######## spkr_inverter_seq_flat ########
<file path="src/rtl/spkr_inv_pkg.sv">
// Shared types and helpers for the serial speaker inverter.
// Optional delay line is enabled with the SPKR_INV_DELAY_EN macro.
package spkr_inv_pkg;

  // Per-channel processing mode
  typedef enum logic [1:0] {
    MODE_PASS   = 2'b00,
    MODE_MIRROR = 2'b01,
    MODE_MUTE   = 2'b10,
    MODE_HOLD   = 2'b11
  } mode_e;

  // Frame sequencer states
  typedef enum logic [1:0] {
    S_IDLE = 2'b00,
    S_SCAN = 2'b01,
    S_DONE = 2'b10
  } state_e;

  // Midscale code for a w-bit unsigned sample
  function automatic logic [31:0] midscale(input int unsigned w);
    return 32'(1) << (w - 1);
  endfunction

endpackage

</file>
<file path="src/rtl/spkr_inverter_seq_if.sv">
// Frame bus between sample source, inverter and DAC side.
// dly_sel exists only when SPKR_INV_DELAY_EN is defined.
interface spkr_inverter_seq_if #(
  parameter int unsigned N_CH      = 4,
  parameter int unsigned W         = 12,
  parameter int unsigned DLY_DEPTH = 8
);
  logic                in_valid;
  logic                in_ready;
  logic [N_CH*W-1:0]   in_data;
  logic [2*N_CH-1:0]   mode;
  logic                out_valid;
  logic [N_CH*W-1:0]   out_data;
  logic                busy;

`ifdef SPKR_INV_DELAY_EN
  localparam int unsigned DW = (DLY_DEPTH > 1) ? $clog2(DLY_DEPTH) : 1;
  logic [N_CH*DW-1:0]  dly_sel;

  modport master (output in_valid, in_data, mode, dly_sel,
                  input  in_ready, out_valid, out_data, busy);
  modport slave  (input  in_valid, in_data, mode, dly_sel,
                  output in_ready, out_valid, out_data, busy);
`else
  modport master (output in_valid, in_data, mode,
                  input  in_ready, out_valid, out_data, busy);
  modport slave  (input  in_valid, in_data, mode,
                  output in_ready, out_valid, out_data, busy);
`endif

endinterface

</file>
<file path="src/rtl/spkr_inv_mirror.sv">
// Combinational single-sample mode apply: pass, mirror, mute or hold.
module spkr_inv_mirror
  import spkr_inv_pkg::*;
#(
  parameter int unsigned W = 12
) (
  input  logic [W-1:0] i_x,
  input  mode_e        i_mode,
  input  logic [W-1:0] i_prev,
  output logic [W-1:0] o_y_c
);

  localparam logic [W-1:0] MID = W'(midscale(W));

  // Mirror about full scale is a bitwise invert for unsigned samples
  always_comb begin
    o_y_c = i_x;
    case (i_mode)
      MODE_PASS:   o_y_c = i_x;
      MODE_MIRROR: o_y_c = ~i_x;
      MODE_MUTE:   o_y_c = MID;
      MODE_HOLD:   o_y_c = i_prev;
      default:     o_y_c = i_x;
    endcase
  end

endmodule

</file>
<file path="src/rtl/spkr_inverter_seq.sv">
// N-channel speaker inverter, channels processed serially through one
// mode-apply datapath. Define SPKR_INV_DELAY_EN to add a per-channel
// delay line selected by dly_sel.
module spkr_inverter_seq
  import spkr_inv_pkg::*;
#(
  parameter int unsigned N_CH      = 4,
  parameter int unsigned W         = 12,
  parameter int unsigned DLY_DEPTH = 8
) (
  input  logic                clk,
  input  logic                rst,
  spkr_inverter_seq_if.slave  sif
);

  localparam int unsigned  CW  = (N_CH > 1) ? $clog2(N_CH) : 1;
  localparam logic [W-1:0] MID = W'(midscale(W));

  state_e          r_state;
  state_e          w_state_nxt;
  logic            w_accept;
  logic [CW-1:0]   r_ch_idx;
  logic [W-1:0]    r_stage [N_CH];
  logic [W-1:0]    r_out   [N_CH];
  mode_e           r_mode  [N_CH];
  logic            r_in_ready;
  logic            r_out_valid;
  logic            r_busy;
  logic [W-1:0]    w_x;
  logic [W-1:0]    w_y;

`ifdef SPKR_INV_DELAY_EN
  localparam int unsigned DW = (DLY_DEPTH > 1) ? $clog2(DLY_DEPTH) : 1;
  logic [W-1:0]    r_dly  [N_CH][DLY_DEPTH];
  logic [DW-1:0]   r_wptr;
  logic [DW-1:0]   r_dsel [N_CH];
  logic [DW-1:0]   w_rd_ptr;

  // Current frame sits one behind the write pointer; step back dsel more
  always_comb begin
    w_rd_ptr = r_wptr - DW'(1) - r_dsel[r_ch_idx];
    w_x      = r_dly[r_ch_idx][w_rd_ptr];
  end

  // Delay line: one write per accepted frame, reset to midscale
  always_ff @(posedge clk) begin
    if (rst) begin
      r_wptr <= '0;
      for (int k = 0; k < N_CH; k++) begin
        r_dsel[k] <= '0;
        for (int d = 0; d < DLY_DEPTH; d++) r_dly[k][d] <= MID;
      end
    end else if (w_accept) begin
      r_wptr <= r_wptr + DW'(1);
      for (int k = 0; k < N_CH; k++) begin
        r_dly[k][r_wptr] <= sif.in_data[k*W +: W];
        r_dsel[k]        <= sif.dly_sel[k*DW +: DW];
      end
    end
  end
`else
  logic [W-1:0]    r_shadow [N_CH];

  always_comb w_x = r_shadow[r_ch_idx];

  // Shadow copy of the accepted frame
  always_ff @(posedge clk) begin
    if (rst) begin
      for (int k = 0; k < N_CH; k++) r_shadow[k] <= MID;
    end else if (w_accept) begin
      for (int k = 0; k < N_CH; k++) r_shadow[k] <= sif.in_data[k*W +: W];
    end
  end
`endif

  spkr_inv_mirror #(.W(W)) u_mirror (
    .i_x    (w_x),
    .i_mode (r_mode[r_ch_idx]),
    .i_prev (r_out[r_ch_idx]),
    .o_y_c  (w_y)
  );

  // State register
  always_ff @(posedge clk) begin
    if (rst) r_state <= S_IDLE;
    else     r_state <= w_state_nxt;
  end

  // Next-state and accept decode
  always_comb begin
    w_state_nxt = r_state;
    w_accept    = 1'b0;
    case (r_state)
      S_IDLE: begin
        if (sif.in_valid && r_in_ready) begin
          w_accept    = 1'b1;
          w_state_nxt = S_SCAN;
        end
      end
      S_SCAN:  if (r_ch_idx == CW'(N_CH - 1)) w_state_nxt = S_DONE;
      S_DONE:  w_state_nxt = S_IDLE;
      default: w_state_nxt = S_IDLE;
    endcase
  end

  // Channel scan, staging, output registers and handshake flags
  always_ff @(posedge clk) begin
    if (rst) begin
      r_ch_idx    <= '0;
      r_in_ready  <= 1'b0;
      r_out_valid <= 1'b0;
      r_busy      <= 1'b0;
      for (int k = 0; k < N_CH; k++) begin
        r_stage[k] <= MID;
        r_out[k]   <= MID;
        r_mode[k]  <= MODE_PASS;
      end
    end else begin
      r_in_ready  <= (w_state_nxt == S_IDLE);
      r_busy      <= (w_state_nxt != S_IDLE);
      r_out_valid <= (r_state == S_DONE);
      if (w_accept) begin
        r_ch_idx <= '0;
        for (int k = 0; k < N_CH; k++) r_mode[k] <= mode_e'(sif.mode[2*k +: 2]);
      end else if (r_state == S_SCAN) begin
        r_stage[r_ch_idx] <= w_y;
        r_ch_idx          <= r_ch_idx + CW'(1);
      end
      if (r_state == S_DONE) begin
        for (int k = 0; k < N_CH; k++) r_out[k] <= r_stage[k];
      end
    end
  end

  assign sif.in_ready  = r_in_ready;
  assign sif.out_valid = r_out_valid;
  assign sif.busy      = r_busy;

  for (genvar g = 0; g < N_CH; g++) begin : g_out
    assign sif.out_data[g*W +: W] = r_out[g];
  end

endmodule

</file>
<file path="src/flat_wrapper.sv">
// flat-port wrapper written by rule: the top's interface ports become plain ports
module spkr_inverter_seq_flat import spkr_inv_pkg::*;
#(
  parameter int unsigned N_CH      = 4,
  parameter int unsigned W         = 12,
  parameter int unsigned DLY_DEPTH = 8
)
  (clk, rst, sif_in_valid, sif_in_data, sif_mode, sif_in_ready, sif_out_valid, sif_out_data, sif_busy);
  spkr_inverter_seq_if #(.N_CH(N_CH), .W(W), .DLY_DEPTH(DLY_DEPTH)) sif_i ();
  input  logic clk;
  input  logic rst;
  input wire logic [$bits(sif_i.in_valid)-1:0] sif_in_valid;
  input wire logic [$bits(sif_i.in_data)-1:0] sif_in_data;
  input wire logic [$bits(sif_i.mode)-1:0] sif_mode;
  output wire logic [$bits(sif_i.in_ready)-1:0] sif_in_ready;
  output wire logic [$bits(sif_i.out_valid)-1:0] sif_out_valid;
  output wire logic [$bits(sif_i.out_data)-1:0] sif_out_data;
  output wire logic [$bits(sif_i.busy)-1:0] sif_busy;
  assign sif_i.in_valid = sif_in_valid;
  assign sif_i.in_data = sif_in_data;
  assign sif_i.mode = sif_mode;
  assign sif_in_ready = sif_i.in_ready;
  assign sif_out_valid = sif_i.out_valid;
  assign sif_out_data = sif_i.out_data;
  assign sif_busy = sif_i.busy;
  spkr_inverter_seq #(.N_CH(N_CH), .W(W), .DLY_DEPTH(DLY_DEPTH)) u_core (.clk(clk), .rst(rst), .sif(sif_i));
endmodule
</file>
<file path="config.mk">
export PLATFORM = sky130hd
export DESIGN_NAME = spkr_inverter_seq_flat
export DESIGN_NICKNAME = d
export VERILOG_FILES = /design/src/rtl/spkr_inv_pkg.sv /design/src/rtl/spkr_inverter_seq_if.sv /design/src/rtl/spkr_inv_mirror.sv /design/src/rtl/spkr_inverter_seq.sv /design/src/flat_wrapper.sv
export SDC_FILE = /design/constraint.sdc
export NUM_CORES = 1
export LEC_CHECK = 0
export ABC_AREA = 1
export CAP_MARGIN = 20
export CORE_ASPECT_RATIO = 0.75
export CORE_MARGIN = 2
export CORE_UTILIZATION = 55
export DETAILED_ROUTE_END_ITERATION = 7
export GPL_ROUTABILITY_DRIVEN = 0
export PLACE_DENSITY = 0.91
export SYNTH_ARGS = -nofsm -noshare
export SYNTH_HDL_FRONTEND = slang
export SYNTH_HIERARCHICAL = 1
export SYNTH_SLANG_ARGS = --single-unit
</file>
<file path="constraint.sdc">
create_clock -name clk -period 12.9 [get_ports clk]
set_input_delay 1.935 -clock clk [delete_from_list [all_inputs] [get_ports clk]]
set_output_delay 1.935 -clock clk [all_outputs]
set_load 0.005 [all_outputs]
</file>
######## ascii_time_encoder ########
File: config.mk
export PLATFORM = sky130hd
export DESIGN_NAME = ascii_time_encoder
export DESIGN_NICKNAME = d
export VERILOG_FILES = /design/src/rtl/ascii_time_encoder.sv
export SDC_FILE = /design/constraint.sdc
export NUM_CORES = 1
export LEC_CHECK = 0
export ABC_AREA = 1
export CORE_ASPECT_RATIO = 1.25
export CORE_UTILIZATION = 50
export DETAILED_ROUTE_END_ITERATION = 7
export PLACE_DENSITY = 0.76
export SLEW_MARGIN = 20
export SYNTH_ARGS = -nofsm -noshare
export SYNTH_HDL_FRONTEND = slang
export SYNTH_SLANG_ARGS = --single-unit
File: constraint.sdc
create_clock -name clk -period 4.7 [get_ports clk]
set_input_delay 0.94 -clock clk [delete_from_list [all_inputs] [get_ports clk]]
set_output_delay 0.94 -clock clk [all_outputs]
set_load 0.05 [all_outputs]
File: src/rtl/ascii_time_encoder.sv
// ascii_time_encoder: sends a "HH:MM:SS.CC[CR LF]" time report to a UART one byte at a time; optional AUTO_REPORT_EN adds a report on every seconds change
module ascii_time_encoder #(
  parameter int SEND_CRLF = 1
) (
  input  logic        clk,
  input  logic        rst,
  input  logic        i_send,
  input  logic [23:0] time_data,
  input  logic        tx_busy,
  output logic        tx_start,
  output logic [7:0]  tx_data,
  output logic        o_busy
);
  typedef enum logic [1:0] {IDLE, SEND, WAIT_HI, WAIT_LO} state_t;
  localparam logic [3:0] LAST = (SEND_CRLF != 0) ? 4'd12 : 4'd10;
  state_t      state_q, state_d;
  logic [3:0]  idx_q, idx_d;
  logic [23:0] snap_q, snap_d;
  logic [7:0]  tx_data_q, tx_data_d, cur_byte;
  logic        req;
  function automatic logic [7:0] dig(input logic [6:0] v, input logic ones);
    logic [6:0] s;
    s = (v > 7'd99) ? 7'd99 : v;
    return ones ? 8'h30 + 8'(s % 7'd10) : 8'h30 + 8'(s / 7'd10);
  endfunction
`ifdef AUTO_REPORT_EN
  logic [5:0] sec_q, sec_d;
  logic       armed_q, armed_d;
  // armed_q masks the first cycle after reset, when sec_q still holds its reset value
  always_comb begin
    sec_d   = time_data[12:7];
    armed_d = 1'b1;
    req     = i_send | (armed_q && (time_data[12:7] != sec_q));
  end
  // previous-cycle seconds field for change detection
  always_ff @(posedge clk) begin
    if (rst) begin
      sec_q   <= '0;
      armed_q <= 1'b0;
    end else begin
      sec_q   <= sec_d;
      armed_q <= armed_d;
    end
  end
`else
  assign req = i_send;
`endif
  // byte selected by the frame index from the snapshot
  always_comb begin
    cur_byte = 8'h00;
    case (idx_q)
      4'd0:  cur_byte = dig({2'b0, snap_q[23:19]}, 1'b0);
      4'd1:  cur_byte = dig({2'b0, snap_q[23:19]}, 1'b1);
      4'd3:  cur_byte = dig({1'b0, snap_q[18:13]}, 1'b0);
      4'd4:  cur_byte = dig({1'b0, snap_q[18:13]}, 1'b1);
      4'd6:  cur_byte = dig({1'b0, snap_q[12:7]}, 1'b0);
      4'd7:  cur_byte = dig({1'b0, snap_q[12:7]}, 1'b1);
      4'd2, 4'd5: cur_byte = 8'h3A;
      4'd8:  cur_byte = 8'h2E;
      4'd9:  cur_byte = dig(snap_q[6:0], 1'b0);
      4'd10: cur_byte = dig(snap_q[6:0], 1'b1);
      4'd11: cur_byte = 8'h0D;
      4'd12: cur_byte = 8'h0A;
      default: cur_byte = 8'h00;
    endcase
  end
  // handshake FSM: one strobe per byte, then wait for the transmitter's busy pulse to finish
  always_comb begin
    state_d   = state_q;
    idx_d     = idx_q;
    snap_d    = snap_q;
    case (state_q)
      IDLE: if (req) begin
        snap_d  = time_data;
        idx_d   = 4'd0;
        state_d = SEND;
      end
      SEND:    state_d = WAIT_HI;
      WAIT_HI: state_d = tx_busy ? WAIT_LO : WAIT_HI;
      WAIT_LO: if (!tx_busy) begin
        state_d = (idx_q == LAST) ? IDLE : SEND;
        idx_d   = (idx_q == LAST) ? idx_q : idx_q + 4'd1;
      end
      default: state_d = IDLE;
    endcase
    tx_start  = (state_q == SEND);
    tx_data   = tx_start ? cur_byte : tx_data_q;
    tx_data_d = tx_data;
    o_busy    = (state_q != IDLE);
  end
  // state, index, snapshot and last-sent byte registers
  always_ff @(posedge clk) begin
    if (rst) begin
      state_q   <= IDLE;
      idx_q     <= '0;
      snap_q    <= '0;
      tx_data_q <= '0;
    end else begin
      state_q   <= state_d;
      idx_q     <= idx_d;
      snap_q    <= snap_d;
      tx_data_q <= tx_data_d;
    end
  end
endmodule

######## sine_table_loader ########
--- src/rtl/sine_table_loader.sv ---
// Streams bytes into 32-bit words and writes a 256-word sine table across four
// 64-word banks, keeping a running XOR checksum of every word written.
module sine_table_loader #(
   parameter bit LITTLE_ENDIAN = 1'b1
) (
   input  logic        clk,
   input  logic        reset_n,
   input  logic        start,
   input  logic        s_valid,
   input  logic [7:0]  s_data,
   output logic        s_ready,
   output logic        csb00,
   output logic        csb10,
   output logic        csb20,
   output logic        csb30,
   output logic        web0,
   output logic [3:0]  wmask0,
   output logic [7:0]  addr0,
   output logic [31:0] din0,
   output logic        busy,
   output logic        done,
   output logic [7:0]  word_idx,
   output logic [31:0] checksum
);

   typedef enum logic [1:0] {StIdle, StCollect, StWrite, StDone} state_e;

   state_e      state_q, state_d;
   logic [1:0]  cnt_q, cnt_d;
   logic [31:0] word_q, word_d;
   logic [7:0]  idx_q, idx_d;
   logic [31:0] chk_q, chk_d;
   logic [7:0]  addr_q, addr_d;
   logic [31:0] din_q, din_d;
   logic        s_ready_q, s_ready_d;
   logic        busy_q, busy_d;
   logic        done_q, done_d;
   logic [3:0]  csb_q, csb_d;
   logic        web_q, web_d;
   logic [3:0]  wmask_q, wmask_d;
   logic [1:0]  lane;

   // Byte lane for the byte being accepted now.
   assign lane = LITTLE_ENDIAN ? cnt_q : ~cnt_q;

   always_ff @(posedge clk) begin
      if (!reset_n) begin
         state_q   <= StIdle;
         cnt_q     <= 2'd0;
         word_q    <= 32'd0;
         idx_q     <= 8'd0;
         chk_q     <= 32'd0;
         addr_q    <= 8'd0;
         din_q     <= 32'd0;
         s_ready_q <= 1'b0;
         busy_q    <= 1'b0;
         done_q    <= 1'b0;
         csb_q     <= 4'hF;
         web_q     <= 1'b1;
         wmask_q   <= 4'h0;
      end else begin
         state_q   <= state_d;
         cnt_q     <= cnt_d;
         word_q    <= word_d;
         idx_q     <= idx_d;
         chk_q     <= chk_d;
         addr_q    <= addr_d;
         din_q     <= din_d;
         s_ready_q <= s_ready_d;
         busy_q    <= busy_d;
         done_q    <= done_d;
         csb_q     <= csb_d;
         web_q     <= web_d;
         wmask_q   <= wmask_d;
      end
   end

   always_comb begin
      state_d = state_q;
      cnt_d   = cnt_q;
      word_d  = word_q;
      idx_d   = idx_q;
      chk_d   = chk_q;
      addr_d  = addr_q;
      din_d   = din_q;
      unique case (state_q)
         StIdle, StDone: begin
            if (start) begin
               state_d = StCollect;
               cnt_d   = 2'd0;
               idx_d   = 8'd0;
               chk_d   = 32'd0;
            end
         end
         StCollect: begin
            if (s_valid && s_ready_q) begin
               word_d[{lane, 3'b000} +: 8] = s_data;
               cnt_d = cnt_q + 2'd1;
               if (cnt_q == 2'd3) begin
                  state_d = StWrite;
                  din_d   = word_d;
                  addr_d  = {2'b00, idx_q[5:0]};
               end
            end
         end
         StWrite: begin
            chk_d   = chk_q ^ din_q;
            idx_d   = idx_q + 8'd1;
            state_d = (idx_q == 8'd255) ? StDone : StCollect;
         end
         default: state_d = StIdle;
      endcase
   end

   // Outputs are decoded from the next state so they land in registers.
   always_comb begin
      s_ready_d = (state_d == StCollect);
      busy_d    = (state_d == StCollect) || (state_d == StWrite);
      done_d    = (state_d == StDone);
      web_d     = (state_d != StWrite);
      wmask_d   = (state_d == StWrite) ? 4'hF : 4'h0;
      csb_d     = 4'hF;
      if (state_d == StWrite) begin
         csb_d[idx_d[7:6]] = 1'b0;
      end
   end

   assign s_ready  = s_ready_q;
   assign csb00    = csb_q[0];
   assign csb10    = csb_q[1];
   assign csb20    = csb_q[2];
   assign csb30    = csb_q[3];
   assign web0     = web_q;
   assign wmask0   = wmask_q;
   assign addr0    = addr_q;
   assign din0     = din_q;
   assign busy     = busy_q;
   assign done     = done_q;
   assign word_idx = idx_q;
   assign checksum = chk_q;

endmodule

--- config.mk ---
export PLATFORM = sky130hd
export DESIGN_NAME = sine_table_loader
export DESIGN_NICKNAME = d
export VERILOG_FILES = /design/src/rtl/sine_table_loader.sv
export SDC_FILE = /design/constraint.sdc
export NUM_CORES = 1
export LEC_CHECK = 0
export ABC_AREA = 1
export CAP_MARGIN = 40
export CORE_ASPECT_RATIO = 2
export CORE_MARGIN = 3
export CORE_UTILIZATION = 35
export CTS_CLUSTER_SIZE = 8
export DETAILED_ROUTE_END_ITERATION = 10
export PLACE_DENSITY = 0.69
export SLEW_MARGIN = 20
export SYNTH_ARGS = -nofsm -noshare
export SYNTH_HDL_FRONTEND = slang
export SYNTH_SLANG_ARGS = --single-unit
--- constraint.sdc ---
create_clock -name clk -period 1.85 [get_ports clk]
set_input_delay 0.37 -clock clk [delete_from_list [all_inputs] [get_ports clk]]
set_output_delay 0.37 -clock clk [all_outputs]
set_load 0.01 [all_outputs]
Fig. 1: sine_table_loader, cells colored by class
Bar = 20 um.
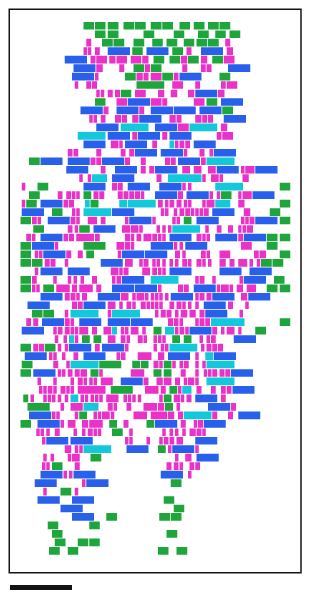
Green stands for remaining buffers and delay cells, cells 128, share of their area 18%. Magenta stands for combinational and other logic, cells 528, share of their area 38%. Cyan stands for clock drivers and dummy loads, cells 31, share of their area 8.4%. Blue stands for sequential cells, cells 123, share of their area 35%.
Core Area: 0.01490 mm2
Site Rows: 63
cell area after layout: 0.007232 mm2
Util after Layout: 48.54%
Seq/total area: 34.05%

Fig. 2: sine_table_loader, clock wires, drivers and flops
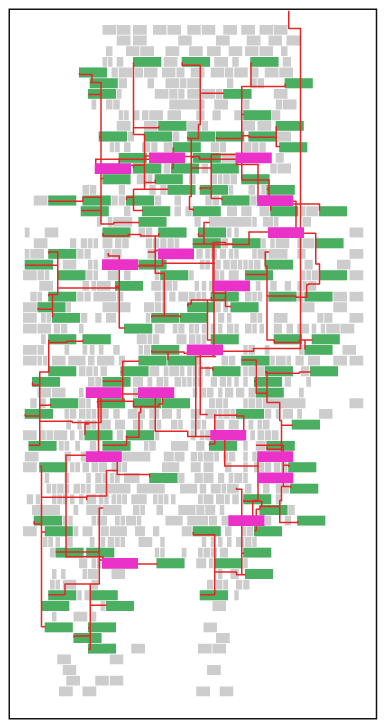
Red stands for clock wires, length 1660 um. Magenta stands for clock drivers, count 17. Green stands for flip-flops, count 123.
There are 18 routed clock nets.
clk pwr: 3.29 mW
Clock power frac: 39.4%

==> impl_metrics.py, sine_table_loader <==
# Auto-generated metrics
metrics = {
    "layout": {
        "drive_gt1_share_pct": 11.85,
        "logic_area_mm2": 0.002321,
    },
    "outcome": {
        "status": "finished, final reports clean",
    },
    "placement": {
        "postPlaceCellArea_mm2": 0.006566,
    },
    "timing": {
        "period_used_pct": 97.16,
    },
    "clock_network": {
        "postCtsSetupBuffers": 0,
        "clkSlewWorstSetupHoldPaths_ns": 0.05,
    },
    "yosys": {
        "top_cell_area_share_pct": 46.21,
        "ys_sh_simple_pct": 20.99,
        "synth.distinct_cells": 38,
        "ff_type": "dfxtp_1",
        "yosysChipArea_mm2": 0.005329,
    },
    "power": {
        "switching_share_pct": 31.88,
        "ir_worst_vdd_v": 0.0006728,
    },
    "flow_run": {
        "cap_violations": 0,
    },
    "floorplan": {
        "fp.dieH_um": 180.5,
    },
    "grt": {
        "overflow": 0,
    },
    "critical_path": {
        "crit_path_max_incr_delay_ns": 0.58,
    },
    "route": {
        "wirelength_um": 14990,
    },
}
-- sine_table_loader: final cells by class --
class / instances / share of cell area [%]
clock buffer: 20 / 6.453
clock inverter: 11 / 1.661
inverter: 86 / 4.654
multi-input combinational: 441 / 32.09
sequential: 123 / 34.05
tap: 195 / 3.374
timing repair buffer: 128 / 17.65
timing repair inverter: 1 / 0.06920
-- sine_table_loader: worst register-to-register path: cells and delay by family (launching register included) --
kind	cells	cell delay, ns
buf+inv	4	0.44
compound gates	3	0.44
fa+ha+maj	1	0.27
simple gates	2	0.16
flops	1	0.33
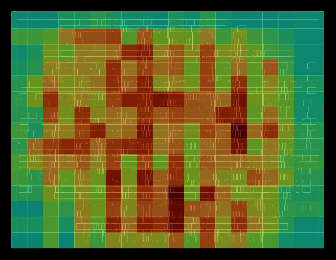
Fig. 3. Track usage over the die (spkr_inverter_seq_flat).
Util after Layout: 70.46%
M3 GR Usage: 7.700%
Tot GR Track Use: 26.44%
met1 Use GR: 33.81%
met2 global-route usage: 41.40%

==> impl_metrics.py, spkr_inverter_seq_flat <==
# Auto-generated metrics
metrics = {
    "outcome": {
        "status": "finished, final reports clean",
    },
    "critical_path": {
        "worstPathArrival_ns": 4.13,
        "crit_path_max_incr_delay_ns": 0.99,
        "r2r_end": "u_core/r_stage[2][1]",
        "rr_worst_depth": 9,
        "cpMaxStageDelayCell": "dfxtp_2",
        "cp_common_cell": "nand2_1",
        "regToRegSetupSlack_ns": 9.02,
        "crit_path_start_kind": "flip-flop",
        "path_cells": "buf_4 -> nand2_1 -> o211ai_1 -> nand2_1 -> nor2_2 -> nand2_1 -> nand3_1 -> inv_1 -> nor3_1",
    },
    "power": {
        "intPower_mw": 0.9898,
        "ir_worst_vdd_v": 0.0001084,
        "powerClk_mw": 0.532,
        "pwr-share-seq_pct": 47.8,
        "power.share.combinational_pct": 10.9,
        "top_power_group": "sequential cells",
        "power.switching_mw": 0.2974,
    },
    "route": {
        "wl_per_cell_um": 17.55,
        "highest_layer": "met4",
        "dr.pass1.iters": 6,
        "wl_met3_um": 1961,
        "vias": 5496,
    },
    "layout": {
        "flop-count": 161,
        "logic_gates": 365,
        "sh_seq_area_pct": 51.74,
        "clockBufferCount": 18,
        "buffers": 118,
    },
    "timing": {
        "tightest_slew_ns": 1.012,
        "tns_ns": 0,
        "setup_viol": 0,
        "fmax_mhz": 257.9,
        "layout_setup_ws_ns": 9.023,
        "period_used_pct": 30.05,
        "hold_slack_ns": 0.5096,
        "maxSlewViolCount": 0,
    },
    "clock_network": {
        "numCtsBuffers": 17,
        "clk_latency_ns": 0.43,
        "postCtsSetupBuffers": 0,
    },
    "yosys": {
        "ys_seq_share_pct": 64.59,
        "ff_type": "edfxtp_1",
        "ys_ff": 161,
    },
    "placement": {
        "placed_cells": 987,
    },
    "hold_path": {
        "hold_start": "u_core/r_stage[1][11]",
    },
    "grt": {
        "overflow": 0,
    },
    "floorplan": {
        "dieArea_mm2": 0.01431,
    },
}
==> spkr_inverter_seq_flat: flip-flops by register name, summed over array words and instances, names as in the netlist, named ones only <==
register	flops
u_core/sif.out_valid	1
u_core/sif.busy	1
u_core/r_state	2
u_core/r_stage	48
u_core/r_mode	8
u_core/r_out	48
u_core/r_ch_idx	2
u_core/r_shadow	48
u_core/sif.in_ready	1
==> spkr_inverter_seq_flat: cells by family after synthesis <==
kind of cell	share of synthesized area [%]
AOI/OAI and AO/OA	5.587
and+or+nand+nor	18.09
buffers and inverters	11.57
adders and majority gates	0.1703
DFF	64.59
Fig. 4: ascii_time_encoder, PDN straps and rails
Bar = 20 um. Pins as bars on the die edge. Tap cells in gray.
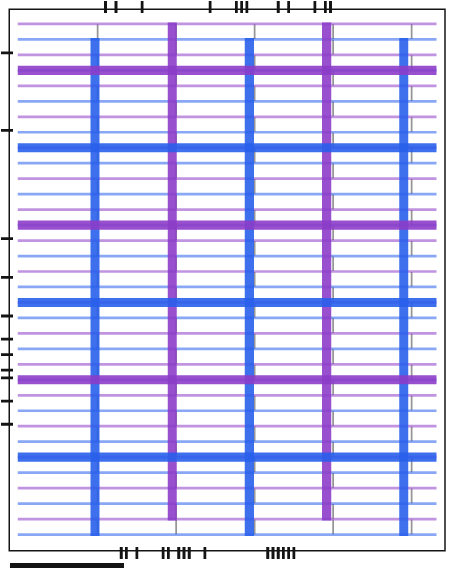
Purple stands for VDD. Blue stands for VSS.
The core has 33 rows. 38 signal pins sit on the boundary.
Core Area: 0.006606 mm2
die y size: 94.93 um
maximum vdd drop: 0.0004411 V
Die X: 76.35 um

==> impl_metrics.py, ascii_time_encoder <==
# Auto-generated metrics
metrics = {
    "power": {
        "pwr-share-seq_pct": 13.7,
        "p_seq_mw": 0.474,
    },
    "placement": {
        "io_buffers": 37,
        "dp_hpwl_um": 6681,
        "pre_cts_slack_ns": -0.04424,
        "gp_routability_congestion": 1.062,
    },
    "critical_path": {
        "r2r-start": "snap_q[3]",
        "crit_start": "snap_q[3]",
        "crit_end": "tx_data[7]",
        "cpMaxStageDelayCell": "dfxtp_2",
    },
    "route": {
        "drt-initial-drc-count": 177,
        "ant_nets": 0,
        "routed_via_density": 5.385,
    },
    "yosys": {
        "ff_type": "dfxtp_1",
        "top_area_cell": "dfxtp_1",
        "synth.distinct_cells": 42,
        "ys_sh_mux_pct": 0,
        "synthTopCellsByCount": "nand2_1, inv_1, a21oi_1",
        "synthArstFlopShare_pct": 0,
    },
    "clock_network": {
        "numCtsBuffers": 5,
        "cts_tree": "done",
        "htreeDepth": 2,
    },
    "timing": {
        "period_used_pct": 103.6,
        "rsz0062_at_grt": "yes",
        "tightest_slew_ns": 0.9795,
        "hold_slack_ns": 0.4723,
        "layout_setup_ws_ns": -0.1700,
        "setup_viol": 8,
    },
    "outcome": {
        "status": "finished with violations",
        "violations": "setup timing",
    },
    "grt": {
        "grt_util_met3_pct": 2.609,
        "use_met1_pct": 28.06,
    },
    "hold_path": {
        "hold_depth": 2,
    },
    "flow_run": {
        "cap_violations": 0,
    },
    "layout": {
        "mostFrequentLayoutCells": "inv_1, nand2_1, a21oi_1",
        "top_register": "snap_q",
        "n_antenna_cell": 0,
    },
}
-- ascii_time_encoder: final cells by class --
class                      count  area, um2  share of cell area [%]
inverter                      98      372.9                   7.913
sequential                    38      767.0                   16.28
clock inverter                 1      30.03                  0.6373
tap                           87      108.9                   2.310
timing repair buffer          74      730.7                   15.51
clock buffer                   6      82.58                   1.753
multi-input combinational    410       2620                   55.60
-- ascii_time_encoder: timing repair --
action | in CTS | in global routing
setup endpoints to repair | 6 | 8
gates resized | 47 | 46
buffers inserted | 24 | 7
hold endpoints to repair | 0 | 0
pin swaps | 43 | 46

######## div_arb_seq ########
Fig. 5: div_arb_seq, track usage over the die
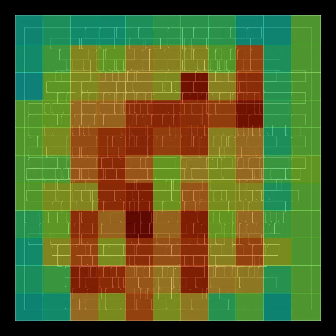

File: config.mk
export PLATFORM = sky130hd
export DESIGN_NAME = div_arb_seq
export DESIGN_NICKNAME = d
export VERILOG_FILES = /design/src/rtl/div_arb_seq.sv
export SDC_FILE = /design/constraint.sdc
export NUM_CORES = 1
export LEC_CHECK = 0
export CORE_MARGIN = 2
export CORE_UTILIZATION = 51
export DETAILED_ROUTE_END_ITERATION = 16
export PLACE_DENSITY = 0.87
export SETUP_SLACK_MARGIN = 0.5
export SYNTH_ARGS = -nofsm -noshare
export SYNTH_HDL_FRONTEND = slang
export SYNTH_SLANG_ARGS = --single-unit
File: constraint.sdc
create_clock -name CLK -period 2.6 [get_ports CLK]
set_input_delay 0.52 -clock CLK [delete_from_list [all_inputs] [get_ports CLK]]
set_output_delay 0.52 -clock CLK [all_outputs]
set_load 0.02 [all_outputs]
File: src/rtl/div_arb_seq.sv
// -----------------------------------------------------------------------------
// div_arb_seq
// Shared iterative unsigned divider with a two-requester round-robin front end.
// One requester is granted at a time. Its operands are captured, and a restoring
// radix-2 division produces one quotient bit per clock. When the division ends,
// the quotient, remainder and divide-by-zero flag are returned, tagged with the
// ID of the requester that owns them.
//
// Ports:
//   CLK           rising-edge clock
//   RST           synchronous reset, active-high
//   REQ0/DVD0/DSR0  requester 0 request, dividend, divisor
//   REQ1/DVD1/DSR1  requester 1 request, dividend, divisor
//   GNT0/GNT1     one-cycle pulse: that requester's operands were captured
//   BUSY          high while a division iterates
//   DONE          one-cycle pulse: Q/R/DZ/DONE_ID carry a new result
//   DONE_ID       requester that owns the current result
//   Q/R           quotient / remainder, held until the next DONE
//   DZ            divide-by-zero flag, held until the next DONE
// -----------------------------------------------------------------------------
module div_arb_seq #(
   parameter int W = 8
) (
   input  logic         CLK,
   input  logic         RST,
   input  logic         REQ0,
   input  logic [W-1:0] DVD0,
   input  logic [W-1:0] DSR0,
   input  logic         REQ1,
   input  logic [W-1:0] DVD1,
   input  logic [W-1:0] DSR1,
   output logic         GNT0,
   output logic         GNT1,
   output logic         BUSY,
   output logic         DONE,
   output logic         DONE_ID,
   output logic [W-1:0] Q,
   output logic [W-1:0] R,
   output logic         DZ
);

   localparam int CW = $clog2(W + 1);

   typedef enum logic [0:0] {
      ST_IDLE = 1'b0,
      ST_CALC = 1'b1
   } state_e;

   state_e          state_q, state_d;
   logic            last_q, last_d;
   logic            id_q, id_d;
   logic [W-1:0]    dsr_q, dsr_d;
   logic [W-1:0]    rem_q, rem_d;
   logic [W-1:0]    qsh_q, qsh_d;
   logic [CW-1:0]   count_q, count_d;
   logic            gnt0_q, gnt0_d;
   logic            gnt1_q, gnt1_d;
   logic            busy_q, busy_d;
   logic            done_q, done_d;
   logic            done_id_q, done_id_d;
   logic [W-1:0]    q_q, q_d;
   logic [W-1:0]    r_q, r_d;
   logic            dz_q, dz_d;

   logic            winner_s;
   logic [W-1:0]    sel_dvd_s;
   logic [W-1:0]    sel_dsr_s;
   logic [W:0]      step_s;

   // One restoring step: returns {next remainder, quotient bit}.
   // The subtraction runs at W+2 bits so its top bit is a clean borrow.
   function automatic logic [W:0] div_step(input logic [W-1:0] rem,
                                           input logic [W-1:0] qsh,
                                           input logic [W-1:0] dsr);
      logic [W:0]   t;
      logic [W+1:0] d;
      logic         borrow;
      t      = {rem, qsh[W-1]};
      d      = {1'b0, t} - {2'b00, dsr};
      borrow = d[W+1];
      div_step = borrow ? {t[W-1:0], 1'b0} : {d[W-1:0], 1'b1};
   endfunction

   // Arbitration: a lone requester wins; on a tie the one not granted last wins.
   always_comb begin
      winner_s  = 1'b0;
      sel_dvd_s = {W{1'b0}};
      sel_dsr_s = {W{1'b0}};
      if (REQ0 && REQ1) begin
         winner_s = ~last_q;
      end else begin
         winner_s = REQ1;
      end
      if (winner_s) begin
         sel_dvd_s = DVD1;
         sel_dsr_s = DSR1;
      end else begin
         sel_dvd_s = DVD0;
         sel_dsr_s = DSR0;
      end
   end

   // Datapath step for the current iteration.
   always_comb begin
      step_s = div_step(rem_q, qsh_q, dsr_q);
   end

   // Next-state and output logic.
   always_comb begin
      state_d   = state_q;
      last_d    = last_q;
      id_d      = id_q;
      dsr_d     = dsr_q;
      rem_d     = rem_q;
      qsh_d     = qsh_q;
      count_d   = count_q;
      gnt0_d    = 1'b0;
      gnt1_d    = 1'b0;
      busy_d    = busy_q;
      done_d    = 1'b0;
      done_id_d = done_id_q;
      q_d       = q_q;
      r_d       = r_q;
      dz_d      = dz_q;
      case (state_q)
         ST_IDLE: begin
            if (REQ0 || REQ1) begin
               last_d = winner_s;
               id_d   = winner_s;
               gnt0_d = ~winner_s;
               gnt1_d = winner_s;
               dsr_d  = sel_dsr_s;
               if (sel_dsr_s == {W{1'b0}}) begin
                  // Divide by zero completes immediately without iterating.
                  q_d       = {W{1'b1}};
                  r_d       = sel_dvd_s;
                  dz_d      = 1'b1;
                  done_d    = 1'b1;
                  done_id_d = winner_s;
               end else begin
                  rem_d   = {W{1'b0}};
                  qsh_d   = sel_dvd_s;
                  count_d = {CW{1'b0}};
                  busy_d  = 1'b1;
                  state_d = ST_CALC;
               end
            end else begin
               state_d = ST_IDLE;
            end
         end
         ST_CALC: begin
            rem_d   = step_s[W:1];
            qsh_d   = {qsh_q[W-2:0], step_s[0]};
            count_d = count_q + {{(CW-1){1'b0}}, 1'b1};
            if (count_q == CW'(W - 1)) begin
               q_d       = {qsh_q[W-2:0], step_s[0]};
               r_d       = step_s[W:1];
               dz_d      = 1'b0;
               done_d    = 1'b1;
               done_id_d = id_q;
               busy_d    = 1'b0;
               state_d   = ST_IDLE;
            end else begin
               state_d = ST_CALC;
            end
         end
         default: begin
            state_d = ST_IDLE;
            busy_d  = 1'b0;
         end
      endcase
   end

   // State and output registers with synchronous reset.
   always_ff @(posedge CLK) begin
      if (RST) begin
         state_q   <= ST_IDLE;
         last_q    <= 1'b1;
         id_q      <= 1'b0;
         dsr_q     <= {W{1'b0}};
         rem_q     <= {W{1'b0}};
         qsh_q     <= {W{1'b0}};
         count_q   <= {CW{1'b0}};
         gnt0_q    <= 1'b0;
         gnt1_q    <= 1'b0;
         busy_q    <= 1'b0;
         done_q    <= 1'b0;
         done_id_q <= 1'b0;
         q_q       <= {W{1'b0}};
         r_q       <= {W{1'b0}};
         dz_q      <= 1'b0;
      end else begin
         state_q   <= state_d;
         last_q    <= last_d;
         id_q      <= id_d;
         dsr_q     <= dsr_d;
         rem_q     <= rem_d;
         qsh_q     <= qsh_d;
         count_q   <= count_d;
         gnt0_q    <= gnt0_d;
         gnt1_q    <= gnt1_d;
         busy_q    <= busy_d;
         done_q    <= done_d;
         done_id_q <= done_id_d;
         q_q       <= q_d;
         r_q       <= r_d;
         dz_q      <= dz_d;
      end
   end

   assign GNT0    = gnt0_q;
   assign GNT1    = gnt1_q;
   assign BUSY    = busy_q;
   assign DONE    = done_q;
   assign DONE_ID = done_id_q;
   assign Q       = q_q;
   assign R       = r_q;
   assign DZ      = dz_q;

endmodule
######## banner_scroll_ctrl ########
<file path="src/rtl/banner_scroll_ctrl.sv">
// Rotating-banner sequencer: scroll-step timebase, message start index, run/stop and wrap dwell.
// Optional ping-pong mode is enabled by defining BANNER_SCROLL_BOUNCE_EN.
module banner_scroll_ctrl #(
  parameter int MSG_LEN     = 10,
  parameter int IDX_W       = 4,
  parameter int TICK_DIV    = 50000000,
  parameter int DIV_W       = 26,
  parameter int DWELL_STEPS = 3
) (
  input  logic             clk,
  input  logic             reset,
  input  logic             go,
  input  logic             stop,
  input  logic             dir,
  output logic [IDX_W-1:0] index,
  output logic             step,
  output logic             wrapped,
  output logic             busy
);

  typedef enum logic [1:0] {IDLE, RUN, DWELL} state_t;

  localparam logic [IDX_W-1:0] IDX_LAST   = IDX_W'(MSG_LEN - 1);
  localparam logic [DIV_W-1:0] DIV_LAST   = DIV_W'(TICK_DIV - 1);
  localparam logic [3:0]       DWELL_LAST = 4'((DWELL_STEPS > 0) ? DWELL_STEPS - 1 : 0);
  localparam bit               DWELL_EN   = (DWELL_STEPS > 0);

  // Wrap is explicit at MSG_LEN, never at 2^IDX_W.
  function automatic logic [IDX_W-1:0] idx_up(input logic [IDX_W-1:0] i);
    return (i == IDX_LAST) ? '0 : i + 1'b1;
  endfunction

  function automatic logic [IDX_W-1:0] idx_dn(input logic [IDX_W-1:0] i);
    return (i == '0) ? IDX_LAST : i - 1'b1;
  endfunction

  state_t           state_q, state_d;
  logic [IDX_W-1:0] index_q, index_d;
  logic [DIV_W-1:0] presc_q, presc_d;
  logic [3:0]       dwell_q, dwell_d;
  logic             step_q, step_d;
  logic             wrap_q, wrap_d;
  logic             tick;
  logic             up;
  logic             at_end;

`ifdef BANNER_SCROLL_BOUNCE_EN
  logic dir_q, dir_d;
  assign up = ~dir_q;
`else
  assign up = ~dir;
`endif

  assign tick   = (state_q != IDLE) && (presc_q == DIV_LAST);
  assign at_end = up ? (index_q == IDX_LAST) : (index_q == '0);

  always_ff @(posedge clk or posedge reset) begin
    if (reset) begin
      state_q <= IDLE;
      index_q <= '0;
      presc_q <= '0;
      dwell_q <= '0;
      step_q  <= 1'b0;
      wrap_q  <= 1'b0;
`ifdef BANNER_SCROLL_BOUNCE_EN
      dir_q   <= 1'b0;
`endif
    end else begin
      state_q <= state_d;
      index_q <= index_d;
      presc_q <= presc_d;
      dwell_q <= dwell_d;
      step_q  <= step_d;
      wrap_q  <= wrap_d;
`ifdef BANNER_SCROLL_BOUNCE_EN
      dir_q   <= dir_d;
`endif
    end
  end

  always_comb begin
    state_d = state_q;
    index_d = index_q;
    presc_d = tick ? '0 : presc_q + 1'b1;
    dwell_d = dwell_q;
    step_d  = 1'b0;
    wrap_d  = 1'b0;
`ifdef BANNER_SCROLL_BOUNCE_EN
    dir_d   = dir_q;
`endif
    unique case (state_q)
      IDLE: begin
        presc_d = '0;
        dwell_d = '0;
        if (go && !stop) begin
          state_d = RUN;
`ifdef BANNER_SCROLL_BOUNCE_EN
          dir_d   = dir;
`endif
        end
      end
      RUN: begin
        if (tick) begin
          step_d = 1'b1;
          wrap_d = at_end;
`ifdef BANNER_SCROLL_BOUNCE_EN
          if (at_end) begin
            index_d = up ? IDX_LAST - 1'b1 : IDX_W'(1);
            dir_d   = ~dir_q;
          end else begin
            index_d = up ? idx_up(index_q) : idx_dn(index_q);
          end
`else
          index_d = up ? idx_up(index_q) : idx_dn(index_q);
`endif
          if (at_end && DWELL_EN) begin
            state_d = DWELL;
            dwell_d = '0;
          end
        end
      end
      DWELL: begin
        if (tick) begin
          dwell_d = dwell_q + 1'b1;
          if (dwell_q == DWELL_LAST) state_d = RUN;
        end
      end
      default: state_d = IDLE;
    endcase
    // stop overrides everything, including a step landing on this edge.
    if (stop && state_q != IDLE) begin
      state_d = IDLE;
      index_d = index_q;
      presc_d = '0;
      dwell_d = '0;
      step_d  = 1'b0;
      wrap_d  = 1'b0;
`ifdef BANNER_SCROLL_BOUNCE_EN
      dir_d   = dir_q;
`endif
    end
  end

  assign index   = index_q;
  assign step    = step_q;
  assign wrapped = wrap_q;
  assign busy    = (state_q != IDLE);

endmodule

</file>
<file path="config.mk">
export PLATFORM = sky130hd
export DESIGN_NAME = banner_scroll_ctrl
export DESIGN_NICKNAME = d
export VERILOG_FILES = /design/src/rtl/banner_scroll_ctrl.sv
export SDC_FILE = /design/constraint.sdc
export NUM_CORES = 1
export LEC_CHECK = 0
export ABC_AREA = 1
export CAP_MARGIN = 20
export CORE_MARGIN = 2
export CORE_UTILIZATION = 60
export CTS_BUF_LIST = sky130_fd_sc_hd__clkbuf_16
export DETAILED_ROUTE_END_ITERATION = 16
export PLACE_DENSITY = 0.86
export SLEW_MARGIN = 15
export SYNTH_ARGS = -nofsm -noshare
export SYNTH_HDL_FRONTEND = slang
export SYNTH_SLANG_ARGS = --single-unit
</file>
<file path="constraint.sdc">
create_clock -name clk -period 2.2 [get_ports clk]
set_input_delay 0.44 -clock clk [delete_from_list [all_inputs] [get_ports clk]]
set_output_delay 0.44 -clock clk [all_outputs]
set_load 0.005 [all_outputs]
</file>
######## regfile_wb_arbiter ########
--- src/rtl/regfile_wb_arbiter.sv ---
// Writeback arbiter: two one-entry holding buffers (ALU, load) share the register
// file write port via round-robin, with a registered write stage and RAW hazard flags.
module regfile_wb_arbiter #(
    parameter int ADDR_W = 3,
    parameter int DATA_W = 32,
    parameter int CNT_W  = 16
) (
    input  logic              clk,
    input  logic              rst,
    input  logic              a_valid,
    output logic              a_ready,
    input  logic [ADDR_W-1:0] a_addr,
    input  logic [DATA_W-1:0] a_data,
    input  logic              b_valid,
    output logic              b_ready,
    input  logic [ADDR_W-1:0] b_addr,
    input  logic [DATA_W-1:0] b_data,
    output logic              We,
    output logic [ADDR_W-1:0] W1,
    output logic [DATA_W-1:0] D1,
    input  logic [ADDR_W-1:0] rd_addr1,
    input  logic [ADDR_W-1:0] rd_addr2,
    output logic              hazard1,
    output logic              hazard2,
    output logic [CNT_W-1:0]  commit_count
);

    localparam logic LG_A = 1'b0;
    localparam logic LG_B = 1'b1;

    logic              hold_a_v;
    logic [ADDR_W-1:0] hold_a_addr;
    logic [DATA_W-1:0] hold_a_data;
    logic              hold_b_v;
    logic [ADDR_W-1:0] hold_b_addr;
    logic [DATA_W-1:0] hold_b_data;
    logic              last_grant;
    logic              grant_a;
    logic              grant_b;

    // On contention the source that did not win last time goes first.
    always_comb begin
        grant_a = hold_a_v && (!hold_b_v || (last_grant == LG_B));
        grant_b = hold_b_v && (!hold_a_v || (last_grant == LG_A));
    end

    assign a_ready = !hold_a_v || grant_a;
    assign b_ready = !hold_b_v || grant_b;

    always_ff @(posedge clk or posedge rst) begin
        if (rst) begin
            hold_a_v    <= 1'b0;
            hold_a_addr <= '0;
            hold_a_data <= '0;
            hold_b_v    <= 1'b0;
            hold_b_addr <= '0;
            hold_b_data <= '0;
        end else begin
            if (a_valid && a_ready) begin
                hold_a_v    <= 1'b1;
                hold_a_addr <= a_addr;
                hold_a_data <= a_data;
            end else if (grant_a) begin
                hold_a_v <= 1'b0;
            end
            if (b_valid && b_ready) begin
                hold_b_v    <= 1'b1;
                hold_b_addr <= b_addr;
                hold_b_data <= b_data;
            end else if (grant_b) begin
                hold_b_v <= 1'b0;
            end
        end
    end

    always_ff @(posedge clk or posedge rst) begin
        if (rst) begin
            We           <= 1'b0;
            W1           <= '0;
            D1           <= '0;
            commit_count <= '0;
            last_grant   <= LG_B;
        end else begin
            We <= grant_a || grant_b;
            if (grant_a) begin
                W1         <= hold_a_addr;
                D1         <= hold_a_data;
                last_grant <= LG_A;
            end else if (grant_b) begin
                W1         <= hold_b_addr;
                D1         <= hold_b_data;
                last_grant <= LG_B;
            end
            if (grant_a || grant_b) begin
                commit_count <= commit_count + 1'b1;
            end
        end
    end

    // Anything accepted but not yet written into the register file is a hazard.
    always_comb begin
        hazard1 = (hold_a_v && (hold_a_addr == rd_addr1)) ||
                  (hold_b_v && (hold_b_addr == rd_addr1)) ||
                  (We && (W1 == rd_addr1));
        hazard2 = (hold_a_v && (hold_a_addr == rd_addr2)) ||
                  (hold_b_v && (hold_b_addr == rd_addr2)) ||
                  (We && (W1 == rd_addr2));
    end

endmodule

--- config.mk ---
export PLATFORM = sky130hd
export DESIGN_NAME = regfile_wb_arbiter
export DESIGN_NICKNAME = d
export VERILOG_FILES = /design/src/rtl/regfile_wb_arbiter.sv
export SDC_FILE = /design/constraint.sdc
export NUM_CORES = 1
export LEC_CHECK = 0
export CORE_ASPECT_RATIO = 1.4
export CORE_UTILIZATION = 35
export DETAILED_ROUTE_END_ITERATION = 6
export PLACE_DENSITY_LB_ADDON = 0.25
export SLEW_MARGIN = 20
export SYNTH_ARGS = -nofsm -noshare
export SYNTH_HDL_FRONTEND = slang
export SYNTH_SLANG_ARGS = --single-unit
--- constraint.sdc ---
create_clock -name clk -period 5.3 [get_ports clk]
set_input_delay 1.06 -clock clk [delete_from_list [all_inputs] [get_ports clk]]
set_output_delay 1.06 -clock clk [all_outputs]
set_load 0.02 [all_outputs]
######## cpu_agu_flat ########
$ cat config.mk
export PLATFORM = sky130hd
export DESIGN_NAME = cpu_agu_flat
export DESIGN_NICKNAME = d
export VERILOG_FILES = /design/src/rtl/cpu_pkg.sv /design/src/rtl/cpu_agu_if.sv /design/src/rtl/agu_page_adder.sv /design/src/rtl/cpu_agu.sv /design/src/flat_wrapper.sv
export SDC_FILE = /design/constraint.sdc
export NUM_CORES = 1
export LEC_CHECK = 0
export CORE_MARGIN = 2
export CORE_UTILIZATION = 40
export DETAILED_ROUTE_END_ITERATION = 10
export GPL_TIMING_DRIVEN = 0
export HOLD_SLACK_MARGIN = 0.08
export PLACE_DENSITY = 0.7
export SYNTH_ARGS = -nofsm -noshare
export SYNTH_HDL_FRONTEND = slang
export SYNTH_SLANG_ARGS = --single-unit
$ cat constraint.sdc
create_clock -name clk -period 12.5 [get_ports clk]
set_input_delay 2.5 -clock clk [delete_from_list [all_inputs] [get_ports clk]]
set_output_delay 2.5 -clock clk [all_outputs]
set_load 0.02 [all_outputs]
$ cat src/rtl/cpu_pkg.sv
`default_nettype none
// +----------------------------------------------------------------------------+
// | Package  : cpu_pkg                                                         |
// | Purpose  : Shared definitions for the 6502-class effective-address unit:  |
// |            addressing-mode codes, AGU state encoding and the address/data  |
// |            width relationship.                                             |
// | Revision : 1.0  initial release                                            |
// +----------------------------------------------------------------------------+
package cpu_pkg;

  localparam int unsigned MODE_W = 3;

  // Addressing-mode codes carried on the mode bus
  localparam logic [MODE_W-1:0] AM_ZP   = 3'd0;
  localparam logic [MODE_W-1:0] AM_ZPX  = 3'd1;
  localparam logic [MODE_W-1:0] AM_ZPY  = 3'd2;
  localparam logic [MODE_W-1:0] AM_ABS  = 3'd3;
  localparam logic [MODE_W-1:0] AM_ABSX = 3'd4;
  localparam logic [MODE_W-1:0] AM_ABSY = 3'd5;
  localparam logic [MODE_W-1:0] AM_INDX = 3'd6;
  localparam logic [MODE_W-1:0] AM_INDY = 3'd7;

  // An address is exactly two data bytes (high byte : low byte)
  localparam int unsigned ADDR_PER_DATA = 2;

  typedef enum logic [2:0] {
    S_IDLE   = 3'd0,
    S_PTR_LO = 3'd1,
    S_PTR_HI = 3'd2,
    S_FIX    = 3'd3,
    S_DONE   = 3'd4
  } agu_state_t;

endpackage : cpu_pkg
`default_nettype wire

$ cat src/rtl/cpu_agu_if.sv
`default_nettype none
// +----------------------------------------------------------------------------+
// | Interface: cpu_agu_if                                                      |
// | Purpose  : Request, pointer-read and result signals of the AGU.            |
// |   start/mode/force_fix/op_lo/op_hi/x_in/y_in : request from sequencer      |
// |   rd_req/rd_addr -> , rd_data/rd_valid <-     : pointer read handshake     |
// |   ea/ea_valid/page_cross/xcyc/busy            : result and status          |
// |   slave  : AGU side      master : sequencer / memory side                  |
// | Revision : 1.0  initial release                                            |
// +----------------------------------------------------------------------------+
interface cpu_agu_if
  import cpu_pkg::*;
#(
  parameter int DATA_W = 8,
  parameter int ADDR_W = 16
);
  logic                start;
  logic [MODE_W-1:0]   mode;
  logic                force_fix;
  logic [DATA_W-1:0]   op_lo;
  logic [DATA_W-1:0]   op_hi;
  logic [DATA_W-1:0]   x_in;
  logic [DATA_W-1:0]   y_in;
  logic                rd_req;
  logic [ADDR_W-1:0]   rd_addr;
  logic [DATA_W-1:0]   rd_data;
  logic                rd_valid;
  logic [ADDR_W-1:0]   ea;
  logic                ea_valid;
  logic                page_cross;
  logic [1:0]          xcyc;
  logic                busy;

  modport slave (
    input  start, mode, force_fix, op_lo, op_hi, x_in, y_in, rd_data, rd_valid,
    output rd_req, rd_addr, ea, ea_valid, page_cross, xcyc, busy
  );

  modport master (
    output start, mode, force_fix, op_lo, op_hi, x_in, y_in, rd_data, rd_valid,
    input  rd_req, rd_addr, ea, ea_valid, page_cross, xcyc, busy
  );
endinterface : cpu_agu_if
`default_nettype wire

$ cat src/rtl/agu_page_adder.sv
`default_nettype none
// +----------------------------------------------------------------------------+
// | Module   : agu_page_adder                                                  |
// | Purpose  : Combinational DATA_W-bit adder returning {carry, sum}.          |
// |   a_i, b_i : addends             sum_o : {carry-out, sum}                  |
// | Revision : 1.0  initial release                                            |
// +----------------------------------------------------------------------------+
module agu_page_adder #(
  parameter int DATA_W = 8
) (
  input  wire logic [DATA_W-1:0] a_i,
  input  wire logic [DATA_W-1:0] b_i,
  output logic      [DATA_W:0]   sum_o
);
  assign sum_o = {1'b0, a_i} + {1'b0, b_i};
endmodule : agu_page_adder
`default_nettype wire

$ cat src/rtl/cpu_agu.sv
`default_nettype none
// +----------------------------------------------------------------------------+
// | Module   : cpu_agu                                                         |
// | Purpose  : Effective-address generator for ZP, ZP indexed, ABS, ABS        |
// |            indexed, (zp,X) and (zp),Y, with pointer fetch over a           |
// |            variable-latency read handshake and cycle accounting.           |
// |   clk, rst : clock, synchronous active-high reset                          |
// |   bus      : cpu_agu_if.slave (request, pointer read, result/status)       |
// | Revision : 1.0  initial release                                            |
// +----------------------------------------------------------------------------+
module cpu_agu
  import cpu_pkg::*;
#(
  parameter int DATA_W  = 8,
  parameter int ADDR_W  = 16,
  parameter bit ZP_WRAP = 1'b1
) (
  input wire logic clk,
  input wire logic rst,
  cpu_agu_if.slave bus
);

  generate
    if (ADDR_W != ADDR_PER_DATA * DATA_W) begin : g_width_check
      $error("cpu_agu: ADDR_W must equal 2*DATA_W");
    end
  endgenerate

  localparam logic [DATA_W-1:0] c_zero_byte = '0;
  localparam logic [DATA_W-1:0] c_one_byte  = DATA_W'(1);

  agu_state_t          state_q, state_d;
  logic [MODE_W-1:0]   mode_q, mode_d;
  logic [DATA_W-1:0]   y_q, y_d;
  logic                force_q, force_d;
  logic [ADDR_W-1:0]   ptr_q, ptr_d;
  logic [DATA_W-1:0]   lo_q, lo_d;
  logic                rd_req_q, rd_req_d;
  logic [ADDR_W-1:0]   rd_addr_q, rd_addr_d;
  logic [ADDR_W-1:0]   ea_q, ea_d;
  logic                ea_valid_q, ea_valid_d;
  logic                page_cross_q, page_cross_d;
  logic [1:0]          xcyc_q, xcyc_d;
  logic                busy_q, busy_d;

  // Index adder: operand + index at request time, fetched low byte + Y
  // when completing a (zp),Y pointer.
  logic [DATA_W-1:0]   w_idx_a, w_idx_b, w_idx_sel;
  logic [DATA_W:0]     w_idx_res;
  logic                w_idx_c;
  logic [DATA_W-1:0]   w_idx_s;
  logic [DATA_W-1:0]   w_hi_base, w_hi_sum;
  logic [DATA_W-1:0]   w_zp_hi;
  logic [ADDR_W-1:0]   w_zp_idx_addr;

  // Pointer + 1 for the high-byte fetch
  logic [DATA_W:0]     w_inc_res;
  logic [DATA_W-1:0]   w_inc_hi;
  logic [ADDR_W-1:0]   w_ptr_inc;

  logic                w_rd_fire;
  logic                w_fix;
  logic [1:0]          w_xcyc_inc;

  assign w_idx_sel = (bus.mode == AM_ZPY || bus.mode == AM_ABSY) ? bus.y_in : bus.x_in;
  assign w_idx_a   = (state_q == S_PTR_HI) ? lo_q : bus.op_lo;
  assign w_idx_b   = (state_q == S_PTR_HI) ? y_q  : w_idx_sel;

  agu_page_adder #(.DATA_W(DATA_W)) u_idx_add (
    .a_i   (w_idx_a),
    .b_i   (w_idx_b),
    .sum_o (w_idx_res)
  );

  assign w_idx_c   = w_idx_res[DATA_W];
  assign w_idx_s   = w_idx_res[DATA_W-1:0];
  // Carry ripples into the high byte: operand high byte, or fetched pointer high
  assign w_hi_base = (state_q == S_PTR_HI) ? bus.rd_data : bus.op_hi;
  assign w_hi_sum  = w_hi_base + DATA_W'(w_idx_c);

  assign w_zp_hi       = ZP_WRAP ? c_zero_byte : DATA_W'(w_idx_c);
  assign w_zp_idx_addr = {w_zp_hi, w_idx_s};

  agu_page_adder #(.DATA_W(DATA_W)) u_ptr_inc (
    .a_i   (ptr_q[DATA_W-1:0]),
    .b_i   (c_one_byte),
    .sum_o (w_inc_res)
  );

  assign w_inc_hi  = ZP_WRAP ? ptr_q[ADDR_W-1:DATA_W]
                             : ptr_q[ADDR_W-1:DATA_W] + DATA_W'(w_inc_res[DATA_W]);
  assign w_ptr_inc = {w_inc_hi, w_inc_res[DATA_W-1:0]};

  // rd_valid only counts while a request is actually outstanding
  assign w_rd_fire  = rd_req_q & bus.rd_valid;
  assign w_fix      = w_idx_c | force_q;
  assign w_xcyc_inc = (xcyc_q == 2'd3) ? 2'd3 : xcyc_q + 2'd1;

  always_ff @(posedge clk) begin
    if (rst) begin
      state_q      <= S_IDLE;
      mode_q       <= AM_ZP;
      y_q          <= '0;
      force_q      <= 1'b0;
      ptr_q        <= '0;
      lo_q         <= '0;
      rd_req_q     <= 1'b0;
      rd_addr_q    <= '0;
      ea_q         <= '0;
      ea_valid_q   <= 1'b0;
      page_cross_q <= 1'b0;
      xcyc_q       <= 2'd0;
      busy_q       <= 1'b0;
    end else begin
      state_q      <= state_d;
      mode_q       <= mode_d;
      y_q          <= y_d;
      force_q      <= force_d;
      ptr_q        <= ptr_d;
      lo_q         <= lo_d;
      rd_req_q     <= rd_req_d;
      rd_addr_q    <= rd_addr_d;
      ea_q         <= ea_d;
      ea_valid_q   <= ea_valid_d;
      page_cross_q <= page_cross_d;
      xcyc_q       <= xcyc_d;
      busy_q       <= busy_d;
    end
  end

  always_comb begin
    state_d      = state_q;
    mode_d       = mode_q;
    y_d          = y_q;
    force_d      = force_q;
    ptr_d        = ptr_q;
    lo_d         = lo_q;
    rd_req_d     = rd_req_q;
    rd_addr_d    = rd_addr_q;
    ea_d         = ea_q;
    page_cross_d = page_cross_q;
    xcyc_d       = xcyc_q;

    unique case (state_q)
      S_IDLE: begin
        if (bus.start) begin
          mode_d       = bus.mode;
          y_d          = bus.y_in;
          force_d      = bus.force_fix;
          page_cross_d = 1'b0;
          xcyc_d       = 2'd0;
          unique case (bus.mode)
            AM_ZP: begin
              ea_d    = {c_zero_byte, bus.op_lo};
              state_d = S_DONE;
            end
            AM_ZPX, AM_ZPY: begin
              ea_d    = w_zp_idx_addr;
              state_d = S_DONE;
            end
            AM_ABS: begin
              ea_d    = {bus.op_hi, bus.op_lo};
              state_d = S_DONE;
            end
            AM_ABSX, AM_ABSY: begin
              ea_d         = {w_hi_sum, w_idx_s};
              page_cross_d = w_idx_c;
              // force_q is not yet loaded, so use the live request bit here
              state_d      = (w_idx_c | bus.force_fix) ? S_FIX : S_DONE;
            end
            AM_INDX: begin
              ptr_d     = w_zp_idx_addr;
              rd_req_d  = 1'b1;
              rd_addr_d = w_zp_idx_addr;
              state_d   = S_PTR_LO;
            end
            default: begin // AM_INDY
              ptr_d     = {c_zero_byte, bus.op_lo};
              rd_req_d  = 1'b1;
              rd_addr_d = {c_zero_byte, bus.op_lo};
              state_d   = S_PTR_LO;
            end
          endcase
        end
      end
      S_PTR_LO: begin
        xcyc_d = w_xcyc_inc;
        if (w_rd_fire) begin
          lo_d      = bus.rd_data;
          rd_addr_d = w_ptr_inc;
          state_d   = S_PTR_HI;
        end
      end
      S_PTR_HI: begin
        xcyc_d = w_xcyc_inc;
        if (w_rd_fire) begin
          rd_req_d = 1'b0;
          if (mode_q == AM_INDX) begin
            ea_d    = {bus.rd_data, lo_q};
            state_d = S_DONE;
          end else begin
            ea_d         = {w_hi_sum, w_idx_s};
            page_cross_d = w_idx_c;
            state_d      = w_fix ? S_FIX : S_DONE;
          end
        end
      end
      S_FIX: begin
        xcyc_d  = w_xcyc_inc;
        state_d = S_DONE;
      end
      S_DONE: begin
        state_d = S_IDLE;
      end
      default: begin
        state_d  = S_IDLE;
        rd_req_d = 1'b0;
      end
    endcase

    // DONE always lasts one cycle, so entering it is the ea_valid pulse
    ea_valid_d = (state_d == S_DONE);
    busy_d     = (state_d != S_IDLE);
  end

  assign bus.rd_req     = rd_req_q;
  assign bus.rd_addr    = rd_addr_q;
  assign bus.ea         = ea_q;
  assign bus.ea_valid   = ea_valid_q;
  assign bus.page_cross = page_cross_q;
  assign bus.xcyc       = xcyc_q;
  assign bus.busy       = busy_q;

endmodule : cpu_agu
`default_nettype wire

$ cat src/flat_wrapper.sv
// flat-port wrapper written by rule: the top's interface ports become plain ports
module cpu_agu_flat import cpu_pkg::*;
#(
  parameter int DATA_W  = 8,
  parameter int ADDR_W  = 16,
  parameter bit ZP_WRAP = 1'b1
)
  (clk, rst, bus_start, bus_mode, bus_force_fix, bus_op_lo, bus_op_hi, bus_x_in, bus_y_in, bus_rd_data, bus_rd_valid, bus_rd_req, bus_rd_addr, bus_ea, bus_ea_valid, bus_page_cross, bus_xcyc, bus_busy);
  cpu_agu_if #(.DATA_W(DATA_W), .ADDR_W(ADDR_W)) bus_i ();
  input wire logic clk;
  input wire logic rst;
  input wire logic [$bits(bus_i.start)-1:0] bus_start;
  input wire logic [$bits(bus_i.mode)-1:0] bus_mode;
  input wire logic [$bits(bus_i.force_fix)-1:0] bus_force_fix;
  input wire logic [$bits(bus_i.op_lo)-1:0] bus_op_lo;
  input wire logic [$bits(bus_i.op_hi)-1:0] bus_op_hi;
  input wire logic [$bits(bus_i.x_in)-1:0] bus_x_in;
  input wire logic [$bits(bus_i.y_in)-1:0] bus_y_in;
  input wire logic [$bits(bus_i.rd_data)-1:0] bus_rd_data;
  input wire logic [$bits(bus_i.rd_valid)-1:0] bus_rd_valid;
  output wire logic [$bits(bus_i.rd_req)-1:0] bus_rd_req;
  output wire logic [$bits(bus_i.rd_addr)-1:0] bus_rd_addr;
  output wire logic [$bits(bus_i.ea)-1:0] bus_ea;
  output wire logic [$bits(bus_i.ea_valid)-1:0] bus_ea_valid;
  output wire logic [$bits(bus_i.page_cross)-1:0] bus_page_cross;
  output wire logic [$bits(bus_i.xcyc)-1:0] bus_xcyc;
  output wire logic [$bits(bus_i.busy)-1:0] bus_busy;
  assign bus_i.start = bus_start;
  assign bus_i.mode = bus_mode;
  assign bus_i.force_fix = bus_force_fix;
  assign bus_i.op_lo = bus_op_lo;
  assign bus_i.op_hi = bus_op_hi;
  assign bus_i.x_in = bus_x_in;
  assign bus_i.y_in = bus_y_in;
  assign bus_i.rd_data = bus_rd_data;
  assign bus_i.rd_valid = bus_rd_valid;
  assign bus_rd_req = bus_i.rd_req;
  assign bus_rd_addr = bus_i.rd_addr;
  assign bus_ea = bus_i.ea;
  assign bus_ea_valid = bus_i.ea_valid;
  assign bus_page_cross = bus_i.page_cross;
  assign bus_xcyc = bus_i.xcyc;
  assign bus_busy = bus_i.busy;
  cpu_agu #(.DATA_W(DATA_W), .ADDR_W(ADDR_W), .ZP_WRAP(ZP_WRAP)) u_core (.clk(clk), .rst(rst), .bus(bus_i));
endmodule

==> gallery <==
Cells colored by class.
Bar = 20 um.
(a)
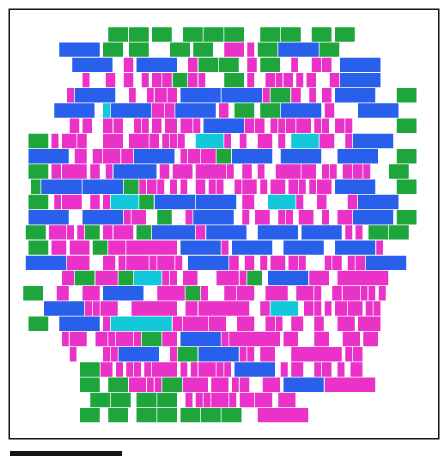
(b)
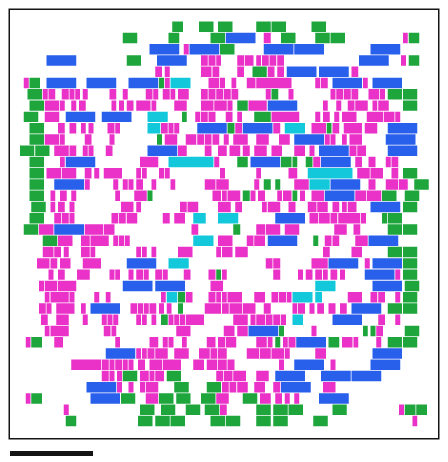
(c)
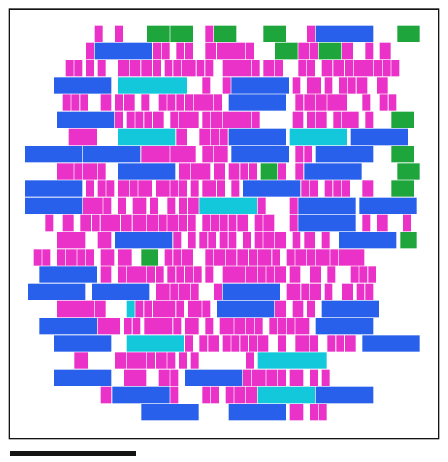
(d)
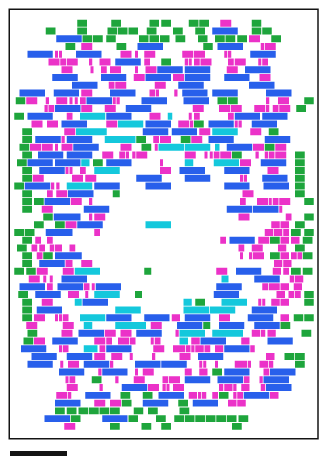
| from | picture |
|---|---|
| div_arb_seq | (a) |
| banner_scroll_ctrl | (c) |
| regfile_wb_arbiter | (d) |
| cpu_agu_flat | (b) |

Key to (c):
Cyan stands for clock drivers and dummy loads, cells 8, share of their area 6.9%. Blue stands for sequential cells, cells 38, share of their area 35%. Green stands for remaining buffers and delay cells, cells 14, share of their area 4.9%. Magenta stands for combinational and other logic, cells 305, share of their area 53%.

Fig. 6: banner_scroll_ctrl, signal wires by layer
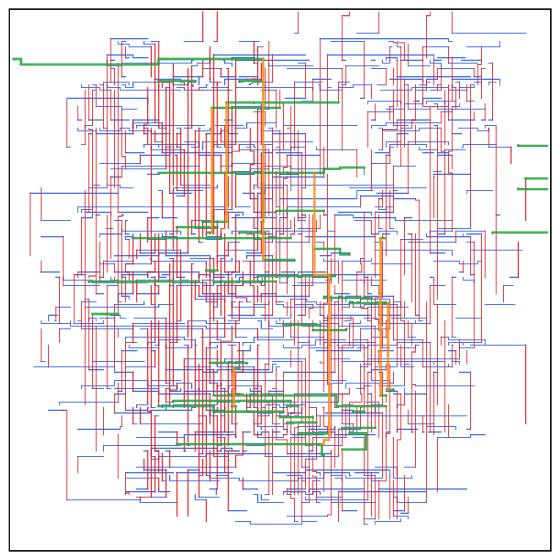
Orange stands for metal 4, wire length 128 um. Blue stands for metal 1, wire length 2400 um. Green stands for metal 3, wire length 319 um. Red stands for metal 2, wire length 2860 um.
Tot GR Track Use: 27.74%
routed wire length: 5703 um
Vias: 2348

Fig. 7: banner_scroll_ctrl, PDN straps and rails
Bar = 20 um. Pins as bars on the die edge. Tap cells in gray.
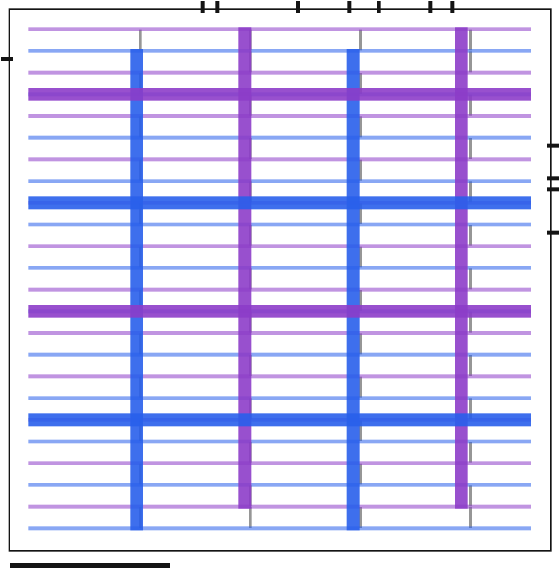
Blue stands for VSS. Purple stands for VDD.
50 tap cells. 24 met1 rails follow the rows. The core has 23 rows. 4 straps on met5. 12 signal pins sit on the boundary.
maximum vdd drop: 0.0005081 V
die y size: 67.69 um
Die X: 67.69 um
Core Area: 0.003943 mm2

==> impl_metrics.py, banner_scroll_ctrl <==
# Auto-generated metrics
metrics = {
    "route": {
        "ant_nets": 0,
        "highest_layer": "met4",
        "dr.pass1.iters": 7,
    },
    "critical_path": {
        "crit_end": "busy",
        "worstSetupEndpointType": "output pin",
        "worstPathArrival_ns": 1.65,
        "cpMaxStageDelayCell": "clkdlybuf4s50_1",
    },
    "outcome": {
        "status": "finished, final reports clean",
    },
    "yosys": {
        "syn_inst": 346,
    },
    "power": {
        "p_leak_nw": 1.316,
    },
    "timing": {
        "layout_setup_ws_ns": 0.1123,
    },
    "clock_network": {
        "clock_path_buffers": 2,
    },
    "floorplan": {
        "fp_util_pct": 61.73,
    },
    "layout": {
        "post-route-util_pct": 70.87,
        "flop-count": 38,
    },
    "hold_path": {
        "worst_hold_path.endpoint": "presc_q[0]",
    },
    "placement": {
        "io_buffers": 11,
    },
}
==> banner_scroll_ctrl: where the power goes <==
group          internal (mW)  switching [mW]
logic                  0.176           0.347
registers              0.736          0.0375
clock network          0.645           0.275
total                   1.56           0.660
==> banner_scroll_ctrl: cell families after synthesis <==
group | count (synthesis) | synth area share [%]
XOR/XNOR | 5 | 1.800
flip-flops | 38 | 39.07
adder cells (fa/ha/maj) | 6 | 3.085
buffers and inverters | 53 | 8.689
AND-OR/OR-AND | 38 | 8.792
AND/OR/NAND/NOR | 206 | 38.56
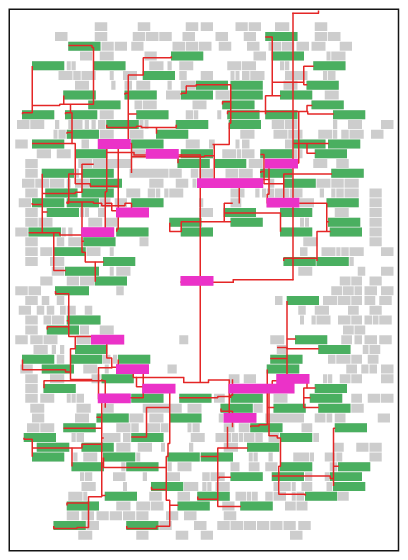
Fig. 8. Clock wires, drivers and flops (regfile_wb_arbiter).
Green stands for flip-flops, count 125. Magenta stands for clock drivers, count 17. Red stands for clock wires, length 1630 um.
Position of the flops: all over the die. There are 18 routed clock nets.
clk pwr: 1.23 mW
Clock power frac: 29.2%
clk_skew: 0.007388 ns
clock latency (worst-skew pair): 0.40 ns

==> impl_metrics.py, regfile_wb_arbiter <==
# Auto-generated metrics
metrics = {
    "critical_path": {
        "worstSetupPathType": "input pin to output pin",
        "crit_end": "hazard1",
        "path_delay_family": "buffers and inverters",
        "r2r-start": "hold_a_v",
    },
    "clock_network": {
        "cts.repair.resized": 0,
        "cts_tree": "done",
    },
    "floorplan": {
        "fp.dieH_um": 150.1,
    },
    "timing": {
        "layout_setup_ws_ns": 1.593,
        "final-hold-violation-count": 0,
        "maxSlewViolCount": 0,
    },
    "layout": {
        "lay_top_count": "clkdlybuf4s50_1",
        "seqCellArea_mm2": 0.003132,
        "mostFrequentLayoutCells": "clkdlybuf4s50_1, dfrtp_1, mux2_2",
        "final_cells": 775,
        "sh_comb_area_pct": 29.08,
    },
    "grt": {
        "use_met1_pct": 21.25,
    },
    "outcome": {
        "status": "finished, final reports clean",
    },
}
## regfile_wb_arbiter: registers in the layout, summed over array words and instances, names as in the netlist
register	cells
D1	32
W1	3
We	1
commit_count	16
hold_a_addr	3
hold_a_data	32
hold_a_v	1
hold_b_addr	3
hold_b_data	32
hold_b_v	1
last_grant	1
## regfile_wb_arbiter: power breakdown
group	switching (mW)	total, mW	internal, mW	leakage (nW)
clock network	0.429	1.23	0.800	0.303
logic	0.663	1.42	0.760	1.31
registers	0.279	1.55	1.27	1.47
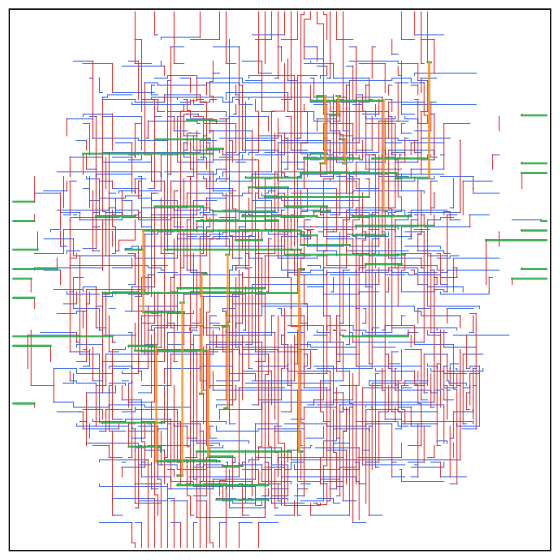
Fig. 9. Signal wires by layer (div_arb_seq).
Blue stands for metal 1, wire length 3070 um. Green stands for metal 3, wire length 480 um. Red stands for metal 2, wire length 3870 um. Orange stands for metal 4, wire length 180 um.
Vias: 2759
Tot GR Track Use: 23.91%
routed length per instance: 16.34 um

About Fig. 5:
met1 Use GR: 29.01%
met2 global-route usage: 41.15%
Util after Layout: 70.17%

==> impl_metrics.py, div_arb_seq <==
# Auto-generated metrics
metrics = {
    "power": {
        "intPower_mw": 1.515,
        "p_comb_mw": 0.710,
    },
    "outcome": {
        "status": "finished, final reports clean",
    },
    "route": {
        "wirelength_um": 7600,
        "route.met2.wl_um": 3874,
        "highest_layer": "met4",
    },
    "critical_path": {
        "r2r-start": "dsr_q[1]",
        "path_buffers": 1,
        "crit_path_max_incr_delay_ns": 0.38,
        "cp.required_ns": 2.79,
        "r2r_end": "R[4]",
        "worstPathMaxFanout": 5,
    },
    "grt": {
        "grt_util_met3_pct": 5.924,
        "antenna_found_initial": 0,
    },
    "clock_network": {
        "cts-root-buf": "clkbuf_8",
        "cts_hold_buf": 0,
    },
    "timing": {
        "setup_viol": 0,
    },
    "yosys": {
        "syn_inst": 339,
    },
    "layout": {
        "fill_cells": 409,
    },
}
div_arb_seq: logic make-up (layout without fill, tap and decap cells):
family,Yosys count,in the layout,synth area share (%)
and+or+nand+nor,155,156,26.41
DFF,53,53,39.64
adders and majority gates,10,10,4.956
xor gates and xnor gates,2,2,0.6546
muxes,7,7,2.758
AOI/OAI and AO/OA,79,79,19.96
buffers and inverters,33,88,5.610
div_arb_seq: layout make-up:
cell class                 instances  area share, %
inverter                          12          1.265
timing repair buffer              68          18.20
sequential                        53          29.87
clock buffer                       7          2.424
tap                               70          2.460
multi-input combinational        254          44.94
clock inverter                     1         0.8433
Fig. 10: cpu_agu_flat, clock wires, drivers and flops
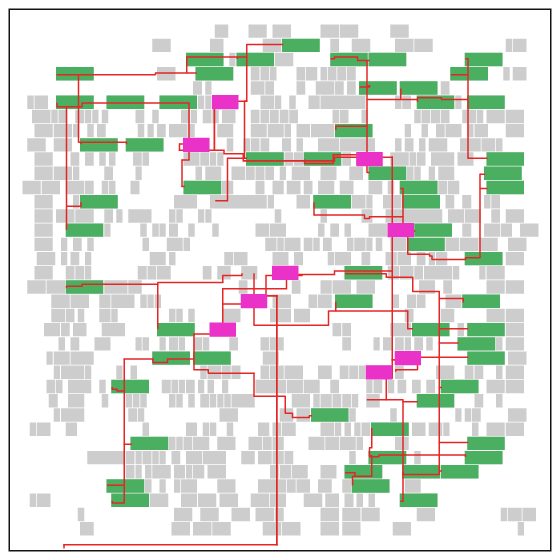
Red stands for clock wires, length 980 um. Green stands for flip-flops, count 61. Magenta stands for clock drivers, count 9.
Position of the flops: all over the die. There are 10 routed clock nets.
clock latency (worst-skew pair): 0.35 ns
clk_skew: 0.007947 ns

==> impl_metrics.py, cpu_agu_flat <==
# Auto-generated metrics
metrics = {
    "grt": {
        "grt_pass1_vias": 3986,
        "use_met1_pct": 33.68,
        "grt_util_met3_pct": 6.452,
        "grt_max_degree": 13,
    },
    "floorplan": {
        "dieArea_mm2": 0.01068,
    },
    "yosys": {
        "ys_cells": 529,
        "top_cell_area_share_pct": 30.94,
        "ys_top_logic_family": "AND-OR/OR-AND gates",
        "xor_area_share_pct": 4.217,
        "yosysChipArea_mm2": 0.003946,
    },
    "layout": {
        "final_cells": 760,
        "clockBufferCount": 9,
        "dominant_cells": "multi-input combinational cells",
        "n_antenna_cell": 0,
        "inverters": 8,
    },
    "critical_path": {
        "cpMaxStageDelayCell": "a21oi_2",
        "worstPathMaxFanout": 10,
        "cp.required_ns": 12.70,
        "path_buffers": 3,
        "worstSetupPathType": "input pin to flip-flop",
        "crit_start": "bus_mode[1]",
        "rr_worst_depth": 19,
    },
    "timing": {
        "rsz0062_at_grt": "no",
        "tightest_slew_ns": 0.6865,
        "final-hold-violation-count": 0,
    },
    "placement": {
        "io_buffers": 75,
        "pre_cts_slack_ns": 4.679,
    },
    "outcome": {
        "status": "finished, final reports clean",
    },
    "route": {
        "wl_per_cell_um": 17.52,
    },
}
cpu_agu_flat: power groups by stage:
stage               Combinational [mW]  Sequential (mW)  Clock [mW]
floorplan                        0.113            0.233           0
global placement                 0.197            0.224           0
detailed placement               0.199            0.225           0
CTS                              0.200            0.220       0.206
global route                     0.222            0.222       0.215
finish                           0.203            0.220       0.203


==> screenshots <==
PDN straps and rails.
shot_01.png
Bar = 20 um. Pins as bars on the die edge. Tap cells in gray.
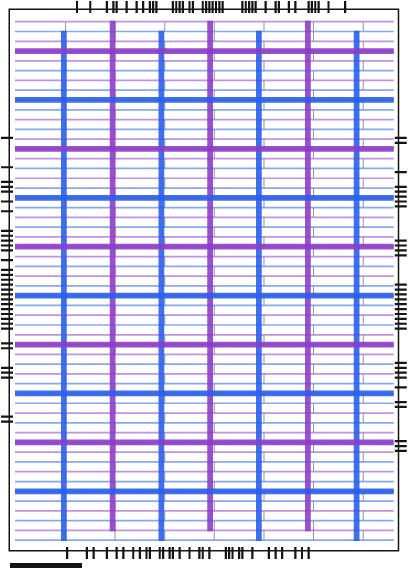
shot_02.png
Bar = 20 um. Pins as bars on the die edge. Tap cells in gray.
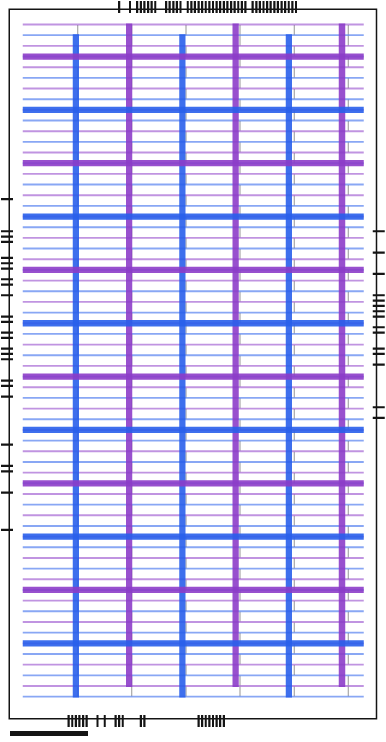
shot_03.png
Bar = 20 um. Pins as bars on the die edge. Tap cells in gray.
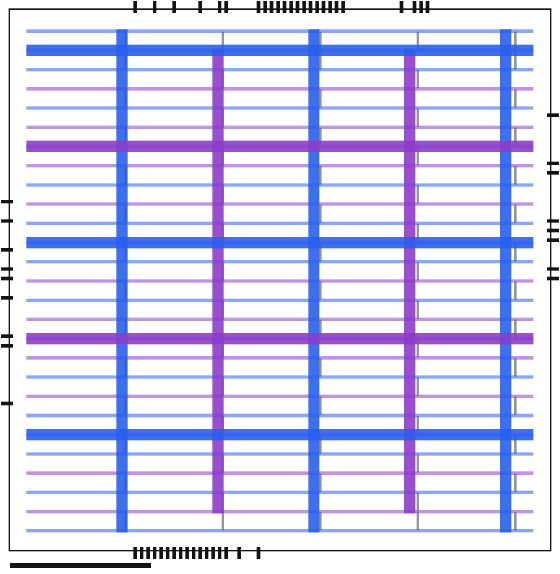
shot_04.png
Bar = 20 um. Pins as bars on the die edge. Tap cells in gray.
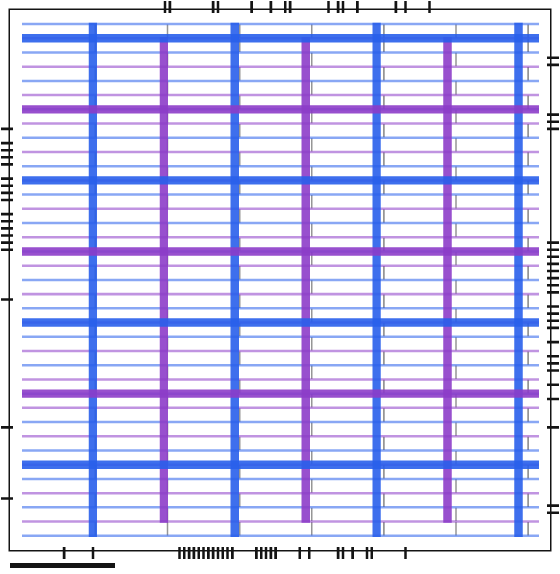
shot_05.png
Bar = 50 um. Pins as bars on the die edge. Tap cells in gray.
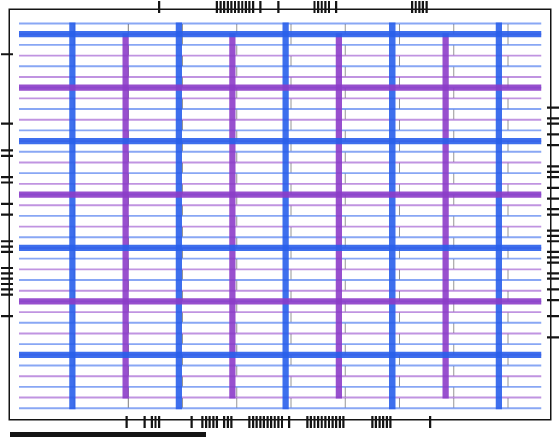
The one with the most pins is shot_01.png.
cpu_agu_flat: shot_04.png
regfile_wb_arbiter: shot_01.png
spkr_inverter_seq_flat: shot_05.png
div_arb_seq: shot_03.png
sine_table_loader: shot_02.png

Key to shot_05.png:
Purple stands for VDD. Blue stands for VSS.
9 straps on met4. The core has 36 rows. 171 tap cells. 110 signal pins sit on the boundary. 37 met1 rails follow the rows.


==> notes/layouts.md <==
Pictures saved along the way, in no particular order.

Clock wires, drivers and flops.
panel A
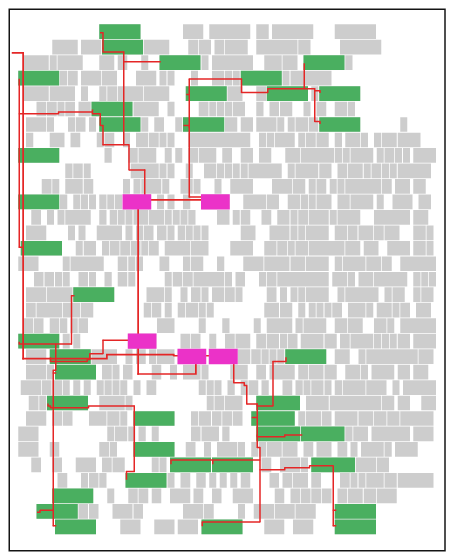
panel B
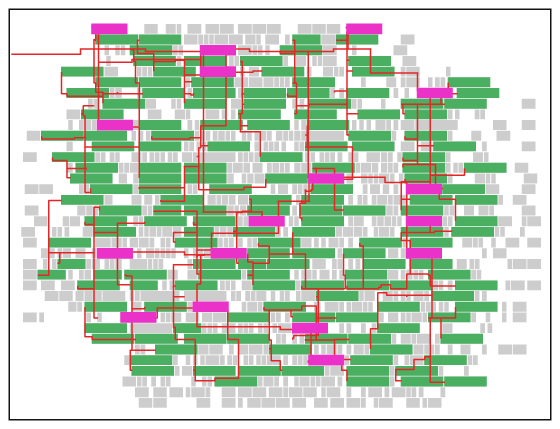
panel C
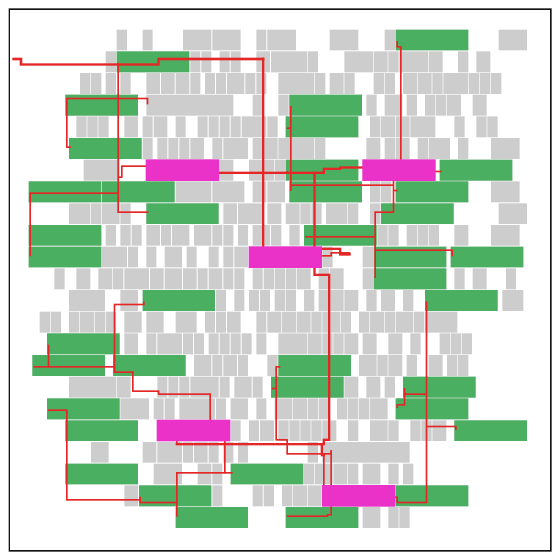
panel D
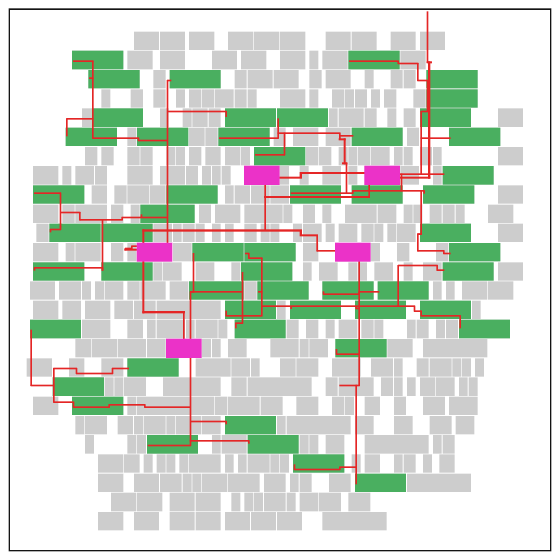
spkr_inverter_seq_flat -> panel B
banner_scroll_ctrl -> panel C
ascii_time_encoder -> panel A
div_arb_seq -> panel D
Of these, most sequential cells: panel B

Key to panel C:
Magenta stands for clock drivers, count 5. Red stands for clock wires, length 488 um. Green stands for flip-flops, count 38.
There are 6 routed clock nets. Position of the flops: all over the die.

Power figures rest on the tool's default switching activity, not on a simulated workload.
